# ---- mul_sched ----
[src/rtl/mul_sched.sv]
// Round-robin scheduler in front of an iterative shift-add multiplier.
// Two requesters share the engine; one partial product is accumulated per clock.
module mul_sched #(
    parameter int unsigned N = 4
) (
    input  logic             clk,
    input  logic             rst,
    input  logic             req0_valid,
    input  logic [N-1:0]     req0_a,
    input  logic [N-1:0]     req0_b,
    output logic             req0_ready,
    input  logic             req1_valid,
    input  logic [N-1:0]     req1_a,
    input  logic [N-1:0]     req1_b,
    output logic             req1_ready,
    output logic             resp_valid,
    output logic             resp_id,
    output logic [2*N-1:0]   resp_y,
    input  logic             resp_ready,
    output logic             busy
);

    localparam int unsigned W    = 2 * N;
    localparam int unsigned CT_W = $clog2(N);

    typedef enum logic [1:0] {
        IDLE = 2'd0,
        RUN  = 2'd1,
        DONE = 2'd2
    } state_t;

    state_t            state;
    state_t            state_nxt;
    logic [N-1:0]      a_r;
    logic [N-1:0]      b_r;
    logic [W-1:0]      acc;
    logic [W-1:0]      pp;
    logic [CT_W-1:0]   ct;
    logic              id_r;
    logic              last_grant;
    logic              grant_any;
    logic              grant_id;
    logic              accept;
    logic              ct_last;

    // On a tie the requester that was not served last wins.
    always_comb begin
        grant_any  = req0_valid | req1_valid;
        grant_id   = (req0_valid & req1_valid) ? ~last_grant : req1_valid;
        accept     = (state == IDLE) & grant_any;
        req0_ready = accept & ~grant_id;
        req1_ready = accept & grant_id;
    end

    always_comb begin
        ct_last = (ct == CT_W'(N - 1));
        pp      = a_r[ct] ? (W'(b_r) << ct) : '0;
    end

    always_comb begin
        state_nxt = state;
        case (state)
            IDLE:    if (accept)     state_nxt = RUN;
            RUN:     if (ct_last)    state_nxt = DONE;
            DONE:    if (resp_ready) state_nxt = IDLE;
            default:                 state_nxt = IDLE;
        endcase
    end

    always_ff @(posedge clk) begin
        if (rst) state <= IDLE;
        else     state <= state_nxt;
    end

    // Operand latch and shift-add accumulation.
    always_ff @(posedge clk) begin
        if (rst) begin
            a_r        <= '0;
            b_r        <= '0;
            acc        <= '0;
            ct         <= '0;
            id_r       <= 1'b0;
            last_grant <= 1'b1;
        end else begin
            case (state)
                IDLE: begin
                    if (accept) begin
                        a_r        <= grant_id ? req1_a : req0_a;
                        b_r        <= grant_id ? req1_b : req0_b;
                        id_r       <= grant_id;
                        last_grant <= grant_id;
                        acc        <= '0;
                        ct         <= '0;
                    end
                end
                RUN: begin
                    acc <= acc + pp;
                    ct  <= ct + CT_W'(1);
                end
                default: ;
            endcase
        end
    end

    assign resp_valid = (state == DONE);
    assign resp_y     = resp_valid ? acc : '0;
    assign resp_id    = resp_valid & id_r;
    assign busy       = (state != IDLE);

endmodule

[config.mk]
export PLATFORM = sky130hd
export DESIGN_NAME = mul_sched
export DESIGN_NICKNAME = d
export VERILOG_FILES = /design/src/rtl/mul_sched.sv
export SDC_FILE = /design/constraint.sdc
export NUM_CORES = 1
export LEC_CHECK = 0
export ABC_AREA = 1
export CAP_MARGIN = 20
export CORE_UTILIZATION = 49
export DETAILED_ROUTE_END_ITERATION = 8
export GPL_TIMING_DRIVEN = 0
export PLACE_DENSITY = 0.83
export SYNTH_ARGS = -nofsm -noshare
export SYNTH_HDL_FRONTEND = slang
export SYNTH_SLANG_ARGS = --single-unit
[constraint.sdc]
create_clock -name clk -period 2.6 [get_ports clk]
set_clock_uncertainty 0.2 [all_clocks]
set_input_delay 0.39 -clock clk [delete_from_list [all_inputs] [get_ports clk]]
set_output_delay 0.39 -clock clk [all_outputs]
set_load 0.05 [all_outputs]
mul_sched/met3.png
Cells faint in the background.
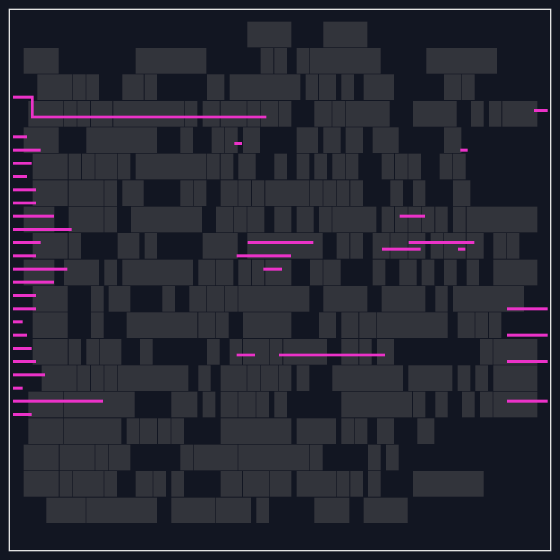
The longest straight run is 23.9 µm. The layer holds 4.5% of the routed length. The wires run mostly horizontal.

==> out/summary.json <==
{
  "run_status": "complete, no violations",
  "floorplanUtilization": 0.514,
  "edf_count": 0,
  "number_of_antenna_violations_at_the_first_check_in_global_routing": 0,
  "max-vdd-ir-drop_v": 0.000361,
  "layout.cell_area.non_filler_um2": 1830,
  "fillerInstances": 246,
  "place_worst_setup_slack_ps": -170,
  "synth_cell_type_count": 25,
  "wire_per_inst_um": 11.1,
  "timing_hold_violations_final": 0,
  "numPlacedInstances": 279,
  "ioPinCount": 34,
  "bufAreaShareNonClock": 0.197,
  "fin_total_pwr_mw": 0.850,
  "synth_top_cell_by_area": "dfxtp_1",
  "dr.pass1.iters": 4,
  "vias_in_the_first_global_route": 1327,
  "top_cell": "nand2_1"
}
## sequential cells by signal, indices dropped and copies added, names as in the netlist
register    cells
b_r             4
a_r             4
state           2
acc             8
last_grant      1
id_r            1
ct              2
## cell families after synthesis
logic type,after synthesis,synth area share
AOI/OAI and AO/OA,41,0.173
DFF,22,0.313
adders and majority gates,9,0.0855
and+or+nand+nor,108,0.324
buffers and inverters,35,0.0971
muxes,1,0.00712
## how the worst min path moves through the flow
stage | startpoint | end | slack (ps) | depth (start not counted)
finish | rst | b_r[2] | 280 | 2
global route | rst | b_r[2] | 300 | 2
CTS | rst | b_r[2] | 280 | 2
detailed placement | last_grant | last_grant | 260 | 2
global placement | id_r | id_r | 250 | 2
floorplan | last_grant | last_grant | 240 | 2
## routing by layer
layer | routed length [µm] | GRT usage | vias to the layer above
met5 | 0 | 0 | -
met4 | 47 | 0.0893 | 0
met3 | 140 | 0.0234 | 7
met2 | 1500 | 0.370 | 44
met1 | 1450 | 0.269 | 630
li1 | - | - | 772
## critical path, cell delays in order, from the launching register on
cell and delay, ps:
dfxtp_1 450, inv_2 60, nor2_4 90, inv_2 100
nor2_1 90, clkdlybuf4s50_1 800

# ---- axis_throttle_fifo ----
**src/rtl/axis_throttle_fifo.sv**
```systemverilog
// AXI-Stream FIFO buffer with a programmable slave-side ready throttle,
// plus fill-level and completed-packet counters for debug.
module axis_throttle_fifo #(
  parameter int DATA_W  = 8,
  parameter int DEPTH   = 4,
  parameter int THR_ON  = 3,
  parameter int THR_OFF = 2
) (
  input  logic                     clk,
  input  logic                     rst,
  input  logic [DATA_W-1:0]        s_data_i,
  input  logic                     s_valid_i,
  output logic                     s_ready_o,
  input  logic                     s_last_i,
  output logic [DATA_W-1:0]        m_data_o,
  output logic                     m_valid_o,
  input  logic                     m_ready_i,
  output logic                     m_last_o,
  output logic [$clog2(DEPTH):0]   level_o,
  output logic [15:0]              pkt_cnt_o
);

  localparam int PTR_W  = $clog2(DEPTH);
  localparam int LVL_W  = PTR_W + 1;
  localparam int PERIOD = THR_ON + THR_OFF;
  localparam int TC_W   = (PERIOD > 1) ? $clog2(PERIOD) : 1;

  logic [DATA_W:0]    mem_q [DEPTH];
  logic [PTR_W-1:0]   wp_q, wp_d;
  logic [PTR_W-1:0]   rp_q, rp_d;
  logic [LVL_W-1:0]   level_q, level_d;
  logic [TC_W-1:0]    tc_q, tc_d;
  logic [15:0]        pktCnt_q, pktCnt_d;

  logic               full;
  logic               empty;
  logic               windowOpen;
  logic               sReady;
  logic               push;
  logic               pop;
  logic [DATA_W:0]    rdEntry;

  assign full       = (level_q == LVL_W'(DEPTH));
  assign empty      = (level_q == '0);
  assign windowOpen = (THR_OFF == 0) || (tc_q < TC_W'(THR_ON));
  // No pass-through when full: a same-cycle pop never frees room for a push.
  assign sReady     = !rst && !full && windowOpen;
  assign push       = s_valid_i && sReady;
  assign pop        = !empty && m_ready_i;
  assign rdEntry    = mem_q[rp_q];

  always_comb begin
    wp_d     = wp_q;
    rp_d     = rp_q;
    level_d  = level_q;
    pktCnt_d = pktCnt_q;
    tc_d     = (tc_q == TC_W'(PERIOD - 1)) ? '0 : tc_q + TC_W'(1);
    if (push) begin
      wp_d = wp_q + PTR_W'(1);
    end
    if (pop) begin
      rp_d = rp_q + PTR_W'(1);
      if (rdEntry[DATA_W]) begin
        pktCnt_d = pktCnt_q + 16'd1;
      end
    end
    case ({push, pop})
      2'b10:   level_d = level_q + LVL_W'(1);
      2'b01:   level_d = level_q - LVL_W'(1);
      default: level_d = level_q;
    endcase
  end

  always_ff @(posedge clk) begin
    if (rst) begin
      wp_q     <= '0;
      rp_q     <= '0;
      level_q  <= '0;
      tc_q     <= '0;
      pktCnt_q <= '0;
    end else begin
      wp_q     <= wp_d;
      rp_q     <= rp_d;
      level_q  <= level_d;
      tc_q     <= tc_d;
      pktCnt_q <= pktCnt_d;
    end
  end

  // Storage is deliberately left out of reset; only the pointers matter.
  always_ff @(posedge clk) begin
    if (push) begin
      mem_q[wp_q] <= {s_last_i, s_data_i};
    end
  end

  always_comb begin
    s_ready_o = sReady;
    m_valid_o = !empty;
    m_data_o  = empty ? '0 : rdEntry[DATA_W-1:0];
    m_last_o  = empty ? 1'b0 : rdEntry[DATA_W];
    level_o   = level_q;
    pkt_cnt_o = pktCnt_q;
  end

endmodule

```
**config.mk**
```make
export PLATFORM = sky130hd
export DESIGN_NAME = axis_throttle_fifo
export DESIGN_NICKNAME = d
export VERILOG_FILES = /design/src/rtl/axis_throttle_fifo.sv
export SDC_FILE = /design/constraint.sdc
export NUM_CORES = 1
export LEC_CHECK = 0
export CELL_PAD_IN_SITES_DETAIL_PLACEMENT = 1
export CELL_PAD_IN_SITES_GLOBAL_PLACEMENT = 2
export CORE_MARGIN = 2
export CORE_UTILIZATION = 39
export DETAILED_ROUTE_END_ITERATION = 10
export HOLD_SLACK_MARGIN = 0.02
export PLACE_DENSITY = 0.82
export SYNTH_ARGS = -nofsm -noshare
export SYNTH_HDL_FRONTEND = slang
export SYNTH_SLANG_ARGS = --single-unit
```
**constraint.sdc**
```tcl
create_clock -name clk -period 4.8 [get_ports clk]
set_input_delay 1.44 -clock clk [delete_from_list [all_inputs] [get_ports clk]]
set_output_delay 1.44 -clock clk [all_outputs]
set_load 0.005 [all_outputs]
```
axis_throttle_fifo/drive_strength.png
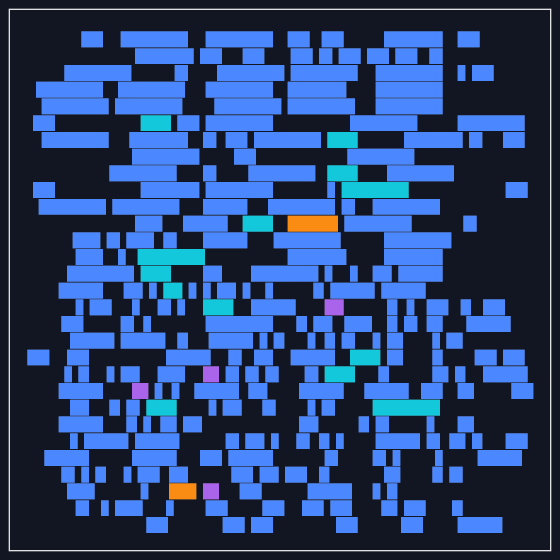
Key: blue = drive 1 or less [cells 242]; cyan = drive 6 and up [cells 13]; orange = drive 2 [cells 2]; purple = drive 3 to 4 [cells 4]

axis_throttle_fifo/gate_families.png
Scale bar: 20 µm.
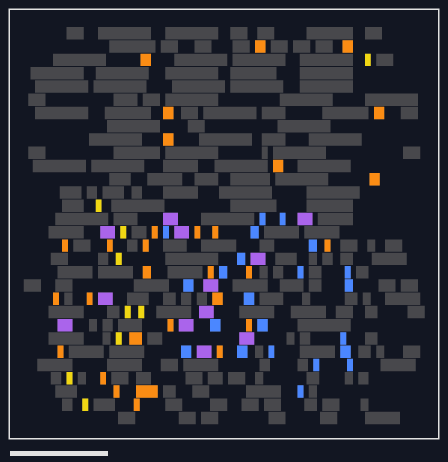
Key: purple = XOR/XNOR gates [cells 12, most used xor2_1]; blue = NAND gates [cells 22, most used nand2_1]; yellow = inverters [cells 9, most used inv_1]; orange = NOR gates [cells 30, most used nor2_1]

axis_throttle_fifo/final_congestion.png
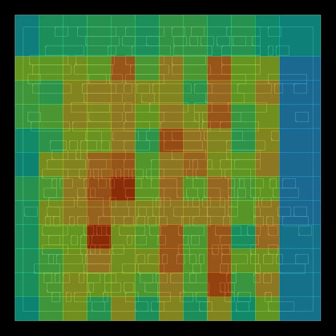
post-layout utilization of the core: 0.513
overall global routing resource usage: 0.161
met1 Track Usage GR: 0.214
met3 Use GR: 0.0330
routing usage on met2: 0.254

==> power by group through the flow <==
stage                     Clock, mW  Sequential [mW]  Combinational (mW)
after floorplan                   0            0.652               0.229
after global placement            0            0.677               0.382
after detailed placement          0            0.680               0.390
after CTS                     0.580            0.668               0.398
after global routing          0.601            0.674               0.430
final                         0.568            0.666               0.390
==> per-layer routing <==
layer  routed length [µm]  vias up
met5                    0        -
met4                  102        0
met3                  159        9
met2                 2790       27
met1                 2680      880
li1                     -      864
==> cells by family after synthesis <==
group / Yosys count
compound gates: 23
xor+xnor: 12
mux: 11
simple gates: 73
fa+ha+maj: 9
buf+inv: 18
flops: 64
==> metrics by stage <==
stage               worst slack [ps]  cells
floorplan                       1340    210
global placement                 577    341
detailed placement               561    341
CTS                              556    357
global route                     534    357
finish                           576    357
==> registers in the layout, indices dropped and copies added, names as in the netlist, named ones only <==
| register | cells |
|---|---|
| tc_q | 3 |
| wp_q | 2 |
| level_o | 3 |
| rp_q | 2 |
| pkt_cnt_o | 16 |
| mem_q | 36 |
==> worst max-delay path, stage by stage <==
cell             delay [ps]
clkdlybuf4s50_1         430
a211o_1                 300
nor2_1                  110
clkdlybuf4s50_1         500
==> out/summary.json <==
{
  "run_status": "complete, no violations",
  "post_synth_instance_area_um2": 2740,
  "clock_path_buffers": 2,
  "multiInputCombCellCount": 128,
  "critPathArrivalTime_ps": 2780,
  "max_slew_margin": 0.645,
  "synth.yosys.warnings": 0,
  "worstPathRequired_ps": 3360,
  "power.switching_mw": 0.440,
  "timing_hold_violations_final": 0,
  "tritoncts_buffers": 9,
  "post-route-min-period_ps": 4220,
  "vias_in_the_first_global_route": 1827,
  "bufAreaShareNonClock": 0.125,
  "tapCellCount": 96,
  "synth_top_cell_by_area": "edfxtp_1",
  "combGateArea_um2": 1010,
  "die_x_um": 87.7,
  "cts.sinks": 64,
  "share_clk_of_total_power": 0.350,
  "fraction_of_layout_cells_with_a_size_suffix_above_1": 0.0728,
  "critical_path_class": "primary input to output pin",
  "coreArea_um2": 6790,
  "synth.cellmix.adderShare": 0.0439,
  "synth_sequential_area_ratio": 0.600,
  "reg2regPathDepth": 7
}

# ---- id_pipe ----
$ cat config.mk
export PLATFORM = sky130hd
export DESIGN_NAME = id_pipe
export DESIGN_NICKNAME = d
export VERILOG_FILES = /design/src/rtl/id_pkg.sv /design/src/rtl/imm_gen.sv /design/src/rtl/id_pipe.sv
export SDC_FILE = /design/constraint.sdc
export NUM_CORES = 1
export LEC_CHECK = 0
export CORE_ASPECT_RATIO = 1.75
export CORE_MARGIN = 2
export CORE_UTILIZATION = 30
export DETAILED_ROUTE_END_ITERATION = 6
export HOLD_SLACK_MARGIN = 0.02
export PLACE_DENSITY = 0.61
export RECOVER_POWER = 25
export SLEW_MARGIN = 20
export SYNTH_ARGS = -nofsm -noshare
export SYNTH_HDL_FRONTEND = slang
export SYNTH_SLANG_ARGS = --single-unit
$ cat constraint.sdc
create_clock -name clk -period 5.2 [get_ports clk]
set_clock_uncertainty 0.2 [all_clocks]
set_input_delay 0.52 -clock clk [delete_from_list [all_inputs] [get_ports clk]]
set_output_delay 0.52 -clock clk [all_outputs]
set_load 0.02 [all_outputs]
$ cat src/rtl/id_pkg.sv
// id_pkg: shared definitions for the id_pipe decode stage.
//   - RV32I opcode constants
//   - imm_type_e: immediate format reported alongside each decode
//   - dec_rec_t: XLEN-independent part of a buffered decode record
//   - is_illegal(): opcode/funct legality (only with ID_ILLEGAL_CHK_EN)
package id_pkg;

    localparam logic [6:0] OP       = 7'b0110011;
    localparam logic [6:0] OP_IMM   = 7'b0010011;
    localparam logic [6:0] LOAD     = 7'b0000011;
    localparam logic [6:0] STORE    = 7'b0100011;
    localparam logic [6:0] BRANCH   = 7'b1100011;
    localparam logic [6:0] JAL      = 7'b1101111;
    localparam logic [6:0] JALR     = 7'b1100111;
    localparam logic [6:0] LUI      = 7'b0110111;
    localparam logic [6:0] AUIPC    = 7'b0010111;
    localparam logic [6:0] SYSTEM   = 7'b1110011;
    localparam logic [6:0] MISC_MEM = 7'b0001111;

    typedef enum logic [2:0] {
        IMM_R = 3'd0,
        IMM_I = 3'd1,
        IMM_S = 3'd2,
        IMM_B = 3'd3,
        IMM_U = 3'd4,
        IMM_J = 3'd5
    } imm_type_e;

    // pc and imm are XLEN wide and kept in separate arrays beside this record.
    typedef struct packed {
        logic [4:0] rs1;
        logic [4:0] rs2;
        logic [4:0] rd;
        logic [6:0] opcode;
        logic [2:0] funct3;
        logic [6:0] funct7;
        logic [2:0] imm_type;
`ifdef ID_ILLEGAL_CHK_EN
        logic       illegal;
`endif
    } dec_rec_t;

`ifdef ID_ILLEGAL_CHK_EN
    // funct7 only carries an opcode extension for OP and for the OP-IMM shifts;
    // for other OP-IMM forms those bits are immediate and never illegal.
    function automatic logic is_illegal(input logic [31:0] inst);
        logic [6:0] op;
        logic [2:0] f3;
        logic [6:0] f7;
        logic       bad_funct;
        op = inst[6:0];
        f3 = inst[14:12];
        f7 = inst[31:25];
        bad_funct = (f7 != 7'b0000000 && f7 != 7'b0100000) ||
                    (f7 == 7'b0100000 && f3 != 3'b000 && f3 != 3'b101);
        case (op)
            OP:     return bad_funct;
            OP_IMM: return (f3 == 3'b001 || f3 == 3'b101) ? bad_funct : 1'b0;
            LOAD, STORE, BRANCH, JAL, JALR, LUI, AUIPC, SYSTEM, MISC_MEM:
                    return 1'b0;
            default: return 1'b1;
        endcase
    endfunction
`endif

endpackage

$ cat src/rtl/imm_gen.sv
// imm_gen: combinational RV32I immediate decoder.
// Ports:
//   inst      in   32    raw instruction
//   imm       out  XLEN  sign-extended immediate (0 for R/unknown formats)
//   imm_type  out  3     format: R=0 I=1 S=2 B=3 U=4 J=5
module imm_gen
    import id_pkg::*;
#(
    parameter int XLEN = 32
) (
    input  logic [31:0]     inst,
    output logic [XLEN-1:0] imm,
    output logic [2:0]      imm_type
);

    logic [31:0] imm32;
    imm_type_e   fmt;

    always_comb begin
        imm32 = '0;
        fmt   = IMM_R;
        case (inst[6:0])
            OP_IMM, LOAD, JALR, SYSTEM: begin
                fmt   = IMM_I;
                imm32 = {{20{inst[31]}}, inst[31:20]};
            end
            STORE: begin
                fmt   = IMM_S;
                imm32 = {{20{inst[31]}}, inst[31:25], inst[11:7]};
            end
            BRANCH: begin
                fmt   = IMM_B;
                imm32 = {{19{inst[31]}}, inst[31], inst[7], inst[30:25], inst[11:8], 1'b0};
            end
            LUI, AUIPC: begin
                fmt   = IMM_U;
                imm32 = {inst[31:12], 12'b0};
            end
            JAL: begin
                fmt   = IMM_J;
                imm32 = {{11{inst[31]}}, inst[31], inst[19:12], inst[20], inst[30:21], 1'b0};
            end
            default: begin
                fmt   = IMM_R;
                imm32 = '0;
            end
        endcase
    end

    // Signed size cast widens to XLEN with sign extension.
    assign imm      = XLEN'($signed(imm32));
    assign imm_type = fmt;

endmodule

$ cat src/rtl/id_pipe.sv
// id_pipe: RV32I decode stage with a DEPTH-entry elastic output FIFO.
// Optional feature macro: ID_ILLEGAL_CHK_EN (per-entry illegal-instruction flag;
// when undefined, illegal is tied to 0 and not stored).
// Ports:
//   clk, rst_n          clock, asynchronous active-low reset
//   flush               synchronous discard of all buffered entries
//   in_valid/in_ready   fetch handshake carrying inst (32) and pc (XLEN)
//   out_valid/out_ready execute handshake for the head entry
//   out_pc, rs1, rs2, rd, opcode, funct3, funct7, imm, imm_type, illegal
//                       decoded fields of the head entry
module id_pipe
    import id_pkg::*;
#(
    parameter int XLEN  = 32,
    parameter int DEPTH = 2
) (
    input  logic            clk,
    input  logic            rst_n,
    input  logic            flush,
    input  logic            in_valid,
    output logic            in_ready,
    input  logic [31:0]     inst,
    input  logic [XLEN-1:0] pc,
    output logic            out_valid,
    input  logic            out_ready,
    output logic [XLEN-1:0] out_pc,
    output logic [4:0]      rs1,
    output logic [4:0]      rs2,
    output logic [4:0]      rd,
    output logic [6:0]      opcode,
    output logic [2:0]      funct3,
    output logic [6:0]      funct7,
    output logic [XLEN-1:0] imm,
    output logic [2:0]      imm_type,
    output logic            illegal
);

    localparam int AW = $clog2(DEPTH);
    localparam int CW = $clog2(DEPTH + 1);
    localparam logic [CW-1:0] FULL = CW'(DEPTH);

    logic [AW-1:0]   wr_ptr;
    logic [AW-1:0]   rd_ptr;
    logic [CW-1:0]   count;

    dec_rec_t        rec_mem [DEPTH];
    logic [XLEN-1:0] pc_mem  [DEPTH];
    logic [XLEN-1:0] imm_mem [DEPTH];

    dec_rec_t        in_rec;
    dec_rec_t        head;
    logic [XLEN-1:0] in_imm;
    logic [2:0]      in_imm_type;
    logic            push;
    logic            pop;

    imm_gen #(.XLEN(XLEN)) u_imm_gen (
        .inst     (inst),
        .imm      (in_imm),
        .imm_type (in_imm_type)
    );

    always_comb begin
        in_rec          = '0;
        in_rec.rs1      = inst[19:15];
        in_rec.rs2      = inst[24:20];
        in_rec.rd       = inst[11:7];
        in_rec.opcode   = inst[6:0];
        in_rec.funct3   = inst[14:12];
        in_rec.funct7   = inst[31:25];
        in_rec.imm_type = in_imm_type;
`ifdef ID_ILLEGAL_CHK_EN
        in_rec.illegal  = is_illegal(inst);
`endif
    end

    assign in_ready  = (count != FULL);
    assign out_valid = (count != '0);
    assign push      = in_valid && in_ready;
    assign pop       = out_valid && out_ready;

    always_ff @(posedge clk or negedge rst_n) begin
        if (!rst_n) begin
            count   <= '0;
            wr_ptr  <= '0;
            rd_ptr  <= '0;
            rec_mem <= '{default: '0};
            pc_mem  <= '{default: '0};
            imm_mem <= '{default: '0};
        end else if (flush) begin
            count  <= '0;
            wr_ptr <= '0;
            rd_ptr <= '0;
        end else begin
            if (push) begin
                rec_mem[wr_ptr] <= in_rec;
                pc_mem[wr_ptr]  <= pc;
                imm_mem[wr_ptr] <= in_imm;
                wr_ptr          <= wr_ptr + 1'b1;
            end
            if (pop) begin
                rd_ptr <= rd_ptr + 1'b1;
            end
            case ({push, pop})
                2'b10:   count <= count + 1'b1;
                2'b01:   count <= count - 1'b1;
                default: count <= count;
            endcase
        end
    end

    assign head     = rec_mem[rd_ptr];
    assign out_pc   = pc_mem[rd_ptr];
    assign imm      = imm_mem[rd_ptr];
    assign rs1      = head.rs1;
    assign rs2      = head.rs2;
    assign rd       = head.rd;
    assign opcode   = head.opcode;
    assign funct3   = head.funct3;
    assign funct7   = head.funct7;
    assign imm_type = head.imm_type;
`ifdef ID_ILLEGAL_CHK_EN
    assign illegal  = head.illegal;
`else
    assign illegal  = 1'b0;
`endif

endmodule

==> out/summary.json <==
{
  "critical_path_class": "flop to output pin",
  "clock_path_buffers": 3,
  "power-per-cell-area_nw_per_um2": 420,
  "max_cap_viol_count": 1,
  "synth_sequential_area_ratio": 0.543,
  "run_status": "finished, violations left",
  "fraction_of_layout_cells_with_a_size_suffix_above_1": 0.149,
  "violations": "max-capacitance violations, max-slew violations",
  "tritoncts_buffers": 22,
  "final_min_period_over_clock_period": 0.675,
  "drv_slew": 95,
  "route.final.wire_length_um": 26100,
  "synth.yosys.warnings": 0,
  "power_frac_seq": 0.418,
  "slowest_delay_ps": 870,
  "vias_in_the_first_global_route": 7316,
  "dr.pass1.iters": 4,
  "worst_pin_slew_ps": 2450,
  "placement.cell_area_um2": 11200,
  "lay_top_cells": "nand2_1, dfrtp_1, clkdlybuf4s50_1, mux2_2, nor2_1",
  "cp_num_buf_inv": 2,
  "area_leaders": "dfrtp_1, nand2_1, mux2_2",
  "worst_hold_slack_ps": 264,
  "hold_path.class": "flop to flop"
}
## cell families after synthesis
group                     after synthesis  synth area share
and+or+nand+nor                       508             0.226
AOI/OAI and AO/OA                      89            0.0650
DFF                                   202             0.543
other                                   1          0.000403
muxes                                 103             0.125
xor gates and xnor gates                4           0.00377
buffers and inverters                  63            0.0375
## sequential cells by signal, summed over array words and instances, names as in the netlist
register and count:
wr_ptr 1, rd_ptr 1, rec_mem 70, pc_mem 64, imm_mem 64, count 2
## final cells by class
class	count	area, µm²	area share
timing repair buffer	176	1770	0.147
clock inverter	7	91.3	0.00762
sequential	202	5060	0.422
clock buffer	33	653	0.0545
tap	391	489	0.0408
inverter	1	3.75	0.000313
multi-input combinational	705	3920	0.327
## routing by layer
metal | wire length (µm) | vias up | global-route usage
met5 | 0 | - | 0
met4 | 644 | 0 | 0.0519
met3 | 1140 | 33 | 0.0227
met2 | 13600 | 170 | 0.288
met1 | 10700 | 3539 | 0.195
li1 | - | 3434 | -
## timing repair
| action | in CTS | in global routing |
|---|---|---|
| hold endpoints to repair | 94 | 0 |
| setup buffers | 0 | 0 |
| hold buffers | 1 | 0 |
id_pipe/clock_map.png
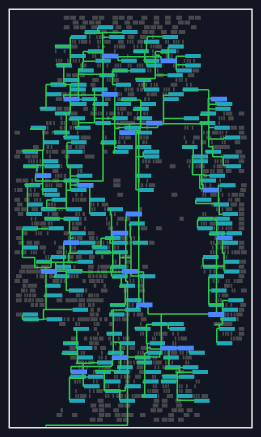
Key: green = clock wires [length 2830 µm]; cyan = flip-flops [count 202]; blue = cells driving clock nets [count 22]
Position of the flops: widely spread.

id_pipe/final_congestion.png
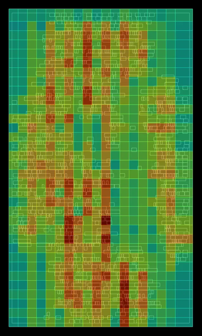
Routed wire per std cell: 17.2 µm
post-layout utilization of the core: 0.391

id_pipe/gate_families.png
Scale bar: 50 µm.
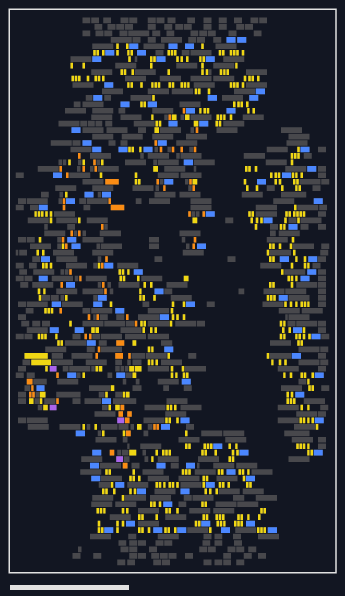
Key: yellow = NAND gates [cells 433, most used nand2_1, where widely spread]; orange = NOR gates [cells 66, most used nor2_1]; purple = XOR/XNOR gates [cells 4, most used xor2_1, where bottom left]; blue = multiplexers [cells 103, most used mux2_2, where widely spread]


# ---- ofm_store ----
`config.mk`:
```
export PLATFORM = sky130hd
export DESIGN_NAME = ofm_store
export DESIGN_NICKNAME = d
export VERILOG_FILES = /design/src/rtl/ofm_store_pkg.sv /design/src/rtl/ofm_fifo.sv /design/src/rtl/ofm_store.sv
export SDC_FILE = /design/constraint.sdc
export NUM_CORES = 1
export LEC_CHECK = 0
export ABC_CLOCK_PERIOD_IN_PS = 8000
export CORE_ASPECT_RATIO = 1.5
export CORE_MARGIN = 2
export CORE_UTILIZATION = 50
export DETAILED_ROUTE_END_ITERATION = 16
export GPL_ROUTABILITY_DRIVEN = 0
export PLACE_DENSITY = 0.71
export SETUP_SLACK_MARGIN = 0.15
export SKIP_CTS_REPAIR_TIMING = 1
export SLEW_MARGIN = 0
export SYNTH_ARGS = -nofsm -noshare
export SYNTH_HDL_FRONTEND = slang
export SYNTH_SLANG_ARGS = --single-unit
export TNS_END_PERCENT = 20
```
`constraint.sdc`:
```
create_clock -name clk -period 8 [get_ports clk]
set_input_delay 1.6 -clock clk [delete_from_list [all_inputs] [get_ports clk]]
set_output_delay 1.6 -clock clk [all_outputs]
set_load 0.1 [all_outputs]
```
`src/rtl/ofm_store_pkg.sv`:
```
// Shared types and default widths for the OFM write-back stage.
// Imported by the FIFO and the top-level store.
package ofm_store_pkg;

  localparam int DEF_DATA_WIDTH = 32;
  localparam int DEF_ADDR_WIDTH = 16;
  localparam int DEF_CNT_WIDTH  = 16;
  localparam int DEF_FIFO_DEPTH = 4;

  typedef enum logic [1:0] {
    IDLE = 2'd0,
    RUN  = 2'd1,
    DONE = 2'd2
  } ofm_store_state_t;

endpackage

```
`src/rtl/ofm_fifo.sv`:
```
// Small register-array FIFO with a combinational head.
// A push into a full FIFO is accepted only when a pop happens in the same cycle.
module ofm_fifo
  import ofm_store_pkg::*;
#(
  parameter int DATA_WIDTH = DEF_DATA_WIDTH,
  parameter int DEPTH      = DEF_FIFO_DEPTH
) (
  input  logic                     clk,
  input  logic                     rst,
  input  logic                     push,
  input  logic                     pop,
  input  logic [DATA_WIDTH-1:0]    din,
  output logic [DATA_WIDTH-1:0]    dout,
  output logic                     full,
  output logic                     empty,
  output logic [$clog2(DEPTH):0]   level
);

  localparam int AW = $clog2(DEPTH);
  localparam int LW = AW + 1;

  logic [DATA_WIDTH-1:0] mem [DEPTH];
  logic [AW-1:0]         wr_ptr;
  logic [AW-1:0]         rd_ptr;
  logic [LW-1:0]         cnt;
  logic                  do_push;
  logic                  do_pop;

  assign full    = (cnt == LW'(DEPTH));
  assign empty   = (cnt == '0);
  assign do_pop  = pop && !empty;
  assign do_push = push && (!full || do_pop);
  assign dout    = mem[rd_ptr];
  assign level   = cnt;

  // Storage is cleared on reset so the write-data port reads zero.
  always_ff @(posedge clk or posedge rst) begin
    if (rst) begin
      for (int i = 0; i < DEPTH; i++) begin
        mem[i] <= '0;
      end
    end else if (do_push) begin
      mem[wr_ptr] <= din;
    end
  end

  always_ff @(posedge clk or posedge rst) begin
    if (rst) begin
      wr_ptr <= '0;
      rd_ptr <= '0;
      cnt    <= '0;
    end else begin
      if (do_push) begin
        wr_ptr <= wr_ptr + AW'(1);
      end
      if (do_pop) begin
        rd_ptr <= rd_ptr + AW'(1);
      end
      cnt <= cnt + LW'(do_push) - LW'(do_pop);
    end
  end

endmodule

```
`src/rtl/ofm_store.sv`:
```
// OFM write-back stage: buffers packed words and streams them
// to sequential SRAM addresses, one job of num_words at a time.
module ofm_store
  import ofm_store_pkg::*;
#(
  parameter int DATA_WIDTH = DEF_DATA_WIDTH,
  parameter int ADDR_WIDTH = DEF_ADDR_WIDTH,
  parameter int CNT_WIDTH  = DEF_CNT_WIDTH,
  parameter int FIFO_DEPTH = DEF_FIFO_DEPTH
) (
  input  logic                        clk,
  input  logic                        rst,
  input  logic                        start,
  input  logic [ADDR_WIDTH-1:0]       base_addr,
  input  logic [CNT_WIDTH-1:0]        num_words,
  input  logic                        ofm_valid,
  input  logic [DATA_WIDTH-1:0]       ofm_data,
  output logic                        mem_wr_en,
  output logic [ADDR_WIDTH-1:0]       mem_addr,
  output logic [DATA_WIDTH-1:0]       mem_wdata,
  input  logic                        mem_ready,
  output logic                        busy,
  output logic                        done,
  output logic                        overflow,
  output logic [$clog2(FIFO_DEPTH):0] fifo_level
);

  ofm_store_state_t state;
  ofm_store_state_t state_nxt;

  logic [ADDR_WIDTH-1:0] wr_addr;
  logic [CNT_WIDTH-1:0]  num_q;
  logic [CNT_WIDTH-1:0]  in_cnt;
  logic [CNT_WIDTH-1:0]  out_cnt;

  logic in_run;
  logic full;
  logic empty;
  logic push;
  logic pop;
  logic last_pop;
  logic drop;
  logic take_start;

  assign in_run     = (state == RUN);
  assign take_start = (state == IDLE) && start;

  assign mem_wr_en = in_run && !empty;
  assign pop       = mem_wr_en && mem_ready;
  assign push      = in_run && ofm_valid
                  && (in_cnt < num_q)
                  && (!full || pop);
  assign drop      = in_run && ofm_valid && !push;
  // num_q is at least 1 whenever RUN is entered.
  assign last_pop  = pop
                  && (out_cnt == num_q - CNT_WIDTH'(1));

  assign mem_addr = wr_addr;
  assign busy     = in_run;
  assign done     = (state == DONE);

  ofm_fifo #(
    .DATA_WIDTH (DATA_WIDTH),
    .DEPTH      (FIFO_DEPTH)
  ) u_fifo (
    .clk   (clk),
    .rst   (rst),
    .push  (push),
    .pop   (pop),
    .din   (ofm_data),
    .dout  (mem_wdata),
    .full  (full),
    .empty (empty),
    .level (fifo_level)
  );

  always_ff @(posedge clk or posedge rst) begin
    if (rst) begin
      state <= IDLE;
    end else begin
      state <= state_nxt;
    end
  end

  always_comb begin
    state_nxt = state;
    unique case (state)
      IDLE: begin
        if (start) begin
          state_nxt = (num_words == '0) ? DONE : RUN;
        end
      end
      RUN: begin
        if (last_pop) begin
          state_nxt = DONE;
        end
      end
      DONE:    state_nxt = IDLE;
      default: state_nxt = IDLE;
    endcase
  end

  always_ff @(posedge clk or posedge rst) begin
    if (rst) begin
      wr_addr  <= '0;
      num_q    <= '0;
      in_cnt   <= '0;
      out_cnt  <= '0;
      overflow <= 1'b0;
    end else if (take_start) begin
      wr_addr  <= base_addr;
      num_q    <= num_words;
      in_cnt   <= '0;
      out_cnt  <= '0;
      overflow <= 1'b0;
    end else begin
      if (push) begin
        in_cnt <= in_cnt + CNT_WIDTH'(1);
      end
      if (pop) begin
        wr_addr <= wr_addr + ADDR_WIDTH'(1);
        out_cnt <= out_cnt + CNT_WIDTH'(1);
      end
      if (drop) begin
        overflow <= 1'b1;
      end
    end
  end

endmodule

```
ofm_store/met3.png
Cells faint in the background.
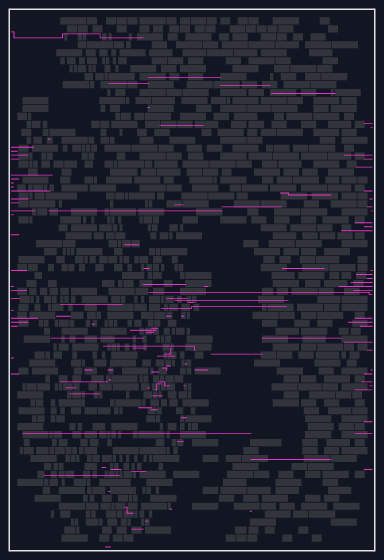
90 nets have wire on it. The layer carries 1060 µm of wire. The longest straight run is 78.0 µm. The layer holds 4.5% of the routed length. The wires run mostly horizontal.

ofm_store/drive_strength.png
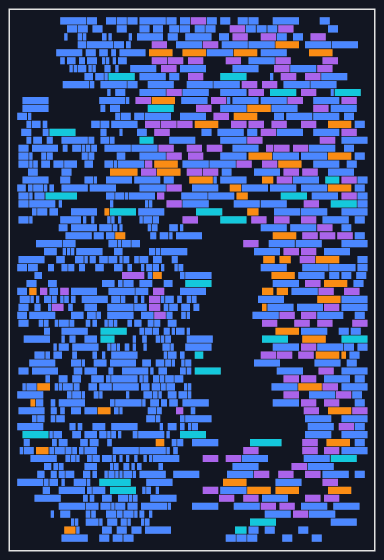
Key: cyan = drive 6 and up [cells 29]; blue = drive 1 or less [cells 741]; purple = drive 3 to 4 [cells 132]; orange = drive 2 [cells 53]

ofm_store/final_congestion.png
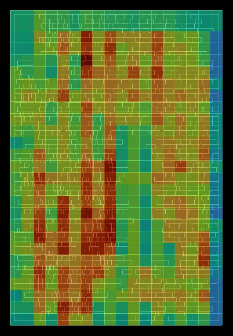
post-layout utilization of the core: 0.590
busiest layer in global routing: met2

[placed cells by master, fill, tap and decap left out, types with 11 or more instances in the layout]
master / netlist / layout
xor2_1: 27 / 27
nand3_1: 18 / 18
ha_1: 25 / 25
clkdlybuf4s50_1: 0 / 123
mux2_4: 120 / 120
inv_1: 34 / 33
dfrtp_1: 202 / 201
clkbuf_16: 0 / 21
xnor2_1: 22 / 22
mux4_2: 32 / 32
and3_1: 11 / 11
nor3_1: 12 / 12
nand2_1: 59 / 59
o21ai_0: 48 / 48
a21oi_1: 25 / 25
nor2_1: 34 / 34
[worst max-delay path: cells and delay by family, from the launching register on]
family	cells	cell delay [ps]
buffers and inverters	2	1510
muxes	1	610
DFF	1	380
[registers in the layout, indices dropped and copies added (netlist names)]
register and count:
u_fifo.rd_ptr 2, in_cnt 16, u_fifo.mem 128, u_fifo.wr_ptr 2, state 2, mem_addr 16, overflow 1, out_cnt 16
u_fifo.level 3, num_q 16
[final cells by class]
class,instances,area (µm²),area share
clock buffer,29,586,0.0460
multi-input combinational,553,5210,0.410
sequential,202,5060,0.397
tap,272,340,0.0267
clock inverter,9,126,0.00993
timing repair buffer,127,1260,0.0991
inverter,35,144,0.0113
==> out/summary.json <==
{
  "fp.dieH_um": 185,
  "reg2regPathDepth": 12,
  "timing.critical_path.from": "u_fifo.rd_ptr[0]",
  "worstPathRequired_ps": 6400,
  "max_slew_margin": 0.273,
  "met2RoutedLength_um": 12400,
  "floorplanUtilization": 0.505,
  "top_cell": "dfrtp_1",
  "route.antenna.remaining_nets": 0,
  "layout.cell_area.non_filler_um2": 12700,
  "setup.worst_path.end_class": "output pin",
  "routed-wl-met3_um": 1060,
  "clock_path_buffers": 3,
  "post-route-min-period_ps": 4630,
  "synth-async-reset-ratio": 1.00,
  "floorplan.rows": 66,
  "design.die.area_um2": 23000,
  "route.final.wire_length_um": 23500,
  "crit_slowest_cell": "clkdlybuf4s50_1",
  "run_status": "complete, no violations",
  "pin_count_of_the_biggest_net_entering_global_routing": 131,
  "synth_cell_type_count": 58,
  "route.vias.total": 6994,
  "wire_per_inst_um": 19.1,
  "synth.top_cells.by_count": "dfrtp_1, mux2_4, nand2_1",
  "r2r_start": "num_q[6]",
  "post_synth_instance_area_um2": 10900,
  "dr.pass1.iters": 5,
  "hold_ep": "u_fifo.rd_ptr[1]"
}

# ---- aes_encrypt_serial ----
aes_encrypt_serial/drive_strength.png
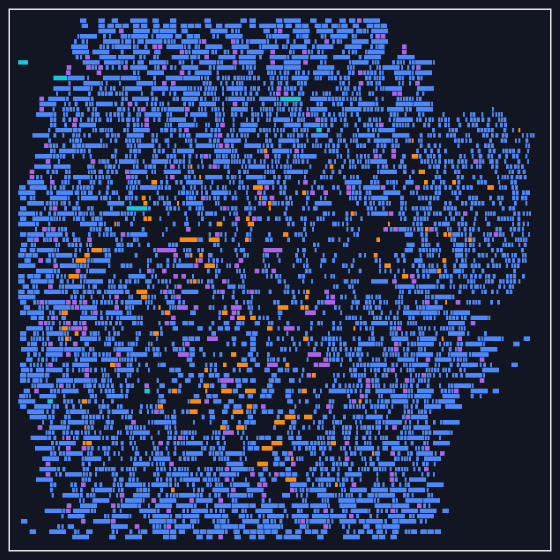
File: config.mk
export PLATFORM = sky130hd
export DESIGN_NAME = aes_encrypt_serial
export DESIGN_NICKNAME = d
export VERILOG_FILES = /design/src/rtl/aes_encrypt_serial_pkg.sv /design/src/rtl/aes_encrypt_serial_sbox.sv /design/src/rtl/aes_encrypt_serial.sv
export SDC_FILE = /design/constraint.sdc
export NUM_CORES = 2
export LEC_CHECK = 0
export ABC_AREA = 1
export CORE_MARGIN = 4
export CORE_UTILIZATION = 40
export CTS_BUF_LIST = sky130_fd_sc_hd__clkbuf_4
export DETAILED_ROUTE_END_ITERATION = 10
export PLACE_DENSITY = 0.66
export SYNTH_ARGS = -nofsm -noshare
export SYNTH_HDL_FRONTEND = slang
export SYNTH_SLANG_ARGS = --single-unit
File: constraint.sdc
create_clock -name clock -period 11.04 [get_ports clock]
set_input_delay 2.208 -clock clock [delete_from_list [all_inputs] [get_ports clock]]
set_output_delay 2.208 -clock clock [all_outputs]
set_load 0.02 [all_outputs]
File: src/rtl/aes_encrypt_serial_pkg.sv
// ============================================================================
// Module  : aes_encrypt_serial_pkg
// Brief   : Shared AES types and GF(2^8) helpers for the byte-serial cipher cores.
// Revision: 1.0 - initial release
// ============================================================================
`default_nettype none

package aes_encrypt_serial_pkg;

    localparam int AES_BLOCK_BYTES = 16;

    typedef enum logic [2:0] {
        ST_IDLE     = 3'd0,
        ST_LOAD     = 3'd1,
        ST_SUBSHIFT = 3'd2,
        ST_MIX      = 3'd3,
        ST_ADDKEY   = 3'd4,
        ST_DONE     = 3'd5
    } aes_state_e;

    function automatic logic [7:0] xtime(input logic [7:0] b);
        return {b[6:0], 1'b0} ^ (b[7] ? 8'h1b : 8'h00);
    endfunction

    function automatic logic [7:0] gmul2(input logic [7:0] b);
        return xtime(b);
    endfunction

    function automatic logic [7:0] gmul3(input logic [7:0] b);
        return xtime(b) ^ b;
    endfunction

    // Byte index r+4c is fed from r+4*((c+r)%4) to realise ShiftRows on the fly.
    function automatic logic [3:0] shift_src(input logic [3:0] idx);
        logic [1:0] col;
        col = idx[3:2] + idx[1:0];
        return {col, idx[1:0]};
    endfunction

    function automatic logic [31:0] mix_column(input logic [31:0] col);
        logic [7:0] a0, a1, a2, a3;
        {a0, a1, a2, a3} = col;
        return {gmul2(a0) ^ gmul3(a1) ^ a2 ^ a3,
                a0 ^ gmul2(a1) ^ gmul3(a2) ^ a3,
                a0 ^ a1 ^ gmul2(a2) ^ gmul3(a3),
                gmul3(a0) ^ a1 ^ a2 ^ gmul2(a3)};
    endfunction

endpackage

`default_nettype wire

File: src/rtl/aes_encrypt_serial_sbox.sv
// ============================================================================
// Module  : aes_encrypt_serial_sbox
// Brief   : Combinational AES forward S-box, 8 bits in, 8 bits out.
// Revision: 1.0 - initial release
// ============================================================================
`default_nettype none

module aes_encrypt_serial_sbox (
    input  logic [7:0] a_i,
    output logic [7:0] s_o
);

    always_comb begin
        s_o = 8'h00;
        case (a_i)
            8'h00: s_o = 8'h63; 8'h01: s_o = 8'h7c; 8'h02: s_o = 8'h77; 8'h03: s_o = 8'h7b; 8'h04: s_o = 8'hf2; 8'h05: s_o = 8'h6b; 8'h06: s_o = 8'h6f; 8'h07: s_o = 8'hc5;
            8'h08: s_o = 8'h30; 8'h09: s_o = 8'h01; 8'h0a: s_o = 8'h67; 8'h0b: s_o = 8'h2b; 8'h0c: s_o = 8'hfe; 8'h0d: s_o = 8'hd7; 8'h0e: s_o = 8'hab; 8'h0f: s_o = 8'h76;
            8'h10: s_o = 8'hca; 8'h11: s_o = 8'h82; 8'h12: s_o = 8'hc9; 8'h13: s_o = 8'h7d; 8'h14: s_o = 8'hfa; 8'h15: s_o = 8'h59; 8'h16: s_o = 8'h47; 8'h17: s_o = 8'hf0;
            8'h18: s_o = 8'had; 8'h19: s_o = 8'hd4; 8'h1a: s_o = 8'ha2; 8'h1b: s_o = 8'haf; 8'h1c: s_o = 8'h9c; 8'h1d: s_o = 8'ha4; 8'h1e: s_o = 8'h72; 8'h1f: s_o = 8'hc0;
            8'h20: s_o = 8'hb7; 8'h21: s_o = 8'hfd; 8'h22: s_o = 8'h93; 8'h23: s_o = 8'h26; 8'h24: s_o = 8'h36; 8'h25: s_o = 8'h3f; 8'h26: s_o = 8'hf7; 8'h27: s_o = 8'hcc;
            8'h28: s_o = 8'h34; 8'h29: s_o = 8'ha5; 8'h2a: s_o = 8'he5; 8'h2b: s_o = 8'hf1; 8'h2c: s_o = 8'h71; 8'h2d: s_o = 8'hd8; 8'h2e: s_o = 8'h31; 8'h2f: s_o = 8'h15;
            8'h30: s_o = 8'h04; 8'h31: s_o = 8'hc7; 8'h32: s_o = 8'h23; 8'h33: s_o = 8'hc3; 8'h34: s_o = 8'h18; 8'h35: s_o = 8'h96; 8'h36: s_o = 8'h05; 8'h37: s_o = 8'h9a;
            8'h38: s_o = 8'h07; 8'h39: s_o = 8'h12; 8'h3a: s_o = 8'h80; 8'h3b: s_o = 8'he2; 8'h3c: s_o = 8'heb; 8'h3d: s_o = 8'h27; 8'h3e: s_o = 8'hb2; 8'h3f: s_o = 8'h75;
            8'h40: s_o = 8'h09; 8'h41: s_o = 8'h83; 8'h42: s_o = 8'h2c; 8'h43: s_o = 8'h1a; 8'h44: s_o = 8'h1b; 8'h45: s_o = 8'h6e; 8'h46: s_o = 8'h5a; 8'h47: s_o = 8'ha0;
            8'h48: s_o = 8'h52; 8'h49: s_o = 8'h3b; 8'h4a: s_o = 8'hd6; 8'h4b: s_o = 8'hb3; 8'h4c: s_o = 8'h29; 8'h4d: s_o = 8'he3; 8'h4e: s_o = 8'h2f; 8'h4f: s_o = 8'h84;
            8'h50: s_o = 8'h53; 8'h51: s_o = 8'hd1; 8'h52: s_o = 8'h00; 8'h53: s_o = 8'hed; 8'h54: s_o = 8'h20; 8'h55: s_o = 8'hfc; 8'h56: s_o = 8'hb1; 8'h57: s_o = 8'h5b;
            8'h58: s_o = 8'h6a; 8'h59: s_o = 8'hcb; 8'h5a: s_o = 8'hbe; 8'h5b: s_o = 8'h39; 8'h5c: s_o = 8'h4a; 8'h5d: s_o = 8'h4c; 8'h5e: s_o = 8'h58; 8'h5f: s_o = 8'hcf;
            8'h60: s_o = 8'hd0; 8'h61: s_o = 8'hef; 8'h62: s_o = 8'haa; 8'h63: s_o = 8'hfb; 8'h64: s_o = 8'h43; 8'h65: s_o = 8'h4d; 8'h66: s_o = 8'h33; 8'h67: s_o = 8'h85;
            8'h68: s_o = 8'h45; 8'h69: s_o = 8'hf9; 8'h6a: s_o = 8'h02; 8'h6b: s_o = 8'h7f; 8'h6c: s_o = 8'h50; 8'h6d: s_o = 8'h3c; 8'h6e: s_o = 8'h9f; 8'h6f: s_o = 8'ha8;
            8'h70: s_o = 8'h51; 8'h71: s_o = 8'ha3; 8'h72: s_o = 8'h40; 8'h73: s_o = 8'h8f; 8'h74: s_o = 8'h92; 8'h75: s_o = 8'h9d; 8'h76: s_o = 8'h38; 8'h77: s_o = 8'hf5;
            8'h78: s_o = 8'hbc; 8'h79: s_o = 8'hb6; 8'h7a: s_o = 8'hda; 8'h7b: s_o = 8'h21; 8'h7c: s_o = 8'h10; 8'h7d: s_o = 8'hff; 8'h7e: s_o = 8'hf3; 8'h7f: s_o = 8'hd2;
            8'h80: s_o = 8'hcd; 8'h81: s_o = 8'h0c; 8'h82: s_o = 8'h13; 8'h83: s_o = 8'hec; 8'h84: s_o = 8'h5f; 8'h85: s_o = 8'h97; 8'h86: s_o = 8'h44; 8'h87: s_o = 8'h17;
            8'h88: s_o = 8'hc4; 8'h89: s_o = 8'ha7; 8'h8a: s_o = 8'h7e; 8'h8b: s_o = 8'h3d; 8'h8c: s_o = 8'h64; 8'h8d: s_o = 8'h5d; 8'h8e: s_o = 8'h19; 8'h8f: s_o = 8'h73;
            8'h90: s_o = 8'h60; 8'h91: s_o = 8'h81; 8'h92: s_o = 8'h4f; 8'h93: s_o = 8'hdc; 8'h94: s_o = 8'h22; 8'h95: s_o = 8'h2a; 8'h96: s_o = 8'h90; 8'h97: s_o = 8'h88;
            8'h98: s_o = 8'h46; 8'h99: s_o = 8'hee; 8'h9a: s_o = 8'hb8; 8'h9b: s_o = 8'h14; 8'h9c: s_o = 8'hde; 8'h9d: s_o = 8'h5e; 8'h9e: s_o = 8'h0b; 8'h9f: s_o = 8'hdb;
            8'ha0: s_o = 8'he0; 8'ha1: s_o = 8'h32; 8'ha2: s_o = 8'h3a; 8'ha3: s_o = 8'h0a; 8'ha4: s_o = 8'h49; 8'ha5: s_o = 8'h06; 8'ha6: s_o = 8'h24; 8'ha7: s_o = 8'h5c;
            8'ha8: s_o = 8'hc2; 8'ha9: s_o = 8'hd3; 8'haa: s_o = 8'hac; 8'hab: s_o = 8'h62; 8'hac: s_o = 8'h91; 8'had: s_o = 8'h95; 8'hae: s_o = 8'he4; 8'haf: s_o = 8'h79;
            8'hb0: s_o = 8'he7; 8'hb1: s_o = 8'hc8; 8'hb2: s_o = 8'h37; 8'hb3: s_o = 8'h6d; 8'hb4: s_o = 8'h8d; 8'hb5: s_o = 8'hd5; 8'hb6: s_o = 8'h4e; 8'hb7: s_o = 8'ha9;
            8'hb8: s_o = 8'h6c; 8'hb9: s_o = 8'h56; 8'hba: s_o = 8'hf4; 8'hbb: s_o = 8'hea; 8'hbc: s_o = 8'h65; 8'hbd: s_o = 8'h7a; 8'hbe: s_o = 8'hae; 8'hbf: s_o = 8'h08;
            8'hc0: s_o = 8'hba; 8'hc1: s_o = 8'h78; 8'hc2: s_o = 8'h25; 8'hc3: s_o = 8'h2e; 8'hc4: s_o = 8'h1c; 8'hc5: s_o = 8'ha6; 8'hc6: s_o = 8'hb4; 8'hc7: s_o = 8'hc6;
            8'hc8: s_o = 8'he8; 8'hc9: s_o = 8'hdd; 8'hca: s_o = 8'h74; 8'hcb: s_o = 8'h1f; 8'hcc: s_o = 8'h4b; 8'hcd: s_o = 8'hbd; 8'hce: s_o = 8'h8b; 8'hcf: s_o = 8'h8a;
            8'hd0: s_o = 8'h70; 8'hd1: s_o = 8'h3e; 8'hd2: s_o = 8'hb5; 8'hd3: s_o = 8'h66; 8'hd4: s_o = 8'h48; 8'hd5: s_o = 8'h03; 8'hd6: s_o = 8'hf6; 8'hd7: s_o = 8'h0e;
            8'hd8: s_o = 8'h61; 8'hd9: s_o = 8'h35; 8'hda: s_o = 8'h57; 8'hdb: s_o = 8'hb9; 8'hdc: s_o = 8'h86; 8'hdd: s_o = 8'hc1; 8'hde: s_o = 8'h1d; 8'hdf: s_o = 8'h9e;
            8'he0: s_o = 8'he1; 8'he1: s_o = 8'hf8; 8'he2: s_o = 8'h98; 8'he3: s_o = 8'h11; 8'he4: s_o = 8'h69; 8'he5: s_o = 8'hd9; 8'he6: s_o = 8'h8e; 8'he7: s_o = 8'h94;
            8'he8: s_o = 8'h9b; 8'he9: s_o = 8'h1e; 8'hea: s_o = 8'h87; 8'heb: s_o = 8'he9; 8'hec: s_o = 8'hce; 8'hed: s_o = 8'h55; 8'hee: s_o = 8'h28; 8'hef: s_o = 8'hdf;
            8'hf0: s_o = 8'h8c; 8'hf1: s_o = 8'ha1; 8'hf2: s_o = 8'h89; 8'hf3: s_o = 8'h0d; 8'hf4: s_o = 8'hbf; 8'hf5: s_o = 8'he6; 8'hf6: s_o = 8'h42; 8'hf7: s_o = 8'h68;
            8'hf8: s_o = 8'h41; 8'hf9: s_o = 8'h99; 8'hfa: s_o = 8'h2d; 8'hfb: s_o = 8'h0f; 8'hfc: s_o = 8'hb0; 8'hfd: s_o = 8'h54; 8'hfe: s_o = 8'hbb; 8'hff: s_o = 8'h16;
            default: s_o = 8'h00;
        endcase
    end

endmodule

`default_nettype wire

File: src/rtl/aes_encrypt_serial.sv
// ============================================================================
// Module  : aes_encrypt_serial
// Brief   : Byte-serial AES forward cipher; round keys read from an external store.
// Revision: 1.0 - initial release
// ============================================================================
`default_nettype none

module aes_encrypt_serial
    import aes_encrypt_serial_pkg::*;
#(
    parameter int NUM_ROUNDS = 10
) (
    input  logic         clock,
    input  logic         reset_n,
    input  logic         in_valid,
    output logic         in_ready,
    input  logic [7:0]   in_byte,
    output logic [7:0]   key_addr,
    input  logic [7:0]   key_byte,
    output logic [127:0] ciphertext,
    output logic         done
);

    localparam logic [3:0] LAST_ROUND = 4'(NUM_ROUNDS);

    aes_state_e   fsm_q,    fsm_d;
    logic [3:0]   idx_q,    idx_d;
    logic [3:0]   round_q,  round_d;
    logic [127:0] state_q,  state_d;
    logic [127:0] shadow_q, shadow_d;
    logic [127:0] ct_q,     ct_d;
    logic         done_q,   done_d;

    logic         w_xfer;
    logic [6:0]   w_byte_base;
    logic [6:0]   w_src_base;
    logic [6:0]   w_col_base;
    logic [7:0]   w_sbox_in;
    logic [7:0]   w_sbox_out;

    // Byte k of the state lives at bits [8*(15-k) +: 8]; 15-k is ~k for a 4-bit k.
    assign w_byte_base = {~idx_q, 3'b000};
    assign w_src_base  = {~shift_src(idx_q), 3'b000};
    assign w_col_base  = {~idx_q[1:0], 5'b00000};
    assign w_sbox_in   = state_q[w_src_base +: 8];

    aes_encrypt_serial_sbox u_sbox (
        .a_i (w_sbox_in),
        .s_o (w_sbox_out)
    );

    assign in_ready   = reset_n & ((fsm_q == ST_IDLE) | (fsm_q == ST_LOAD));
    assign w_xfer     = in_valid & in_ready;
    assign key_addr   = {round_q, idx_q};
    assign ciphertext = ct_q;
    assign done       = done_q;

    always_ff @(posedge clock or negedge reset_n) begin
        if (!reset_n) begin
            fsm_q    <= ST_IDLE;
            idx_q    <= 4'd0;
            round_q  <= 4'd0;
            state_q  <= '0;
            shadow_q <= '0;
            ct_q     <= '0;
            done_q   <= 1'b0;
        end else begin
            fsm_q    <= fsm_d;
            idx_q    <= idx_d;
            round_q  <= round_d;
            state_q  <= state_d;
            shadow_q <= shadow_d;
            ct_q     <= ct_d;
            done_q   <= done_d;
        end
    end

    always_comb begin
        fsm_d    = fsm_q;
        idx_d    = idx_q;
        round_d  = round_q;
        state_d  = state_q;
        shadow_d = shadow_q;
        ct_d     = ct_q;
        done_d   = 1'b0;

        unique case (fsm_q)
            ST_IDLE, ST_LOAD: begin
                if (w_xfer) begin
                    state_d[w_byte_base +: 8] = in_byte ^ key_byte;
                    idx_d = idx_q + 4'd1;
                    fsm_d = ST_LOAD;
                    if (idx_q == 4'd15) begin
                        round_d = 4'd1;
                        fsm_d   = ST_SUBSHIFT;
                    end
                end
            end
            ST_SUBSHIFT: begin
                // Shadow keeps unshifted source bytes intact until the whole row pass is done.
                shadow_d[w_byte_base +: 8] = w_sbox_out;
                idx_d = idx_q + 4'd1;
                if (idx_q == 4'd15) begin
                    state_d = shadow_d;
                    fsm_d   = (round_q == LAST_ROUND) ? ST_ADDKEY : ST_MIX;
                end
            end
            ST_MIX: begin
                state_d[w_col_base +: 32] = mix_column(state_q[w_col_base +: 32]);
                idx_d = idx_q + 4'd1;
                if (idx_q[1:0] == 2'd3) begin
                    idx_d = 4'd0;
                    fsm_d = ST_ADDKEY;
                end
            end
            ST_ADDKEY: begin
                state_d[w_byte_base +: 8] = state_q[w_byte_base +: 8] ^ key_byte;
                idx_d = idx_q + 4'd1;
                if (idx_q == 4'd15) begin
                    if (round_q == LAST_ROUND) begin
                        fsm_d = ST_DONE;
                    end else begin
                        round_d = round_q + 4'd1;
                        fsm_d   = ST_SUBSHIFT;
                    end
                end
            end
            ST_DONE: begin
                ct_d    = state_q;
                done_d  = 1'b1;
                round_d = 4'd0;
                idx_d   = 4'd0;
                fsm_d   = ST_IDLE;
            end
            default: begin
                fsm_d = ST_IDLE;
            end
        endcase
    end

endmodule

`default_nettype wire
==> out/summary.json <==
{
  "ys_top_logic_family": "simple AND/OR/NAND/NOR gates",
  "synth.cellmix.adderShare": 0.00961,
  "ys_sh_simple": 0.275,
  "fp.dieH_um": 282,
  "post_cts.resized_instances": 0,
  "regArea_um2": 9910,
  "synthAoiAreaFrac": 0.228,
  "worstSetupStartpointType": "flop",
  "routed_via_density": 6.01,
  "worst_path_clk_slew_ps": 70,
  "clkbuf_count": 161,
  "min_from": "ciphertext[1]",
  "synth.yosys.warnings": 0,
  "run_status": "complete, no violations",
  "groute.layer.met1.usage": 0.463,
  "dr.first_iter.drc_count": 5194,
  "hold_ep": "ciphertext[1]",
  "design.die.area_um2": 79300,
  "final_min_period_over_clock_period": 0.601
}
## Picture notes: aes_encrypt_serial/drive_strength.png
Key: orange = drive 2 [cells 111]; blue = drive 1 or less [cells 4291]; cyan = drive 6 and up [cells 7]; purple = drive 3 to 4 [cells 259]

==> cells in the mapped netlist, types with 16 or more instances <==
cell	n	area, µm²
nand2_2	16	100
o21ai_0	429	2150
buf_4	29	218
buf_1	23	86.3
nor2_1	190	713
inv_1	484	1820
buf_6	29	327
inv_2	20	75.1
a21oi_1	469	2350
nand4_1	25	156
ha_1	23	288
a22oi_1	47	353
dfrtp_1	396	9910
clkbuf_1	185	694
buf_2	38	190
nand3_1	570	2850
o211ai_1	51	383
xnor2_1	63	552
o21ai_1	152	761
nand2_1	1109	4160
xor2_1	58	508
==> per-stage QoR <==
stage	area (µm²)	instances	hold WS (ps)	setup WS, ps
global placement	31900	5450	461	4740
detailed placement	31900	5450	462	4730
finish	33300	5647	472	4400
CTS	33300	5637	481	4680
floorplan	29900	4550	451	6300
global route	33300	5642	493	4120

# ---- bus_arbiter ----
bus_arbiter/drive_strength.png
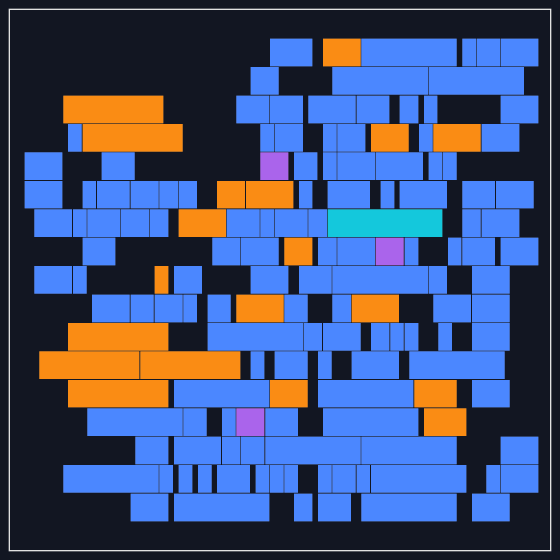
bus_arbiter/gate_families.png
Scale bar: 20 µm.
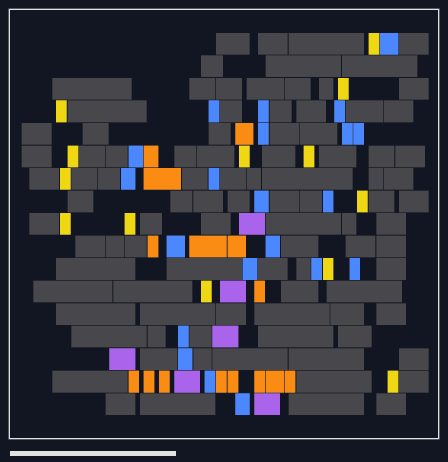
bus_arbiter/final_congestion.png
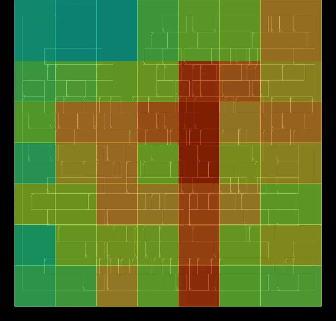
<file path="src/rtl/bus_arbiter_pkg.sv">
`default_nettype none
// ============================================================================
//  Module      : bus_arbiter_pkg
//  Description : Shared definitions for the 4-master shared-bus arbiter.
//                Active-low enable levels, master channel count and index
//                width, arbiter state encodings and a one-hot helper.
//  Revision    : 1.0 - initial release
// ============================================================================
package bus_arbiter_pkg;

    // Active-low bus signalling levels
    localparam logic ENABLE_  = 1'b0;
    localparam logic DISABLE_ = 1'b1;

    localparam int BUS_MASTER_CH      = 4;
    localparam int BUS_MASTER_INDEX_W = 2;

    typedef enum logic [0:0] {
        BUS_ARB_IDLE  = 1'b0,
        BUS_ARB_GRANT = 1'b1
    } bus_arb_state_e;

    // One-hot decode of a master index
    function automatic logic [BUS_MASTER_CH-1:0] bus_onehot(
        input logic [BUS_MASTER_INDEX_W-1:0] idx
    );
        logic [BUS_MASTER_CH-1:0] one;
        one = {{(BUS_MASTER_CH-1){1'b0}}, 1'b1};
        return one << idx;
    endfunction

endpackage
`default_nettype wire

</file>
<file path="src/rtl/bus_arb_rr_pick.sv">
`default_nettype none
// ============================================================================
//  Module      : bus_arb_rr_pick
//  Description : Combinational round-robin picker. Scans the eligible vector
//                in the order start+1, start+2, start+3, start (mod 4) and
//                returns the first eligible master.
//  Ports       : i_elig   [4]  eligible masters (active high)
//                i_start  [2]  round-robin pointer (last owner)
//                o_found  [1]  at least one master eligible
//                o_winner [2]  index of selected master
//  Revision    : 1.0 - initial release
// ============================================================================
module bus_arb_rr_pick
    import bus_arbiter_pkg::*;
(
    input  logic [BUS_MASTER_CH-1:0]      i_elig,
    input  logic [BUS_MASTER_INDEX_W-1:0] i_start,
    output logic                          o_found,
    output logic [BUS_MASTER_INDEX_W-1:0] o_winner
);

    logic [BUS_MASTER_INDEX_W-1:0] w_idx;

    always_comb begin
        o_found  = 1'b0;
        o_winner = i_start;
        w_idx    = i_start;
        // Offset 4 wraps back to the start pointer itself, so the previous
        // owner is considered last.
        for (int k = 1; k <= BUS_MASTER_CH; k++) begin
            w_idx = i_start + BUS_MASTER_INDEX_W'(k);
            if (!o_found && i_elig[w_idx]) begin
                o_found  = 1'b1;
                o_winner = w_idx;
            end
        end
    end

endmodule
`default_nettype wire

</file>
<file path="src/rtl/bus_arbiter.sv">
`default_nettype none
// ============================================================================
//  Module      : bus_arbiter
//  Description : Round-robin arbiter for the 4-master shared bus. Active-low
//                requests in, registered active-low grants out. Ownership is
//                held while the owner requests or is mid-burst; a slave-ready
//                watchdog revokes a stalled owner, masks it until it drops
//                its request, and pulses bus_err.
//  Ports       : clk, reset (async, active high)
//                m0..m3_req_   in   bus request, active low
//                m0..m3_busy   in   owner mid-burst, holds grant
//                s_rdy_        in   selected slave ready, active low
//                m0..m3_grnt_  out  bus grant, active low, registered
//                owner         out  current / last granted master
//                bus_err       out  one-cycle pulse on timeout revocation
//                err_id        out  index of revoked master
//  Revision    : 1.0 - initial release
// ============================================================================
module bus_arbiter
    import bus_arbiter_pkg::*;
#(
    parameter int TIMEOUT = 16,
    parameter int TO_W    = 8
)(
    input  logic       clk,
    input  logic       reset,
    input  logic       m0_req_,
    input  logic       m1_req_,
    input  logic       m2_req_,
    input  logic       m3_req_,
    input  logic       m0_busy,
    input  logic       m1_busy,
    input  logic       m2_busy,
    input  logic       m3_busy,
    input  logic       s_rdy_,
    output logic       m0_grnt_,
    output logic       m1_grnt_,
    output logic       m2_grnt_,
    output logic       m3_grnt_,
    output logic [1:0] owner,
    output logic       bus_err,
    output logic [1:0] err_id
);

    localparam logic [TO_W-1:0] C_WD_LAST = TO_W'(TIMEOUT - 1);

    // ------------------------------------------------------------------
    // State
    // ------------------------------------------------------------------
    bus_arb_state_e                state_q,   state_d;
    logic [BUS_MASTER_INDEX_W-1:0] owner_q,   owner_d;
    logic [BUS_MASTER_CH-1:0]      grnt_q,    grnt_d;
    logic [BUS_MASTER_CH-1:0]      mask_q,    mask_d;
    logic [TO_W-1:0]               wd_q,      wd_d;
    logic                          bus_err_q, bus_err_d;
    logic [BUS_MASTER_INDEX_W-1:0] err_id_q,  err_id_d;

    // ------------------------------------------------------------------
    // Combinational
    // ------------------------------------------------------------------
    logic [BUS_MASTER_CH-1:0]      w_req;
    logic [BUS_MASTER_CH-1:0]      w_busy;
    logic [BUS_MASTER_CH-1:0]      w_pick_elig;
    logic                          w_found;
    logic [BUS_MASTER_INDEX_W-1:0] w_winner;
    logic                          w_release;
    logic                          w_wd_hit;

    assign w_req  = ~{m3_req_, m2_req_, m1_req_, m0_req_};
    assign w_busy = {m3_busy, m2_busy, m1_busy, m0_busy};

    // While granted, a search only happens on release or timeout, and the
    // current owner must not win it back.
    assign w_pick_elig = (state_q == BUS_ARB_GRANT)
                       ? (w_req & ~mask_q & ~bus_onehot(owner_q))
                       : (w_req & ~mask_q);

    bus_arb_rr_pick u_pick (
        .i_elig   (w_pick_elig),
        .i_start  (owner_q),
        .o_found  (w_found),
        .o_winner (w_winner)
    );

    assign w_release = !w_req[owner_q] && !w_busy[owner_q];
    assign w_wd_hit  = (TIMEOUT != 0) && (state_q == BUS_ARB_GRANT)
                    && s_rdy_ && (wd_q == C_WD_LAST);

    always_comb begin
        state_d   = state_q;
        owner_d   = owner_q;
        grnt_d    = grnt_q;
        wd_d      = wd_q;
        bus_err_d = 1'b0;
        err_id_d  = err_id_q;
        // A mask bit drops once its master is seen with its request released
        mask_d    = mask_q & w_req;

        case (state_q)
            BUS_ARB_IDLE: begin
                wd_d = '0;
                if (w_found) begin
                    state_d = BUS_ARB_GRANT;
                    owner_d = w_winner;
                    grnt_d  = ~bus_onehot(w_winner);
                end
            end

            BUS_ARB_GRANT: begin
                if (w_wd_hit || w_release) begin
                    // Timeout outranks both hold and a coincident release
                    if (w_wd_hit) begin
                        bus_err_d       = 1'b1;
                        err_id_d        = owner_q;
                        mask_d[owner_q] = 1'b1;
                    end
                    wd_d = '0;
                    if (w_found) begin
                        owner_d = w_winner;
                        grnt_d  = ~bus_onehot(w_winner);
                    end else begin
                        state_d = BUS_ARB_IDLE;
                        grnt_d  = {BUS_MASTER_CH{DISABLE_}};
                    end
                end else begin
                    wd_d = s_rdy_ ? (wd_q + TO_W'(1)) : '0;
                end
            end

            default: begin
                state_d = BUS_ARB_IDLE;
                grnt_d  = {BUS_MASTER_CH{DISABLE_}};
                wd_d    = '0;
            end
        endcase
    end

    // ------------------------------------------------------------------
    // Registers
    // ------------------------------------------------------------------
    always_ff @(posedge clk or posedge reset) begin
        if (reset) begin
            state_q   <= BUS_ARB_IDLE;
            owner_q   <= 2'd3;  // first search begins at m0
            grnt_q    <= {BUS_MASTER_CH{DISABLE_}};
            mask_q    <= '0;
            wd_q      <= '0;
            bus_err_q <= 1'b0;
            err_id_q  <= '0;
        end else begin
            state_q   <= state_d;
            owner_q   <= owner_d;
            grnt_q    <= grnt_d;
            mask_q    <= mask_d;
            wd_q      <= wd_d;
            bus_err_q <= bus_err_d;
            err_id_q  <= err_id_d;
        end
    end

    assign m0_grnt_ = grnt_q[0];
    assign m1_grnt_ = grnt_q[1];
    assign m2_grnt_ = grnt_q[2];
    assign m3_grnt_ = grnt_q[3];
    assign owner    = owner_q;
    assign bus_err  = bus_err_q;
    assign err_id   = err_id_q;

endmodule
`default_nettype wire
</file>
<file path="config.mk">
export PLATFORM = sky130hd
export DESIGN_NAME = bus_arbiter
export DESIGN_NICKNAME = d
export VERILOG_FILES = /design/src/rtl/bus_arbiter_pkg.sv /design/src/rtl/bus_arb_rr_pick.sv /design/src/rtl/bus_arbiter.sv
export SDC_FILE = /design/constraint.sdc
export NUM_CORES = 1
export LEC_CHECK = 0
export CORE_UTILIZATION = 53
export DETAILED_ROUTE_END_ITERATION = 12
export HOLD_SLACK_MARGIN = 0.02
export PLACE_DENSITY = 0.86
export SYNTH_ARGS = -nofsm -noshare
export SYNTH_HDL_FRONTEND = slang
export SYNTH_SLANG_ARGS = --single-unit
export TNS_END_PERCENT = 30
</file>
<file path="constraint.sdc">
create_clock -name clk -period 6.5 [get_ports clk]
set_input_delay 1.3 -clock clk [delete_from_list [all_inputs] [get_ports clk]]
set_output_delay 1.3 -clock clk [all_outputs]
set_load 0.01 [all_outputs]
</file>
==> out/summary.json <==
{
  "run_status": "complete, no violations",
  "grt.total_usage": 0.243,
  "switching_share": 0.418,
  "clk_latency_worst_skew_pair_ps": 330,
  "comb_area_share": 0.434,
  "routed_via_density": 5.94,
  "area.growth.synth_to_final_pct": 19.5,
  "post_synth_instance_area_um2": 1310,
  "yosysCellCount": 131,
  "global_route.usage.met2": 0.429,
  "tritoncts_buffers": 3,
  "slowest_delay_ps": 450,
  "worst_path_dominant_cell_family": "AND-OR/OR-AND gates",
  "synth.yosys.warnings": 0,
  "power_leader": "combinational logic",
  "rsz0062_at_grt": "false",
  "r2r_start": "owner[0]",
  "synth.ff_latch_count": 22,
  "routed-wl-met3_um": 111,
  "route.final.wire_length_um": 2850,
  "cts_root_buffer": "clkbuf_4",
  "regToRegSetupSlack_ps": 3740,
  "setup-violations-final": 0,
  "fraction_of_layout_cells_with_a_size_suffix_above_1": 0.153,
  "critical_path_class": "primary input to flop"
}
Notes on bus_arbiter/drive_strength.png above:
Key: purple = drive 3 to 4 [cells 3]; orange = drive 2 [cells 19]; blue = drive 1 or less [cells 127]; cyan = drive 6 and up [cells 1]

Notes on bus_arbiter/gate_families.png above:
Key: yellow = inverters [cells 13, most used inv_1]; blue = NAND gates [cells 21, most used nand2_1]; purple = XOR/XNOR gates [cells 6, where bottom middle]; orange = NOR gates [cells 15, most used nor2_1]

Notes on bus_arbiter/final_congestion.png above:
busiest layer in global routing: met2
Routed wire per std cell: 16.0 µm

==> state kept, by name, indices dropped and copies added (netlist names) <==
signal,count
state_q,1
grnt_q,4
mask_q,4
owner,2
err_id,2
bus_err,1
wd_q,8
==> cell usage after synthesis <==
library cell	count	area (µm²)
a211o_2	2	20.0
a211oi_1	2	15.0
a211oi_2	3	37.5
a21o_1	3	22.5
a22o_1	2	17.5
a31oi_1	1	6.26
a32oi_1	5	43.8
and3_1	2	12.5
and3_2	2	15.0
and4_2	1	10.0
buf_2	2	10.0
buf_4	1	7.51
clkbuf_2	1	5.00
dfrtp_1	16	400
dfstp_2	6	158
ha_1	5	62.6
inv_1	12	45.0
inv_2	1	3.75
mux2_2	2	22.5
mux2i_1	4	40.0
nand2_1	12	45.0
nand2b_1	2	12.5
nand3_1	7	35.0
nor2_1	9	33.8
nor2b_1	2	12.5
nor3_1	1	5.00
nor3b_2	2	25.0
nor4_1	1	6.26
o2111a_1	2	22.5
o211a_1	1	10.0
o211ai_1	1	7.51
o21a_1	1	7.51
o21ai_0	5	25.0
o21ba_1	1	10.0
o221ai_1	3	26.3
o32ai_1	1	8.76
or2b_1	1	7.51
xnor2_1	3	26.3
xor2_1	3	26.3

# ---- cdc_dst_rr_arbiter ----
[config.mk]
export PLATFORM = sky130hd
export DESIGN_NAME = cdc_dst_rr_arbiter
export DESIGN_NICKNAME = d
export VERILOG_FILES = /design/src/rtl/cdc_arb_pkg.sv /design/src/rtl/rr_first_set.sv /design/src/rtl/cdc_dst_rr_arbiter.sv
export SDC_FILE = /design/constraint.sdc
export NUM_CORES = 1
export LEC_CHECK = 0
export ABC_CLOCK_PERIOD_IN_PS = 2000
export CAP_MARGIN = 20
export CORE_UTILIZATION = 44
export CTS_CLUSTER_DIAMETER = 150
export DETAILED_ROUTE_END_ITERATION = 8
export GPL_ROUTABILITY_DRIVEN = 0
export PLACE_DENSITY = 0.77
export SLEW_MARGIN = 20
export SYNTH_ARGS = -nofsm -noshare
export SYNTH_HDL_FRONTEND = slang
export SYNTH_SLANG_ARGS = --single-unit
[constraint.sdc]
create_clock -name dst_clk_i -period 2 [get_ports dst_clk_i]
set_clock_uncertainty 0.15 [all_clocks]
set_input_delay 0.2 -clock dst_clk_i [delete_from_list [all_inputs] [get_ports dst_clk_i]]
set_output_delay 0.2 -clock dst_clk_i [all_outputs]
set_load 0.03 [all_outputs]
[src/rtl/cdc_arb_pkg.sv]
// Shared types and helpers for the destination-domain round-robin arbiter.
package cdc_arb_pkg;

  typedef enum logic {
    IDLE  = 1'b0,
    GRANT = 1'b1
  } arb_state_e;

  // Index width for n entries; never narrower than one bit.
  function automatic int unsigned idx_width(input int unsigned n);
    return (n > 1) ? $clog2(n) : 1;
  endfunction

  // Modulo-n increment with an explicit wrap, valid for any n.
  function automatic int unsigned rr_next(input int unsigned idx, input int unsigned n);
    return (idx + 1 >= n) ? 0 : idx + 1;
  endfunction

endpackage

[src/rtl/rr_first_set.sv]
// Combinational circular priority pick: first set request at or after start_i.
module rr_first_set
  import cdc_arb_pkg::*;
#(
  parameter int unsigned NumIn    = 4,
  localparam int unsigned IdxWidth = idx_width(NumIn)
) (
  input  logic [NumIn-1:0]    req_i,
  input  logic [IdxWidth-1:0] start_i,
  output logic [IdxWidth-1:0] idx_o,
  output logic                any_o
);

  logic [IdxWidth:0]   cand;
  logic [IdxWidth-1:0] cand_idx;

  always_comb begin
    idx_o    = '0;
    any_o    = 1'b0;
    cand     = '0;
    cand_idx = '0;
    for (int unsigned k = 0; k < NumIn; k++) begin
      // One extra bit keeps start+k from overflowing before the wrap.
      cand = {1'b0, start_i} + (IdxWidth + 1)'(k);
      if (cand >= (IdxWidth + 1)'(NumIn)) cand = cand - (IdxWidth + 1)'(NumIn);
      cand_idx = cand[IdxWidth-1:0];
      if (!any_o && req_i[cand_idx]) begin
        any_o = 1'b1;
        idx_o = cand_idx;
      end
    end
  end

endmodule

[src/rtl/cdc_dst_rr_arbiter.sv]
// Round-robin scheduler sharing one valid/ready sink between NumIn CDC FIFO
// read ports; each grant lasts at most MaxBurst handshakes.
module cdc_dst_rr_arbiter
  import cdc_arb_pkg::*;
#(
  parameter type         T        = logic,
  parameter int unsigned NumIn    = 4,
  parameter int unsigned MaxBurst = 4,
  localparam int unsigned IdxWidth = idx_width(NumIn),
  localparam int unsigned CntWidth = idx_width(MaxBurst)
) (
  input  logic                dst_clk_i,
  input  logic                dst_rst_ni,
  input  logic                clr_i,
  input  T [NumIn-1:0]        in_data_i,
  input  logic [NumIn-1:0]    in_valid_i,
  output logic [NumIn-1:0]    in_ready_o,
  output T                    out_data_o,
  output logic                out_valid_o,
  input  logic                out_ready_i,
  output logic [IdxWidth-1:0] out_idx_o
);

  arb_state_e          state_q, state_d;
  logic [IdxWidth-1:0] gnt_q, gnt_d;
  logic [IdxWidth-1:0] rr_q, rr_d;
  logic [CntWidth-1:0] cnt_q, cnt_d;

  logic [IdxWidth-1:0] pick_idx;
  logic                pick_any;
  logic                granted;
  logic                handshake;
  logic                burst_done;
  logic [IdxWidth-1:0] gnt_inc;

  rr_first_set #(
    .NumIn (NumIn)
  ) u_pick (
    .req_i   (in_valid_i),
    .start_i (rr_q),
    .idx_o   (pick_idx),
    .any_o   (pick_any)
  );

  assign granted    = (state_q == GRANT);
  assign handshake  = out_valid_o && out_ready_i;
  assign burst_done = (cnt_q == CntWidth'(MaxBurst - 1));
  assign gnt_inc    = IdxWidth'(rr_next(32'(gnt_q), NumIn));

  // Pass-through datapath; everything is gated by state_q, so an async reset
  // drops valid and ready immediately.
  always_comb begin
    out_data_o  = in_data_i[gnt_q];
    out_idx_o   = gnt_q;
    out_valid_o = granted && in_valid_i[gnt_q];
    in_ready_o  = '0;
    if (granted) in_ready_o[gnt_q] = out_ready_i;
  end

  always_comb begin
    state_d = state_q;
    gnt_d   = gnt_q;
    rr_d    = rr_q;
    cnt_d   = cnt_q;
    if (clr_i) begin
      state_d = IDLE;
      gnt_d   = '0;
      rr_d    = '0;
      cnt_d   = '0;
    end else begin
      unique case (state_q)
        IDLE: begin
          if (pick_any) begin
            state_d = GRANT;
            gnt_d   = pick_idx;
            cnt_d   = '0;
          end
        end
        GRANT: begin
          // Release only on a handshake or with valid already low, so an
          // offered word is never withdrawn.
          if (!in_valid_i[gnt_q]) begin
            state_d = IDLE;
            rr_d    = gnt_inc;
          end else if (handshake) begin
            cnt_d = cnt_q + 1'b1;
            if (burst_done) begin
              state_d = IDLE;
              rr_d    = gnt_inc;
            end
          end
        end
        default: state_d = IDLE;
      endcase
    end
  end

  always_ff @(posedge dst_clk_i or negedge dst_rst_ni) begin
    if (!dst_rst_ni) begin
      state_q <= IDLE;
      gnt_q   <= '0;
      rr_q    <= '0;
      cnt_q   <= '0;
    end else begin
      state_q <= state_d;
      gnt_q   <= gnt_d;
      rr_q    <= rr_d;
      cnt_q   <= cnt_d;
    end
  end

endmodule
cdc_dst_rr_arbiter/drive_strength.png
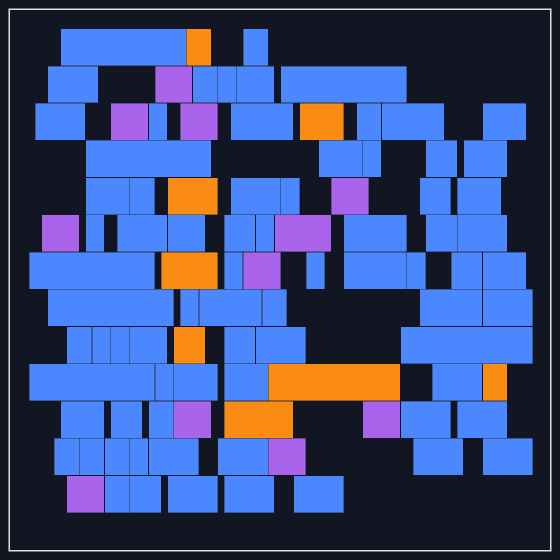
Key: blue = drive 1 or less [cells 75]; orange = drive 2 [cells 8]; purple = drive 3 to 4 [cells 11]

==> out/summary.json <==
{
  "clock_path_buffers": 2,
  "setup-violations-final": 0,
  "hold_path.class": "primary input to asynchronous set/reset pin",
  "area.growth.synth_to_final_pct": 41.4,
  "synth.top_cells.by_count": "dfrtp_1, nand2_1, a21oi_1, ha_1, inv_1",
  "timing.critical_path.cells": "buf_4 -> mux2i_1 -> nand2_1 -> and3_1 -> buf_4",
  "bufAreaShareNonClock": 0.255,
  "ys_sh_simple": 0.191,
  "cts.sinks": 7,
  "sequential_cell_total": 7,
  "ys_top_logic_family": "AND-OR/OR-AND gates",
  "synth_area_per_cell_um2": 9.07,
  "lay_top_count": "clkdlybuf4s50_1",
  "clkbuf_count": 3,
  "pin_count_of_the_biggest_net_entering_global_routing": 12,
  "worst_hold_slack_ps": 46.4,
  "max_slew_margin": 0.724,
  "fraction_of_layout_cells_with_a_size_suffix_above_1": 0.202,
  "achievable-frequency_mhz": 521,
  "sh_seq_area": 0.202,
  "wire_per_inst_um": 12.7,
  "largest_contributor_to_cell_area_by_class": "combinational gates",
  "fin_total_pwr_mw": 0.524,
  "worst_path_dominant_cell_family": "flip-flops",
  "flop_cell": "dfrtp_1",
  "ys_sh_xor": 0,
  "postCtsHoldBufs": 0,
  "synth_chip_area_um2": 617,
  "rsz0062_at_grt": "false",
  "drt_drc_violations_left": 0,
  "setup.worst_path.end_class": "output pin",
  "final_min_period_over_clock_period": 0.960,
  "max-vdd-ir-drop_v": 0.000417,
  "route.final.wire_length_um": 1390,
  "floorplanUtilization": 0.474,
  "htree_levels": 1,
  "fillerInstances": 113,
  "ioPinCount": 20,
  "run_status": "complete, no violations",
  "combGateArea_um2": 404,
  "critical_path_peak_fanout": 6,
  "number_of_antenna_violations_at_the_first_check_in_global_routing": 0,
  "synth.cellmix.adderShare": 0.122
}
cdc_dst_rr_arbiter/final_congestion.png
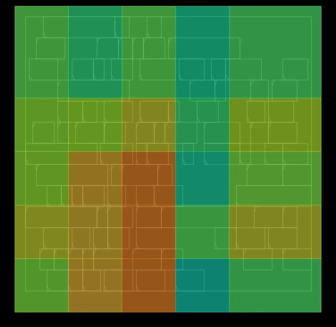
busiest layer in global routing: met2
met1 Track Usage GR: 0.233
met3 Use GR: 0.0341
routing usage on met2: 0.348
post-layout utilization of the core: 0.670

-- through the flow --
| stage | instances | setup slack [ps] | util | cell area [µm²] | TNS [ps] |
|---|---|---|---|---|---|
| floorplan | 68 | 205 | - | 617 | 0 |
| global placement | 105 | -32.9 | 0.653 | 850 | -32.9 |
| detailed placement | 105 | -46.9 | 0.653 | 850 | -46.9 |
| CTS | 109 | 34.9 | 0.673 | 876 | 0 |
| global route | 109 | 1.85 | 0.670 | 872 | 0 |
| finish | 109 | 79.3 | 0.670 | 872 | 0 |
-- metal layers --
layer | wire length, µm | GRT usage | share of wire | vias to the layer above
li1 | - | - | - | 301
met5 | 0 | 0 | 0 | -
met4 | 24 | 0.103 | 0.017 | 0
met3 | 161 | 0.0341 | 0.12 | 2
met1 | 614 | 0.233 | 0.44 | 274
met2 | 588 | 0.348 | 0.42 | 33
-- sequential cells by signal, summed over array words and instances (netlist names) --
signal / count
cnt_q: 2
granted: 1
out_idx_o: 2
rr_q: 2
-- power by group --
part | internal (mW) | switching, mW
Combinational | 0.101 | 0.104
Clock | 0.0738 | 0.0661
Sequential | 0.157 | 0.0226

# ---- lsu_mem_bridge ----
lsu_mem_bridge/drive_strength.png
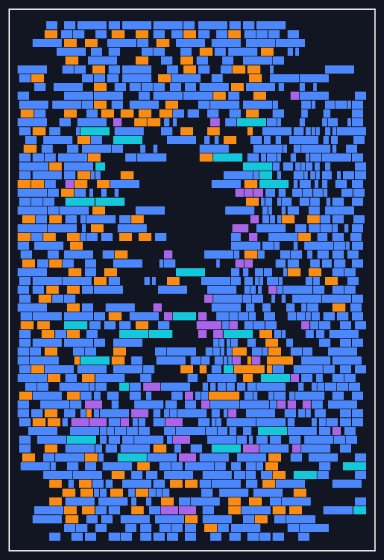
<file path="src/rtl/lsu_mem_bridge_pkg.sv">
`default_nettype none
// ============================================================================
//  Module      : lsu_mem_bridge_pkg
//  Description : Shared definitions for the LSU-to-SRAM bridge:
//                - request type-field bit positions
//                - access size encodings
//                - bridge FSM state enum
//                - reset constants
//                - lane helper functions (misalignment, byte enables,
//                  store lane replication, load extraction/extension)
//  Revision    : 1.0 - initial release
// ============================================================================
package lsu_mem_bridge_pkg;

    // Bit positions inside the 6-bit request type field
    localparam int c_TYPE_STORE    = 5;
    localparam int c_TYPE_ATOMIC   = 4;
    localparam int c_TYPE_UNSIGNED = 3;

    // Access size encodings (type[1:0])
    localparam logic [1:0] SZ_B = 2'b00;
    localparam logic [1:0] SZ_H = 2'b01;
    localparam logic [1:0] SZ_W = 2'b10;
    localparam logic [1:0] SZ_X = 2'b11;    // illegal size

    typedef enum logic [2:0] {
        ST_IDLE  = 3'd0,
        ST_CHK   = 3'd1,
        ST_RREQ  = 3'd2,
        ST_RDATA = 3'd3,
        ST_RET   = 3'd4,
        ST_AWAIT = 3'd5,
        ST_WREQ  = 3'd6,
        ST_DONE  = 3'd7
    } state_t;

    localparam state_t      c_RESET_STATE = ST_IDLE;
    localparam logic [31:0] c_RESET_WORD  = 32'h0000_0000;
    localparam logic [3:0]  c_RESET_BE    = 4'b0000;
    localparam logic [3:0]  c_BE_ALL      = 4'b1111;

    // Illegal size, halfword on an odd byte, word off a word boundary,
    // or any atomic that is not a full word.
    function automatic logic isMisaligned(input logic [1:0] size,
                                          input logic       atomic,
                                          input logic [1:0] addrLo);
        logic mis;
        mis = 1'b0;
        if (size == SZ_X)                          mis = 1'b1;
        if ((size == SZ_H) && addrLo[0])           mis = 1'b1;
        if ((size == SZ_W) && (addrLo != 2'b00))   mis = 1'b1;
        if (atomic && (size != SZ_W))              mis = 1'b1;
        return mis;
    endfunction

    function automatic logic [3:0] storeBe(input logic [1:0] size,
                                           input logic [1:0] addrLo);
        logic [3:0] be;
        case (size)
            SZ_B:    be = 4'b0001 << addrLo;
            SZ_H:    be = 4'b0011 << addrLo;
            default: be = c_BE_ALL;
        endcase
        return be;
    endfunction

    // Right-aligned store data is replicated across every lane so the
    // byte enables alone choose where it lands.
    function automatic logic [31:0] storeLanes(input logic [1:0]  size,
                                               input logic [31:0] data);
        logic [31:0] lanes;
        case (size)
            SZ_B:    lanes = {4{data[7:0]}};
            SZ_H:    lanes = {2{data[15:0]}};
            default: lanes = data;
        endcase
        return lanes;
    endfunction

    function automatic logic [31:0] loadExtract(input logic [31:0] word,
                                                input logic [1:0]  addrLo,
                                                input logic [1:0]  size,
                                                input logic        isUnsigned);
        logic [31:0] shifted;
        logic [31:0] result;
        shifted = word >> {addrLo, 3'b000};
        case (size)
            SZ_B:    result = isUnsigned ? {24'h000000, shifted[7:0]}
                                         : {{24{shifted[7]}}, shifted[7:0]};
            SZ_H:    result = isUnsigned ? {16'h0000, shifted[15:0]}
                                         : {{16{shifted[15]}}, shifted[15:0]};
            default: result = shifted;
        endcase
        return result;
    endfunction

endpackage
`default_nettype wire

</file>
<file path="src/rtl/lsu_mem_bridge_toggle_sync.sv">
`default_nettype none
// ============================================================================
//  Module      : toggle_sync
//  Description : SYNC_STAGES-deep flip-flop synchronizer for a two-phase
//                (toggle) signal crossing into the clk domain.
//  Ports       : clk      - destination clock
//                rstn     - asynchronous active-low reset (clears chain)
//                i_toggle - asynchronous toggle input
//                o_toggle - synchronized toggle
//  Revision    : 1.0 - initial release
// ============================================================================
module toggle_sync #(
    parameter int SYNC_STAGES = 2
) (
    input  logic clk,
    input  logic rstn,
    input  logic i_toggle,
    output logic o_toggle
);

    generate
        if (SYNC_STAGES <= 1) begin : g_single
            logic r_stage;
            always_ff @(posedge clk or negedge rstn) begin
                if (!rstn) r_stage <= 1'b0;
                else       r_stage <= i_toggle;
            end
            assign o_toggle = r_stage;
        end else begin : g_chain
            logic [SYNC_STAGES-1:0] r_stages;
            always_ff @(posedge clk or negedge rstn) begin
                if (!rstn) r_stages <= '0;
                else       r_stages <= {r_stages[SYNC_STAGES-2:0], i_toggle};
            end
            assign o_toggle = r_stages[SYNC_STAGES-1];
        end
    endgenerate

endmodule
`default_nettype wire

</file>
<file path="src/rtl/lsu_mem_bridge.sv">
`default_nettype none
// ============================================================================
//  Module      : lsu_mem_bridge
//  Description : Converts two-phase bundled-data load/store/atomic requests
//                from the LSA into single-port SRAM accesses. Returns load
//                data / atomic old values, accepts the atomic result and
//                writes it back. Handles sub-word byte enables, load
//                extension and misalignment trapping.
//  Ports       : clk, rstn (async, active-low)
//                Request   : i_driveFromLSA / o_freeToLSA toggles with
//                            i_addr, i_index, i_type, i_storedata, i_areg
//                Return    : o_driveToLSA / i_freeFromLSA toggles with
//                            o_oprandToLSA, o_indexToLSA, o_aregToLSA
//                Atomic    : i_driveFromLSAForA / o_freeToLSAForA toggles
//                            with i_resultFromLSA
//                SRAM      : o_mem_req/we/be/addr/wdata, i_mem_ready,
//                            i_mem_rdata (1 cycle after accepted read)
//                Status    : o_err_misalign (1-cycle pulse)
//  Revision    : 1.0 - initial release
// ============================================================================
module lsu_mem_bridge #(
    parameter int SYNC_STAGES = 2,
    parameter int MEM_AW      = 30
) (
    input  logic              clk,
    input  logic              rstn,
    input  logic              i_driveFromLSA,
    output logic              o_freeToLSA,
    input  logic [31:0]       i_addr,
    input  logic [3:0]        i_index,
    input  logic [5:0]        i_type,
    input  logic [31:0]       i_storedata,
    input  logic [4:0]        i_areg,
    output logic              o_driveToLSA,
    input  logic              i_freeFromLSA,
    output logic [31:0]       o_oprandToLSA,
    output logic [3:0]        o_indexToLSA,
    output logic [4:0]        o_aregToLSA,
    input  logic              i_driveFromLSAForA,
    output logic              o_freeToLSAForA,
    input  logic [31:0]       i_resultFromLSA,
    output logic              o_mem_req,
    output logic              o_mem_we,
    output logic [3:0]        o_mem_be,
    output logic [MEM_AW-1:0] o_mem_addr,
    output logic [31:0]       o_mem_wdata,
    input  logic              i_mem_ready,
    input  logic [31:0]       i_mem_rdata,
    output logic              o_err_misalign
);

    import lsu_mem_bridge_pkg::*;

    // ---------------------------------------------------------------- sync
    logic w_reqSync;
    logic w_resSync;
    logic w_ackSync;

    toggle_sync #(.SYNC_STAGES(SYNC_STAGES)) u_syncReq (
        .clk      (clk),
        .rstn     (rstn),
        .i_toggle (i_driveFromLSA),
        .o_toggle (w_reqSync)
    );

    toggle_sync #(.SYNC_STAGES(SYNC_STAGES)) u_syncRes (
        .clk      (clk),
        .rstn     (rstn),
        .i_toggle (i_driveFromLSAForA),
        .o_toggle (w_resSync)
    );

    toggle_sync #(.SYNC_STAGES(SYNC_STAGES)) u_syncAck (
        .clk      (clk),
        .rstn     (rstn),
        .i_toggle (i_freeFromLSA),
        .o_toggle (w_ackSync)
    );

    // ------------------------------------------------------------ registers
    state_t            r_state;
    state_t            w_stateNext;

    logic [31:0]       r_addr;
    logic [3:0]        r_index;
    logic              r_isStore;
    logic              r_isAtomic;
    logic              r_isUnsigned;
    logic [1:0]        r_size;
    logic [31:0]       r_storedata;
    logic [4:0]        r_areg;
    logic              r_faulted;       // current transaction trapped in CHK

    logic [3:0]        r_be;
    logic [31:0]       r_wdata;
    logic [31:0]       r_oprand;
    logic [3:0]        r_indexRet;
    logic [4:0]        r_aregRet;

    logic              r_freeToLSA;
    logic              r_driveToLSA;
    logic              r_freeToLSAForA;
    logic              r_errMisalign;

    // Reserved type bit carries no meaning here.
    logic              w_unused;
    assign w_unused = i_type[2];

    logic w_reqPending;
    logic w_resPending;
    logic w_retAcked;
    logic w_misaligned;

    assign w_reqPending = (w_reqSync != r_freeToLSA);
    assign w_resPending = (w_resSync != r_freeToLSAForA);
    assign w_retAcked   = (w_ackSync == r_driveToLSA);
    assign w_misaligned = isMisaligned(r_size, r_isAtomic, r_addr[1:0]);

    // ----------------------------------------------------------------- FSM
    logic       w_capture;
    logic       w_chkFault;
    logic       w_retZero;
    logic       w_storeSetup;
    logic       w_readLatch;
    logic       w_takeResult;
    logic       w_freeToggle;
    logic       w_memReq;
    logic       w_memWe;
    logic [3:0] w_memBe;

    always_ff @(posedge clk or negedge rstn) begin
        if (!rstn) r_state <= c_RESET_STATE;
        else       r_state <= w_stateNext;
    end

    always_comb begin
        w_stateNext  = r_state;
        w_capture    = 1'b0;
        w_chkFault   = 1'b0;
        w_retZero    = 1'b0;
        w_storeSetup = 1'b0;
        w_readLatch  = 1'b0;
        w_takeResult = 1'b0;
        w_freeToggle = 1'b0;
        w_memReq     = 1'b0;
        w_memWe      = 1'b0;
        w_memBe      = c_RESET_BE;

        case (r_state)
            ST_IDLE: begin
                if (w_reqPending) begin
                    w_capture   = 1'b1;
                    w_stateNext = ST_CHK;
                end
            end
            ST_CHK: begin
                if (w_misaligned) begin
                    w_chkFault = 1'b1;
                    if (r_isStore) begin
                        w_stateNext = ST_DONE;
                    end else begin
                        w_retZero   = 1'b1;
                        w_stateNext = ST_RET;
                    end
                end else if (r_isStore) begin
                    w_storeSetup = 1'b1;
                    w_stateNext  = ST_WREQ;
                end else begin
                    w_stateNext = ST_RREQ;
                end
            end
            ST_RREQ: begin
                w_memReq = 1'b1;
                w_memBe  = c_BE_ALL;
                if (i_mem_ready) w_stateNext = ST_RDATA;
            end
            ST_RDATA: begin
                w_readLatch = 1'b1;
                w_stateNext = ST_RET;
            end
            ST_RET: begin
                if (w_retAcked) begin
                    // A trapped atomic never read memory, so it has no
                    // write-back phase.
                    w_stateNext = (r_isAtomic && !r_faulted) ? ST_AWAIT : ST_DONE;
                end
            end
            ST_AWAIT: begin
                if (w_resPending) begin
                    w_takeResult = 1'b1;
                    w_stateNext  = ST_WREQ;
                end
            end
            ST_WREQ: begin
                w_memReq = 1'b1;
                w_memWe  = 1'b1;
                w_memBe  = r_be;
                if (i_mem_ready) w_stateNext = ST_DONE;
            end
            ST_DONE: begin
                w_freeToggle = 1'b1;
                w_stateNext  = ST_IDLE;
            end
            default: w_stateNext = ST_IDLE;
        endcase
    end

    // ------------------------------------------------------------ datapath
    always_ff @(posedge clk or negedge rstn) begin
        if (!rstn) begin
            r_addr          <= c_RESET_WORD;
            r_index         <= '0;
            r_isStore       <= 1'b0;
            r_isAtomic      <= 1'b0;
            r_isUnsigned    <= 1'b0;
            r_size          <= SZ_B;
            r_storedata     <= c_RESET_WORD;
            r_areg          <= '0;
            r_faulted       <= 1'b0;
            r_be            <= c_RESET_BE;
            r_wdata         <= c_RESET_WORD;
            r_oprand        <= c_RESET_WORD;
            r_indexRet      <= '0;
            r_aregRet       <= '0;
            r_freeToLSA     <= 1'b0;
            r_driveToLSA    <= 1'b0;
            r_freeToLSAForA <= 1'b0;
            r_errMisalign   <= 1'b0;
        end else begin
            r_errMisalign <= w_chkFault;

            if (w_capture) begin
                r_addr       <= i_addr;
                r_index      <= i_index;
                // An atomic takes precedence over the store bit.
                r_isStore    <= i_type[c_TYPE_STORE] & ~i_type[c_TYPE_ATOMIC];
                r_isAtomic   <= i_type[c_TYPE_ATOMIC];
                r_isUnsigned <= i_type[c_TYPE_UNSIGNED];
                r_size       <= i_type[1:0];
                r_storedata  <= i_storedata;
                r_areg       <= i_areg;
                r_faulted    <= 1'b0;
            end

            if (w_chkFault) r_faulted <= 1'b1;

            if (w_retZero) begin
                r_oprand     <= c_RESET_WORD;
                r_indexRet   <= r_index;
                r_aregRet    <= r_areg;
                r_driveToLSA <= ~r_driveToLSA;
            end

            if (w_storeSetup) begin
                r_be    <= storeBe(r_size, r_addr[1:0]);
                r_wdata <= storeLanes(r_size, r_storedata);
            end

            if (w_readLatch) begin
                r_oprand     <= r_isAtomic ? i_mem_rdata
                                           : loadExtract(i_mem_rdata, r_addr[1:0],
                                                         r_size, r_isUnsigned);
                r_indexRet   <= r_index;
                r_aregRet    <= r_areg;
                r_driveToLSA <= ~r_driveToLSA;
            end

            if (w_takeResult) begin
                r_wdata         <= i_resultFromLSA;
                r_be            <= c_BE_ALL;
                r_freeToLSAForA <= ~r_freeToLSAForA;
            end

            if (w_freeToggle) r_freeToLSA <= ~r_freeToLSA;
        end
    end

    // ------------------------------------------------------------- outputs
    assign o_freeToLSA     = r_freeToLSA;
    assign o_driveToLSA    = r_driveToLSA;
    assign o_freeToLSAForA = r_freeToLSAForA;
    assign o_oprandToLSA   = r_oprand;
    assign o_indexToLSA    = r_indexRet;
    assign o_aregToLSA     = r_aregRet;
    assign o_mem_req       = w_memReq;
    assign o_mem_we        = w_memWe;
    assign o_mem_be        = w_memBe;
    assign o_mem_addr      = r_addr[MEM_AW+1:2];
    assign o_mem_wdata     = r_wdata;
    assign o_err_misalign  = r_errMisalign;

endmodule
`default_nettype wire
</file>
<file path="config.mk">
export PLATFORM = sky130hd
export DESIGN_NAME = lsu_mem_bridge
export DESIGN_NICKNAME = d
export VERILOG_FILES = /design/src/rtl/lsu_mem_bridge_pkg.sv /design/src/rtl/lsu_mem_bridge_toggle_sync.sv /design/src/rtl/lsu_mem_bridge.sv
export SDC_FILE = /design/constraint.sdc
export NUM_CORES = 1
export LEC_CHECK = 0
export CORE_ASPECT_RATIO = 1.5
export CORE_MARGIN = 2
export CORE_UTILIZATION = 47
export CTS_CLUSTER_DIAMETER = 50
export DETAILED_ROUTE_END_ITERATION = 7
export PLACE_DENSITY = 0.81
export SYNTH_ARGS = -nofsm -noshare
export SYNTH_HDL_FRONTEND = slang
export SYNTH_SLANG_ARGS = --single-unit
</file>
<file path="constraint.sdc">
create_clock -name clk -period 2.8 [get_ports clk]
set_clock_uncertainty 0.2 [all_clocks]
set_input_delay 0.56 -clock clk [delete_from_list [all_inputs] [get_ports clk]]
set_output_delay 0.56 -clock clk [all_outputs]
set_load 0.01 [all_outputs]
</file>
==> out/summary.json <==
{
  "hold_ep": "u_syncRes.g_chain.r_stages[1]",
  "static-leakage-power_nw": 4.83,
  "area.growth.synth_to_final_pct": 39.8,
  "final_nets": 1064,
  "lay_top_count": "clkdlybuf4s50_1",
  "max-vdd-ir-drop_v": 0.000580,
  "cts_tree": "yes",
  "route.vias.total": 6414,
  "route.antenna.remaining_nets": 0,
  "grt.total_usage": 0.248,
  "fin_total_pwr_mw": 13.2,
  "reg2regPathDepth": 5,
  "post_cts.resized_instances": 2,
  "fp.dieH_um": 167,
  "wl_met1_um": 8680,
  "synth.yosys.warnings": 0,
  "run_status": "complete, no violations",
  "grt_util_met3": 0.0564,
  "drt_drc_violations_left": 0,
  "tritoncts_buffers": 17,
  "synth-async-reset-ratio": 1.00,
  "routed_via_density": 5.62,
  "final_cell_count_no_fill": 1141,
  "postLayoutSetupSlackWorst_ps": 101,
  "number_of_port_buffers": 260,
  "place_worst_setup_slack_ps": 131,
  "worst_pin_slew_ps": 1100,
  "synth_chip_area_um2": 8280,
  "htree_levels": 4,
  "dp.final_hpwl_um": 16900
}
## Picture notes: lsu_mem_bridge/drive_strength.png
Key: purple = drive 3 to 4 [cells 46]; orange = drive 2 [cells 148]; blue = drive 1 or less [cells 707]; cyan = drive 6 and up [cells 27]

[flip-flops by register name, indices dropped and copies added (netlist names)]
signal                      cells
o_aregToLSA                     5
r_be                            4
r_index                         4
o_err_misalign                  1
o_freeToLSAForA                 1
r_isUnsigned                    1
u_syncRes.g_chain.r_stages      2
r_size                          2
o_freeToLSA                     1
r_state                         3
r_isStore                       1
r_isAtomic                      1
u_syncAck.g_chain.r_stages      2
o_indexToLSA                    4
r_addr                         32
o_mem_wdata                    32
o_oprandToLSA                  32
r_storedata                    32
r_faulted                       1
u_syncReq.g_chain.r_stages      2
r_areg                          5
o_driveToLSA                    1
[cell families after synthesis]
group                     after synthesis  synth area share
muxes                                 181             0.247
DFF                                   169             0.511
AOI/OAI and AO/OA                     131             0.110
buffers and inverters                 107            0.0662
and+or+nand+nor                        86            0.0591
xor gates and xnor gates                6           0.00635
[area by class of cell]
cell class,instances,area (µm²)
fillers,1369,5700
flip-flops and latches,169,4230
well taps,213,267
multi-input cells,404,3520
repair buffers,293,2920
inverters,30,113
clock buffers,19,433
clock inverters,13,97.6
[report_power, final]
part	switching (mW)	internal [mW]
Sequential	0.768	3.63
Combinational	2.89	3.77
Clock	1.02	1.14
Total	4.68	8.55

# ---- alu_seq ----
`config.mk`:
```
export PLATFORM = sky130hd
export DESIGN_NAME = alu_seq
export DESIGN_NICKNAME = d
export VERILOG_FILES = /design/src/rtl/alu_seq.sv
export SDC_FILE = /design/constraint.sdc
export NUM_CORES = 1
export LEC_CHECK = 0
export CAP_MARGIN = 10
export CORE_ASPECT_RATIO = 1.1
export CORE_MARGIN = 10
export CORE_UTILIZATION = 40
export CTS_BUF_LIST = sky130_fd_sc_hd__clkbuf_16
export CTS_CLUSTER_SIZE = 10
export DETAILED_ROUTE_END_ITERATION = 10
export GPL_ROUTABILITY_DRIVEN = 0
export REMOVE_ABC_BUFFERS = 1
export SYNTH_ARGS = -nofsm -noshare
export SYNTH_HDL_FRONTEND = slang
export SYNTH_SLANG_ARGS = --single-unit
```
`constraint.sdc`:
```
create_clock -name clk -period 1.4 [get_ports clk]
set_input_delay 0.28 -clock clk [delete_from_list [all_inputs] [get_ports clk]]
set_output_delay 0.28 -clock clk [all_outputs]
set_load 0.02 [all_outputs]
```
`src/rtl/alu_seq.sv`:
```
// -----------------------------------------------------------------------------
// alu_seq -- registered W-bit ALU with a valid/ready handshake.
//
// Sits between the register file and the writeback mux. It computes one
// operation per accepted request and registers the result and the flags.
// Ops 000-110 always finish in a single cycle. Op 111 is either a
// multi-cycle shift-and-add multiply or a single-cycle bitwise NOT,
// depending on the build option below.
//
// Build option:
//   ALU_SEQ_MUL_EN  defined   : op 111 = unsigned multiply. It takes W
//                               iteration cycles and then one result cycle.
//                   undefined : no multiplier. op 111 = ~A in one cycle,
//                               and busy is tied to 0.
//
// Parameters:
//   W      datapath width (4..32)
//   CNT_W  multiply iteration counter width, $clog2(W)+1 (derived; present
//          only when the multiplier is built)
//
// Ports:
//   clk        system clock, rising edge
//   reset      asynchronous reset, active low
//   in_valid   operands/opcode present this cycle
//   in_ready   an operation can be accepted (= ~busy)
//   A, B       operands (W bits)
//   c_in       carry in, used by ADD only
//   op         3-bit opcode
//   R          registered result
//   out_valid  one-cycle pulse: R and flags were updated this cycle
//   zero       R == 0
//   c_out      carry / no-borrow / multiply high-half-nonzero
//   sign       R[W-1]
//   ovf        signed overflow (multiply: same as c_out)
//   busy       multiply in progress
// -----------------------------------------------------------------------------
module alu_seq #(
    parameter int W = 8
) (
    input  logic         clk,
    input  logic         reset,
    input  logic         in_valid,
    output logic         in_ready,
    input  logic [W-1:0] A,
    input  logic [W-1:0] B,
    input  logic         c_in,
    input  logic [2:0]   op,
    output logic [W-1:0] R,
    output logic         out_valid,
    output logic         zero,
    output logic         c_out,
    output logic         sign,
    output logic         ovf,
    output logic         busy
);

    localparam logic [2:0] OP_ADD = 3'b000;
    localparam logic [2:0] OP_SUB = 3'b001;
    localparam logic [2:0] OP_INC = 3'b010;
    localparam logic [2:0] OP_NEG = 3'b011;
    localparam logic [2:0] OP_AND = 3'b100;
    localparam logic [2:0] OP_OR  = 3'b101;
    localparam logic [2:0] OP_XOR = 3'b110;
    localparam logic [2:0] OP_MUL = 3'b111;

    // Result of one operation, before it is registered.
    typedef struct packed {
        logic [W-1:0] res;
        logic         c;
        logic         v;
    } alu_rsp_t;

    logic accept;
    assign accept   = in_valid & in_ready;
    assign in_ready = ~busy;

    // -------------------------------------------------------------------------
    // Single-cycle datapath
    // -------------------------------------------------------------------------
    logic [W:0]   sum_add;
    logic [W:0]   sum_sub;
    logic [W:0]   sum_inc;
    logic [W-1:0] neg_res;
    alu_rsp_t     sc_rsp;

    // The extra top bit of each sum is the carry out of bit W-1.
    assign sum_add = {1'b0, A} + {1'b0, B} + {{W{1'b0}}, c_in};
    assign sum_sub = {1'b0, A} + {1'b0, ~B} + {{W{1'b0}}, 1'b1};
    assign sum_inc = {1'b0, A} + {{W{1'b0}}, 1'b1};
    assign neg_res = (~A) + {{(W-1){1'b0}}, 1'b1};

    always_comb begin
        sc_rsp = '0;
        case (op)
            OP_ADD: begin
                sc_rsp.res = sum_add[W-1:0];
                sc_rsp.c   = sum_add[W];
                // Operands share a sign and the result sign differs.
                sc_rsp.v   = (A[W-1] == B[W-1]) && (sum_add[W-1] != A[W-1]);
            end
            OP_SUB: begin
                sc_rsp.res = sum_sub[W-1:0];
                sc_rsp.c   = sum_sub[W];            // 1 = no borrow
                // A + ~B: the effective second operand has the sign ~B[W-1].
                sc_rsp.v   = (A[W-1] != B[W-1]) && (sum_sub[W-1] != A[W-1]);
            end
            OP_INC: begin
                sc_rsp.res = sum_inc[W-1:0];
                sc_rsp.c   = sum_inc[W];
                sc_rsp.v   = ~A[W-1] & sum_inc[W-1];
            end
            OP_NEG: begin
                sc_rsp.res = neg_res;
                sc_rsp.c   = (A == '0);
                // Only the most negative value negates to itself.
                sc_rsp.v   = A[W-1] & neg_res[W-1];
            end
            OP_AND:  sc_rsp.res = A & B;
            OP_OR:   sc_rsp.res = A | B;
            OP_XOR:  sc_rsp.res = A ^ B;
`ifdef ALU_SEQ_MUL_EN
            // Handled by the multiplier below, never by this path.
            OP_MUL:  sc_rsp = '0;
`else
            OP_MUL:  sc_rsp.res = ~A;
`endif
            default: sc_rsp = '0;
        endcase
    end

    // Write port into the result/flag registers.
    logic     wr_en;
    alu_rsp_t wr_rsp;

`ifdef ALU_SEQ_MUL_EN
    // -------------------------------------------------------------------------
    // Shift-and-add multiplier
    // -------------------------------------------------------------------------
    localparam int CNT_W = $clog2(W) + 1;

    typedef enum logic [1:0] {
        S_IDLE,
        S_MUL,
        S_DONE
    } state_t;

    state_t           state, state_nxt;
    logic [CNT_W-1:0] cnt;
    logic [2*W-1:0]   prod;      // {partial sum, remaining multiplier bits}
    logic [W-1:0]     mcand;
    logic [W:0]       part;
    logic [2*W-1:0]   prod_nxt;
    logic             mul_start;
    logic             mul_last;

    assign mul_start = accept && (op == OP_MUL);
    assign mul_last  = (state == S_MUL) && (cnt == CNT_W'(W - 1));

    // One partial product per cycle: add the multiplicand into the upper
    // half when the current multiplier LSB is set, then shift right. After
    // W steps, prod holds the full 2W-bit product.
    assign part     = {1'b0, prod[2*W-1:W]} + (prod[0] ? {1'b0, mcand} : '0);
    assign prod_nxt = {part, prod[W-1:1]};

    always_ff @(posedge clk or negedge reset) begin
        if (!reset) begin
            state <= S_IDLE;
            cnt   <= '0;
            prod  <= '0;
            mcand <= '0;
        end else begin
            state <= state_nxt;
            if (mul_start) begin
                prod  <= {{W{1'b0}}, B};
                mcand <= A;
                cnt   <= '0;
            end else if (state == S_MUL) begin
                prod  <= prod_nxt;
                cnt   <= cnt + CNT_W'(1);
            end
        end
    end

    // DONE is the out_valid cycle. The product is written into R on the
    // edge that enters DONE, so R changes only on the cycle that out_valid
    // is high. DONE is not busy, so a new operation can be accepted there.
    always_comb begin
        state_nxt = state;
        busy      = 1'b0;
        case (state)
            S_IDLE, S_DONE: state_nxt = mul_start ? S_MUL : S_IDLE;
            S_MUL: begin
                busy = 1'b1;
                if (mul_last) state_nxt = S_DONE;
            end
            default: state_nxt = S_IDLE;
        endcase
    end

    // Accept and the last multiply step never occur together, because
    // in_ready is low in S_MUL.
    always_comb begin
        wr_en  = 1'b0;
        wr_rsp = sc_rsp;
        if (accept && (op != OP_MUL)) begin
            wr_en = 1'b1;
        end else if (mul_last) begin
            wr_en      = 1'b1;
            wr_rsp.res = prod_nxt[W-1:0];
            wr_rsp.c   = |prod_nxt[2*W-1:W];
            wr_rsp.v   = |prod_nxt[2*W-1:W];
        end
    end
`else
    assign busy   = 1'b0;
    assign wr_en  = accept;
    assign wr_rsp = sc_rsp;
`endif

    // -------------------------------------------------------------------------
    // Result and flag registers. They hold between out_valid pulses.
    // -------------------------------------------------------------------------
    always_ff @(posedge clk or negedge reset) begin
        if (!reset) begin
            R         <= '0;
            zero      <= 1'b0;
            c_out     <= 1'b0;
            sign      <= 1'b0;
            ovf       <= 1'b0;
            out_valid <= 1'b0;
        end else begin
            out_valid <= wr_en;
            if (wr_en) begin
                R     <= wr_rsp.res;
                zero  <= (wr_rsp.res == '0);
                c_out <= wr_rsp.c;
                sign  <= wr_rsp.res[W-1];
                ovf   <= wr_rsp.v;
            end
        end
    end

endmodule

```
alu_seq/clock_map.png
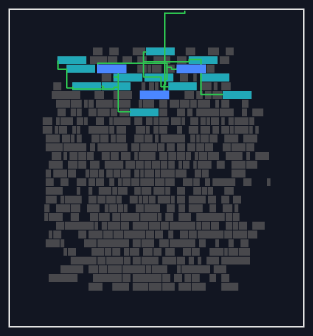
Key: cyan = flip-flops [count 12]; blue = cells driving clock nets [count 3]; green = clock wires [length 182 µm]
There are 4 routed clock nets.

alu_seq/drive_strength.png
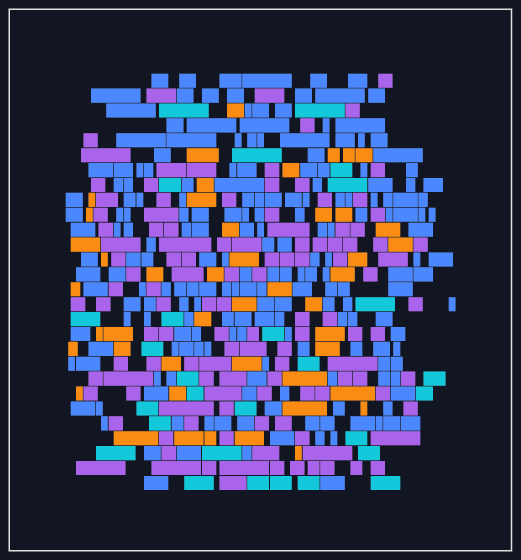
Key: orange = drive 2 [cells 46]; purple = drive 3 to 4 [cells 119]; cyan = drive 6 and up [cells 28]; blue = drive 1 or less [cells 201]

==> out/summary.json <==
{
  "power-per-cell-area_nw_per_um2": 615,
  "worst_path_clk_slew_ps": 40,
  "worstPathRequired_ps": 1530,
  "final_min_period_over_clock_period": 1.54,
  "run_status": "finished, violations left",
  "stage_log_warnings": 44,
  "groute.layer.met1.usage": 0.191,
  "postLayoutSetupSlackWorst_ps": -755,
  "critPathCapture": "zero",
  "setup-violations-final": 11,
  "cts_root_buffer": "clkbuf_16",
  "fin_total_pwr_mw": 2.34,
  "critical_path_peak_fanout": 2,
  "insertedDiodeCount": 0,
  "synth_chip_area_um2": 2250,
  "violations": "negative setup slack",
  "worst_hold_slack_ps": 342
}
[cell families (layout without fill, tap and decap cells)]
family	count (synthesis)	after routing	synth area share
and+or+nand+nor	80	80	0.186
AOI/OAI and AO/OA	79	79	0.264
buffers and inverters	49	165	0.118
adders and majority gates	31	31	0.183
xor gates and xnor gates	13	13	0.0507
muxes	12	12	0.0624
DFF	12	12	0.134
other	2	2	0.00334
[worst min path at each step]
| stage | startpoint | end | slack [ps] | cells after the start |
|---|---|---|---|---|
| floorplan | reset | R[0] | -20 | 0 |
| global placement | R[4] | R[4] | 470 | 2 |
| detailed placement | R[4] | R[4] | 480 | 2 |
| global route | reset | R[0] | 360 | 2 |
| finish | reset | R[0] | 340 | 2 |
| CTS | reset | out_valid | 350 | 2 |
[final cells by class]
class,instances,area (µm²)
Tap cell,75,93.8
Clock buffer,3,75.1
Sequential cell,12,300
Inverter,25,111
Timing Repair Buffer,137,1200
Fill cell,433,1630
Multi-Input combinational cell,217,2020
[flip-flops by register name, indices dropped and copies added, names as in the netlist]
name / count
ovf: 1
zero: 1
out_valid: 1
R: 8
c_out: 1
[power breakdown]
group	internal [mW]	switching, mW
combinational	0.721	0.690
clock	0.371	0.135
sequential	0.395	0.0237

# ---- cnc_segment_scheduler_flat ----
<file path="config.mk">
export PLATFORM = sky130hd
export DESIGN_NAME = cnc_segment_scheduler_flat
export DESIGN_NICKNAME = d
export VERILOG_FILES = /design/src/rtl/cnc_segment_scheduler_if.sv /design/src/rtl/cnc_segment_scheduler.sv /design/src/flat_wrapper.sv
export SDC_FILE = /design/constraint.sdc
export NUM_CORES = 1
export LEC_CHECK = 0
export CAP_MARGIN = 20
export CORE_AREA = 2 2 125 127
export CTS_BUF_LIST = sky130_fd_sc_hd__clkbuf_4 sky130_fd_sc_hd__clkbuf_8
export DETAILED_ROUTE_END_ITERATION = 7
export DIE_AREA = 0 0 127 129
export SLEW_MARGIN = 20
export SYNTH_ARGS = -nofsm -noshare
export SYNTH_HDL_FRONTEND = slang
export SYNTH_SLANG_ARGS = --single-unit
</file>
<file path="constraint.sdc">
create_clock -name clk -period 5.9 [get_ports clk]
set_input_delay 0.59 -clock clk [delete_from_list [all_inputs] [get_ports clk]]
set_output_delay 0.59 -clock clk [all_outputs]
set_load 0.005 [all_outputs]
</file>
<file path="src/rtl/cnc_segment_scheduler_if.sv">
// Host/interpolator-side signal bundle for cnc_segment_scheduler.
// The master side drives the command inputs; the slave side is the scheduler.
interface cnc_segment_scheduler_if #(
    parameter int DEPTH = 4
);
    localparam int LW = $clog2(DEPTH) + 1;

    logic          WR;
    logic [7:0]    Nx;
    logic [7:0]    Ny;
    logic          start;
    logic          LS;
    logic          seg_load;
    logic [7:0]    seg_x;
    logic [7:0]    seg_y;
    logic          seg_valid;
    logic          dda_en;
    logic          busy;
    logic          flag_full;
    logic          flag_empty;
    logic [LW-1:0] level;
    logic          underrun;
    logic          fault;

    modport master (
        output WR, Nx, Ny, start, LS,
        input  seg_load, seg_x, seg_y, seg_valid, dda_en, busy,
               flag_full, flag_empty, level, underrun, fault
    );

    modport slave (
        input  WR, Nx, Ny, start, LS,
        output seg_load, seg_x, seg_y, seg_valid, dda_en, busy,
               flag_full, flag_empty, level, underrun, fault
    );
endinterface

</file>
<file path="src/rtl/cnc_segment_scheduler.sv">
// Segment FIFO plus period timer feeding the 2-axis DDA interpolators:
// one period-aligned segment load per PERIOD clocks, sub-step strobes, LS abort.
module cnc_segment_scheduler #(
    parameter int DEPTH  = 4,
    parameter int PERIOD = 1000,
    parameter int SUB    = 100
) (
    input logic                     clk,
    input logic                     rst_n,
    cnc_segment_scheduler_if.slave  bus
);
    localparam int PW = $clog2(DEPTH);
    localparam int LW = $clog2(DEPTH) + 1;
    localparam int TW = $clog2(PERIOD);
    localparam int SW = $clog2(SUB);
    localparam logic [LW-1:0] FULL  = LW'(DEPTH);
    localparam logic [TW-1:0] TLAST = TW'(PERIOD - 1);
    localparam logic [SW-1:0] SLAST = SW'(SUB - 1);
    localparam logic [SW-1:0] SHALF = SW'(SUB / 2);

    typedef enum logic [1:0] {S_IDLE, S_RUN, S_FAULT} state_t;

    state_t        r_state;
    logic          r_wr_d;
    logic [15:0]   r_mem [DEPTH];
    logic [PW-1:0] r_wptr;
    logic [PW-1:0] r_rptr;
    logic [LW-1:0] r_level;
    logic [TW-1:0] r_timer;
    logic [SW-1:0] r_sub;
    logic          r_seg_load;
    logic [7:0]    r_seg_x;
    logic [7:0]    r_seg_y;
    logic          r_seg_valid;
    logic          r_dda_en;
    logic          r_busy;
    logic          r_flag_full;
    logic          r_flag_empty;
    logic          r_underrun;
    logic          r_fault;

    logic          w_push;
    logic          w_empty;
    logic          w_boundary;
    logic          w_pop;
    logic          w_push_ok;
    logic [LW-1:0] w_level_nxt;
    logic [15:0]   w_head;
    logic [SW-1:0] w_sub_nxt;

    always_comb begin
        w_push      = bus.WR & ~r_wr_d;
        w_empty     = (r_level == '0);
        w_boundary  = (r_state == S_RUN) && (r_timer == TLAST);
        w_pop       = !bus.LS && !w_empty &&
                      (((r_state == S_IDLE) && bus.start) || w_boundary);
        // A full FIFO still accepts a push when the same cycle pops the old head.
        w_push_ok   = w_push && !bus.LS && (r_state != S_FAULT) &&
                      ((r_level != FULL) || w_pop);
        w_level_nxt = bus.LS ? '0 : r_level + LW'(w_push_ok) - LW'(w_pop);
        w_head      = r_mem[r_rptr];
        w_sub_nxt   = (r_sub == SLAST) ? '0 : r_sub + SW'(1);
    end

    always_ff @(posedge clk) begin
        if (w_push_ok)
            r_mem[r_wptr] <= {bus.Nx, bus.Ny};
    end

    always_ff @(posedge clk or negedge rst_n) begin
        if (!rst_n) begin
            r_state      <= S_IDLE;
            r_wr_d       <= 1'b0;
            r_wptr       <= '0;
            r_rptr       <= '0;
            r_level      <= '0;
            r_timer      <= '0;
            r_sub        <= '0;
            r_seg_load   <= 1'b0;
            r_seg_x      <= '0;
            r_seg_y      <= '0;
            r_seg_valid  <= 1'b0;
            r_dda_en     <= 1'b0;
            r_busy       <= 1'b0;
            r_flag_full  <= 1'b0;
            r_flag_empty <= 1'b1;
            r_underrun   <= 1'b0;
            r_fault      <= 1'b0;
        end else begin
            r_wr_d       <= bus.WR;
            r_seg_load   <= 1'b0;
            r_dda_en     <= 1'b0;
            r_level      <= w_level_nxt;
            r_flag_full  <= (w_level_nxt == FULL);
            r_flag_empty <= (w_level_nxt == '0);
            if (w_push_ok)
                r_wptr <= r_wptr + PW'(1);
            if (w_pop)
                r_rptr <= r_rptr + PW'(1);

            if (bus.LS) begin
                // Flush and clear the interpolators once on entry only.
                r_wptr  <= '0;
                r_rptr  <= '0;
                r_timer <= '0;
                r_sub   <= '0;
                r_state <= S_FAULT;
                r_busy  <= 1'b0;
                r_fault <= 1'b1;
                if (r_state != S_FAULT) begin
                    r_seg_load  <= 1'b1;
                    r_seg_x     <= '0;
                    r_seg_y     <= '0;
                    r_seg_valid <= 1'b0;
                end
            end else begin
                case (r_state)
                    S_IDLE: begin
                        r_timer <= '0;
                        r_sub   <= '0;
                        if (!bus.start)
                            r_underrun <= 1'b0;
                        if (w_pop) begin
                            r_seg_load  <= 1'b1;
                            r_seg_x     <= w_head[15:8];
                            r_seg_y     <= w_head[7:0];
                            r_seg_valid <= 1'b1;
                            r_state     <= S_RUN;
                            r_busy      <= 1'b1;
                        end
                    end
                    S_RUN: begin
                        if (w_boundary) begin
                            r_timer    <= '0;
                            r_sub      <= '0;
                            r_seg_load <= 1'b1;
                            if (!w_empty) begin
                                r_seg_x     <= w_head[15:8];
                                r_seg_y     <= w_head[7:0];
                                r_seg_valid <= 1'b1;
                            end else begin
                                r_seg_x     <= '0;
                                r_seg_y     <= '0;
                                r_seg_valid <= 1'b0;
                                if (bus.start) begin
                                    r_underrun <= 1'b1;
                                end else begin
                                    r_state <= S_IDLE;
                                    r_busy  <= 1'b0;
                                end
                            end
                        end else begin
                            r_timer  <= r_timer + TW'(1);
                            r_sub    <= w_sub_nxt;
                            r_dda_en <= (w_sub_nxt == SHALF);
                        end
                    end
                    S_FAULT: begin
                        r_timer <= '0;
                        r_sub   <= '0;
                        if (!bus.start) begin
                            r_state <= S_IDLE;
                            r_fault <= 1'b0;
                        end
                    end
                    default: begin
                        r_state <= S_IDLE;
                        r_busy  <= 1'b0;
                        r_fault <= 1'b0;
                    end
                endcase
            end
        end
    end

    assign bus.seg_load   = r_seg_load;
    assign bus.seg_x      = r_seg_x;
    assign bus.seg_y      = r_seg_y;
    assign bus.seg_valid  = r_seg_valid;
    assign bus.dda_en     = r_dda_en;
    assign bus.busy       = r_busy;
    assign bus.flag_full  = r_flag_full;
    assign bus.flag_empty = r_flag_empty;
    assign bus.level      = r_level;
    assign bus.underrun   = r_underrun;
    assign bus.fault      = r_fault;
endmodule

</file>
<file path="src/flat_wrapper.sv">
// flat-port wrapper written by rule: the top's interface ports become plain ports
module cnc_segment_scheduler_flat 
#(
    parameter int DEPTH  = 4,
    parameter int PERIOD = 1000,
    parameter int SUB    = 100
)
  (clk, rst_n, bus_WR, bus_Nx, bus_Ny, bus_start, bus_LS, bus_seg_load, bus_seg_x, bus_seg_y, bus_seg_valid, bus_dda_en, bus_busy, bus_flag_full, bus_flag_empty, bus_level, bus_underrun, bus_fault);
  cnc_segment_scheduler_if #(.DEPTH(DEPTH)) bus_i ();
  input logic clk;
  input logic rst_n;
  input wire logic [$bits(bus_i.WR)-1:0] bus_WR;
  input wire logic [$bits(bus_i.Nx)-1:0] bus_Nx;
  input wire logic [$bits(bus_i.Ny)-1:0] bus_Ny;
  input wire logic [$bits(bus_i.start)-1:0] bus_start;
  input wire logic [$bits(bus_i.LS)-1:0] bus_LS;
  output wire logic [$bits(bus_i.seg_load)-1:0] bus_seg_load;
  output wire logic [$bits(bus_i.seg_x)-1:0] bus_seg_x;
  output wire logic [$bits(bus_i.seg_y)-1:0] bus_seg_y;
  output wire logic [$bits(bus_i.seg_valid)-1:0] bus_seg_valid;
  output wire logic [$bits(bus_i.dda_en)-1:0] bus_dda_en;
  output wire logic [$bits(bus_i.busy)-1:0] bus_busy;
  output wire logic [$bits(bus_i.flag_full)-1:0] bus_flag_full;
  output wire logic [$bits(bus_i.flag_empty)-1:0] bus_flag_empty;
  output wire logic [$bits(bus_i.level)-1:0] bus_level;
  output wire logic [$bits(bus_i.underrun)-1:0] bus_underrun;
  output wire logic [$bits(bus_i.fault)-1:0] bus_fault;
  assign bus_i.WR = bus_WR;
  assign bus_i.Nx = bus_Nx;
  assign bus_i.Ny = bus_Ny;
  assign bus_i.start = bus_start;
  assign bus_i.LS = bus_LS;
  assign bus_seg_load = bus_i.seg_load;
  assign bus_seg_x = bus_i.seg_x;
  assign bus_seg_y = bus_i.seg_y;
  assign bus_seg_valid = bus_i.seg_valid;
  assign bus_dda_en = bus_i.dda_en;
  assign bus_busy = bus_i.busy;
  assign bus_flag_full = bus_i.flag_full;
  assign bus_flag_empty = bus_i.flag_empty;
  assign bus_level = bus_i.level;
  assign bus_underrun = bus_i.underrun;
  assign bus_fault = bus_i.fault;
  cnc_segment_scheduler #(.DEPTH(DEPTH), .PERIOD(PERIOD), .SUB(SUB)) u_core (.clk(clk), .rst_n(rst_n), .bus(bus_i));
endmodule
</file>
cnc_segment_scheduler_flat/final_congestion.png
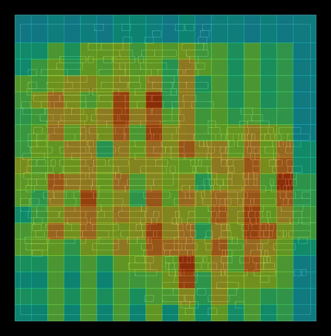
busiest layer in global routing: met2
routing usage on met2: 0.232
post-layout utilization of the core: 0.415
Routed wire per std cell: 17.1 µm

cnc_segment_scheduler_flat/met3.png
Cells faint in the background.
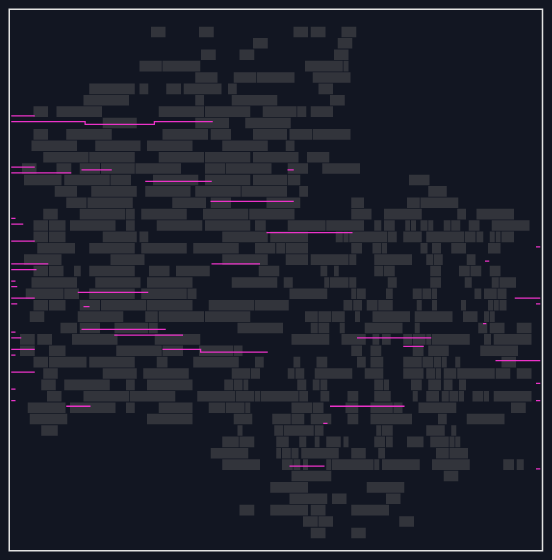
34 nets have wire on it. The layer carries 348 µm of wire.

registers in the layout, indices dropped and copies added, names as in the netlist, 2 cells and up:
name / cells
u_core.bus.level: 3
u_core.bus.seg_x: 8
u_core.bus.seg_y: 8
u_core.r_mem: 64
u_core.r_rptr: 2
u_core.r_state: 2
u_core.r_sub: 7
u_core.r_timer: 10
u_core.r_wptr: 2
per-layer routing:
layer / up-vias / wire, µm / global-route usage
li1: 1450 / - / -
met1: 1580 / 4690 / 0.171
met2: 58 / 5280 / 0.232
met3: 11 / 348 / 0.0457
met4: 0 / 79 / 0.0440
met5: - / 0 / 0
through the flow:
step / hold slack, ps / utilization / cell area [µm²] / cells
after floorplan: 294 / - / 5160 / 353
after global placement: 487 / 0.387 / 5800 / 575
after detailed placement: 496 / 0.387 / 5800 / 575
after CTS: 290 / 0.415 / 6210 / 607
after global routing: 324 / 0.415 / 6210 / 607
final: 291 / 0.415 / 6210 / 607
critical path, delay by kind of cell:
kind | cells | cell delay (ps)
simple gates | 4 | 1480
buf+inv | 2 | 890
fa+ha+maj | 2 | 600
compound gates | 1 | 320
xor+xnor | 1 | 160
==> out/summary.json <==
{
  "cts.sinks": 115,
  "synth.top_cells.by_count": "edfxtp_1, dfrtp_1, nand2_1",
  "lay_top_cells": "edfxtp_1, dfrtp_1, clkdlybuf4s50_1, nand2_1, clkbuf_8",
  "postLayoutSetupSlackWorst_ps": 2220,
  "critPathArrivalTime_ps": 4030,
  "max_slew_margin": 0.308,
  "timing.critical_path.from": "bus_LS",
  "max_cap_viol_count": 0,
  "sequential_cell_total": 115,
  "n_all_buffers": 51,
  "htree_levels": 4,
  "dp.final_hpwl_um": 6600,
  "run_status": "complete, no violations",
  "routed_via_density": 5.11,
  "layout.clock.cell_area_share": 0.0659,
  "combinationalPower_mw": 0.201,
  "clock_path_buffers": 2,
  "critical_path_class": "primary input to flop",
  "syn_inst": 353,
  "cts_root_buffer": "clkbuf_8",
  "synth_chip_area_um2": 5160,
  "edf_count": 64,
  "combGateArea_um2": 1830,
  "synth.cellmix.adderShare": 0.0305,
  "fraction_of_layout_cells_with_a_size_suffix_above_1": 0.200,
  "power_frac_seq": 0.492,
  "largest_contributor_to_cell_area_by_class": "sequential cells",
  "hold_path.class": "primary input to asynchronous set/reset pin",
  "synth.yosys.warnings": 0,
  "dr.pass1.iters": 4,
  "number_of_antenna_violations_at_the_first_check_in_global_routing": 0,
  "synth-async-reset-ratio": 0.443,
  "max-vdd-ir-drop_v": 0.000200
}


==> gallery <==
Sizing map.
image #1
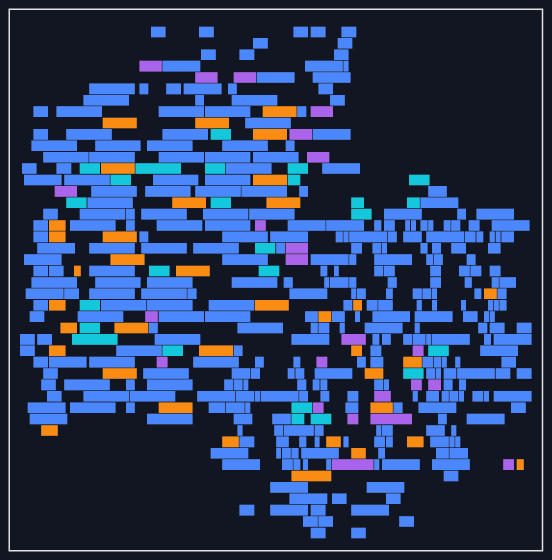
image #2
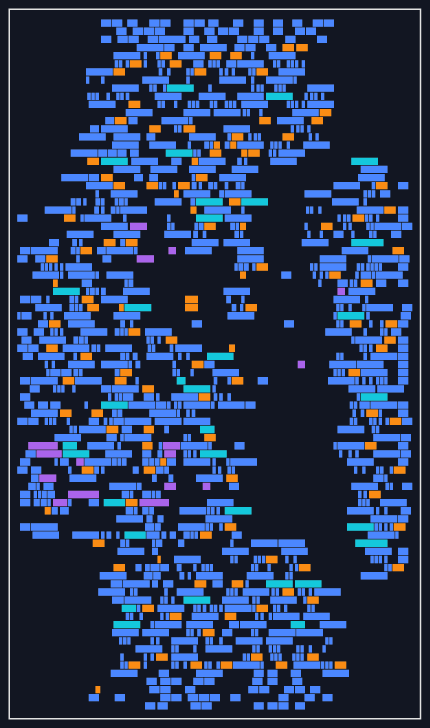
image #3
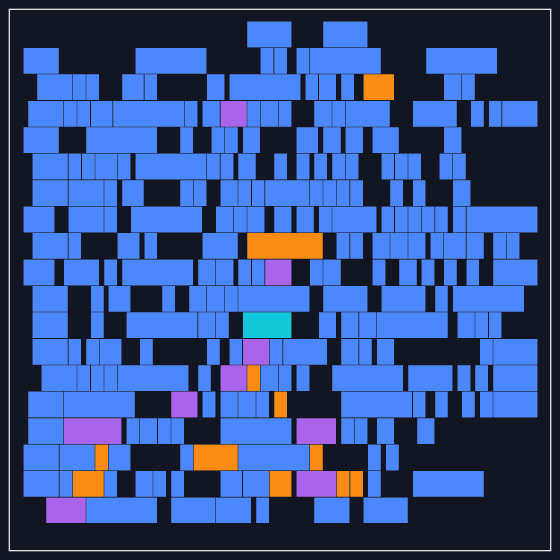
Image #1 is cnc_segment_scheduler_flat.
Image #2 is id_pipe.
Image #3 is mul_sched.
Of these, fewest cells: image #3
Of these, most cells: image #2


==> gallery <==
The metal 3 layer.
Cells faint in the background.
Plate I
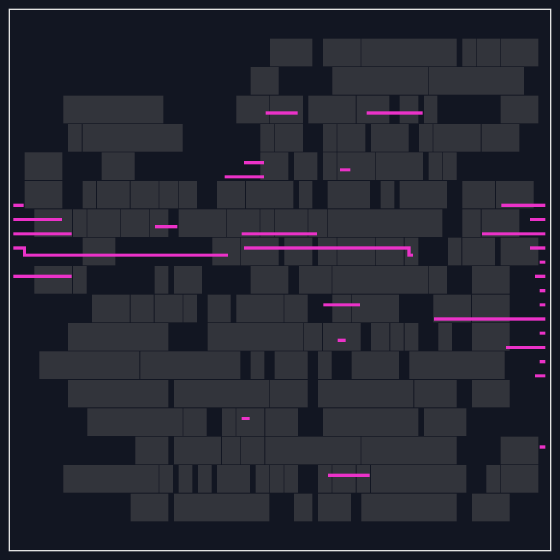
Plate II
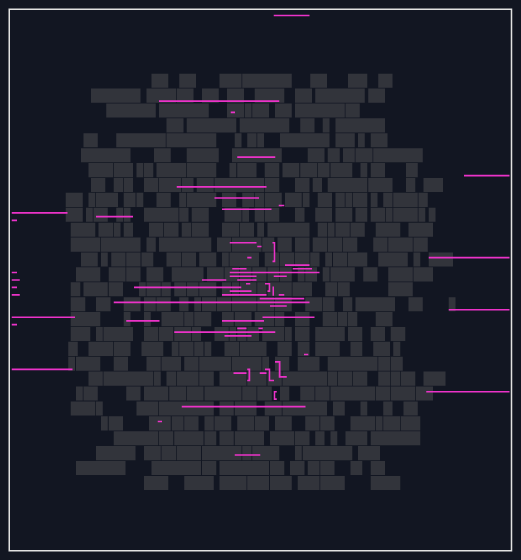
Plate III
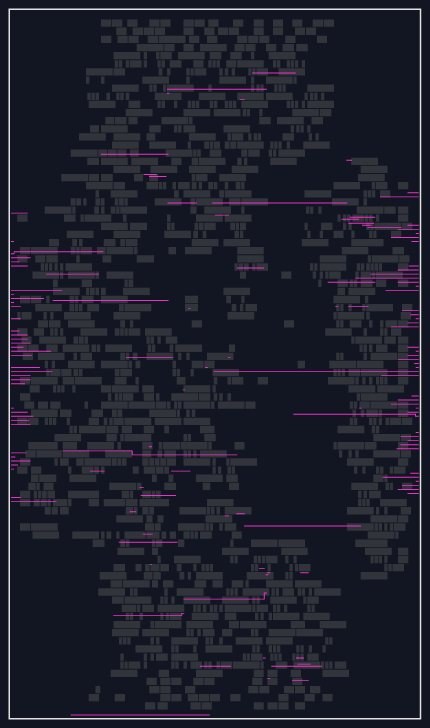
Plate IV
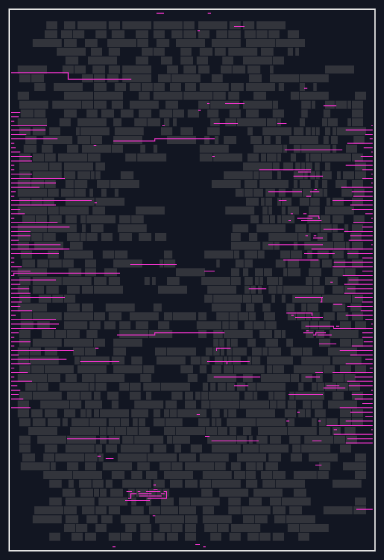
Plate V
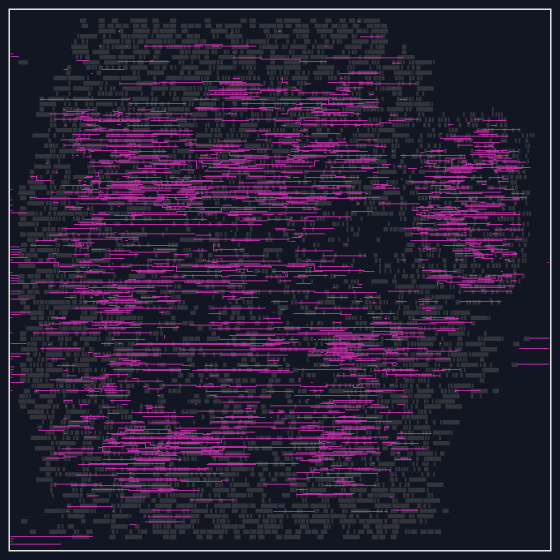
Plate VI
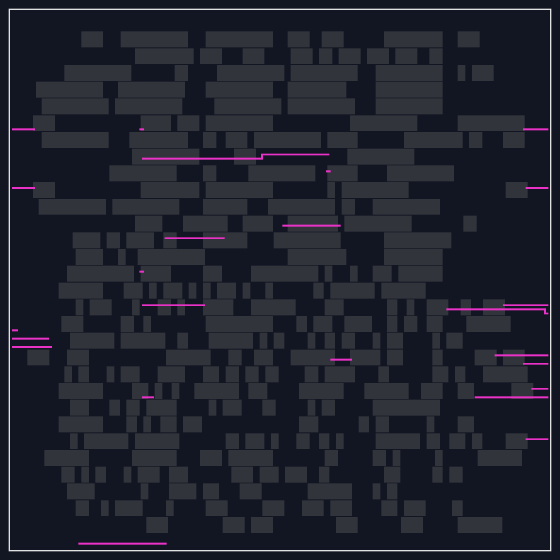
- lsu_mem_bridge = Plate IV
- axis_throttle_fifo = Plate VI
- alu_seq = Plate II
- aes_encrypt_serial = Plate V
- bus_arbiter = Plate I
- id_pipe = Plate III

Power and IR drop assume default switching activity.
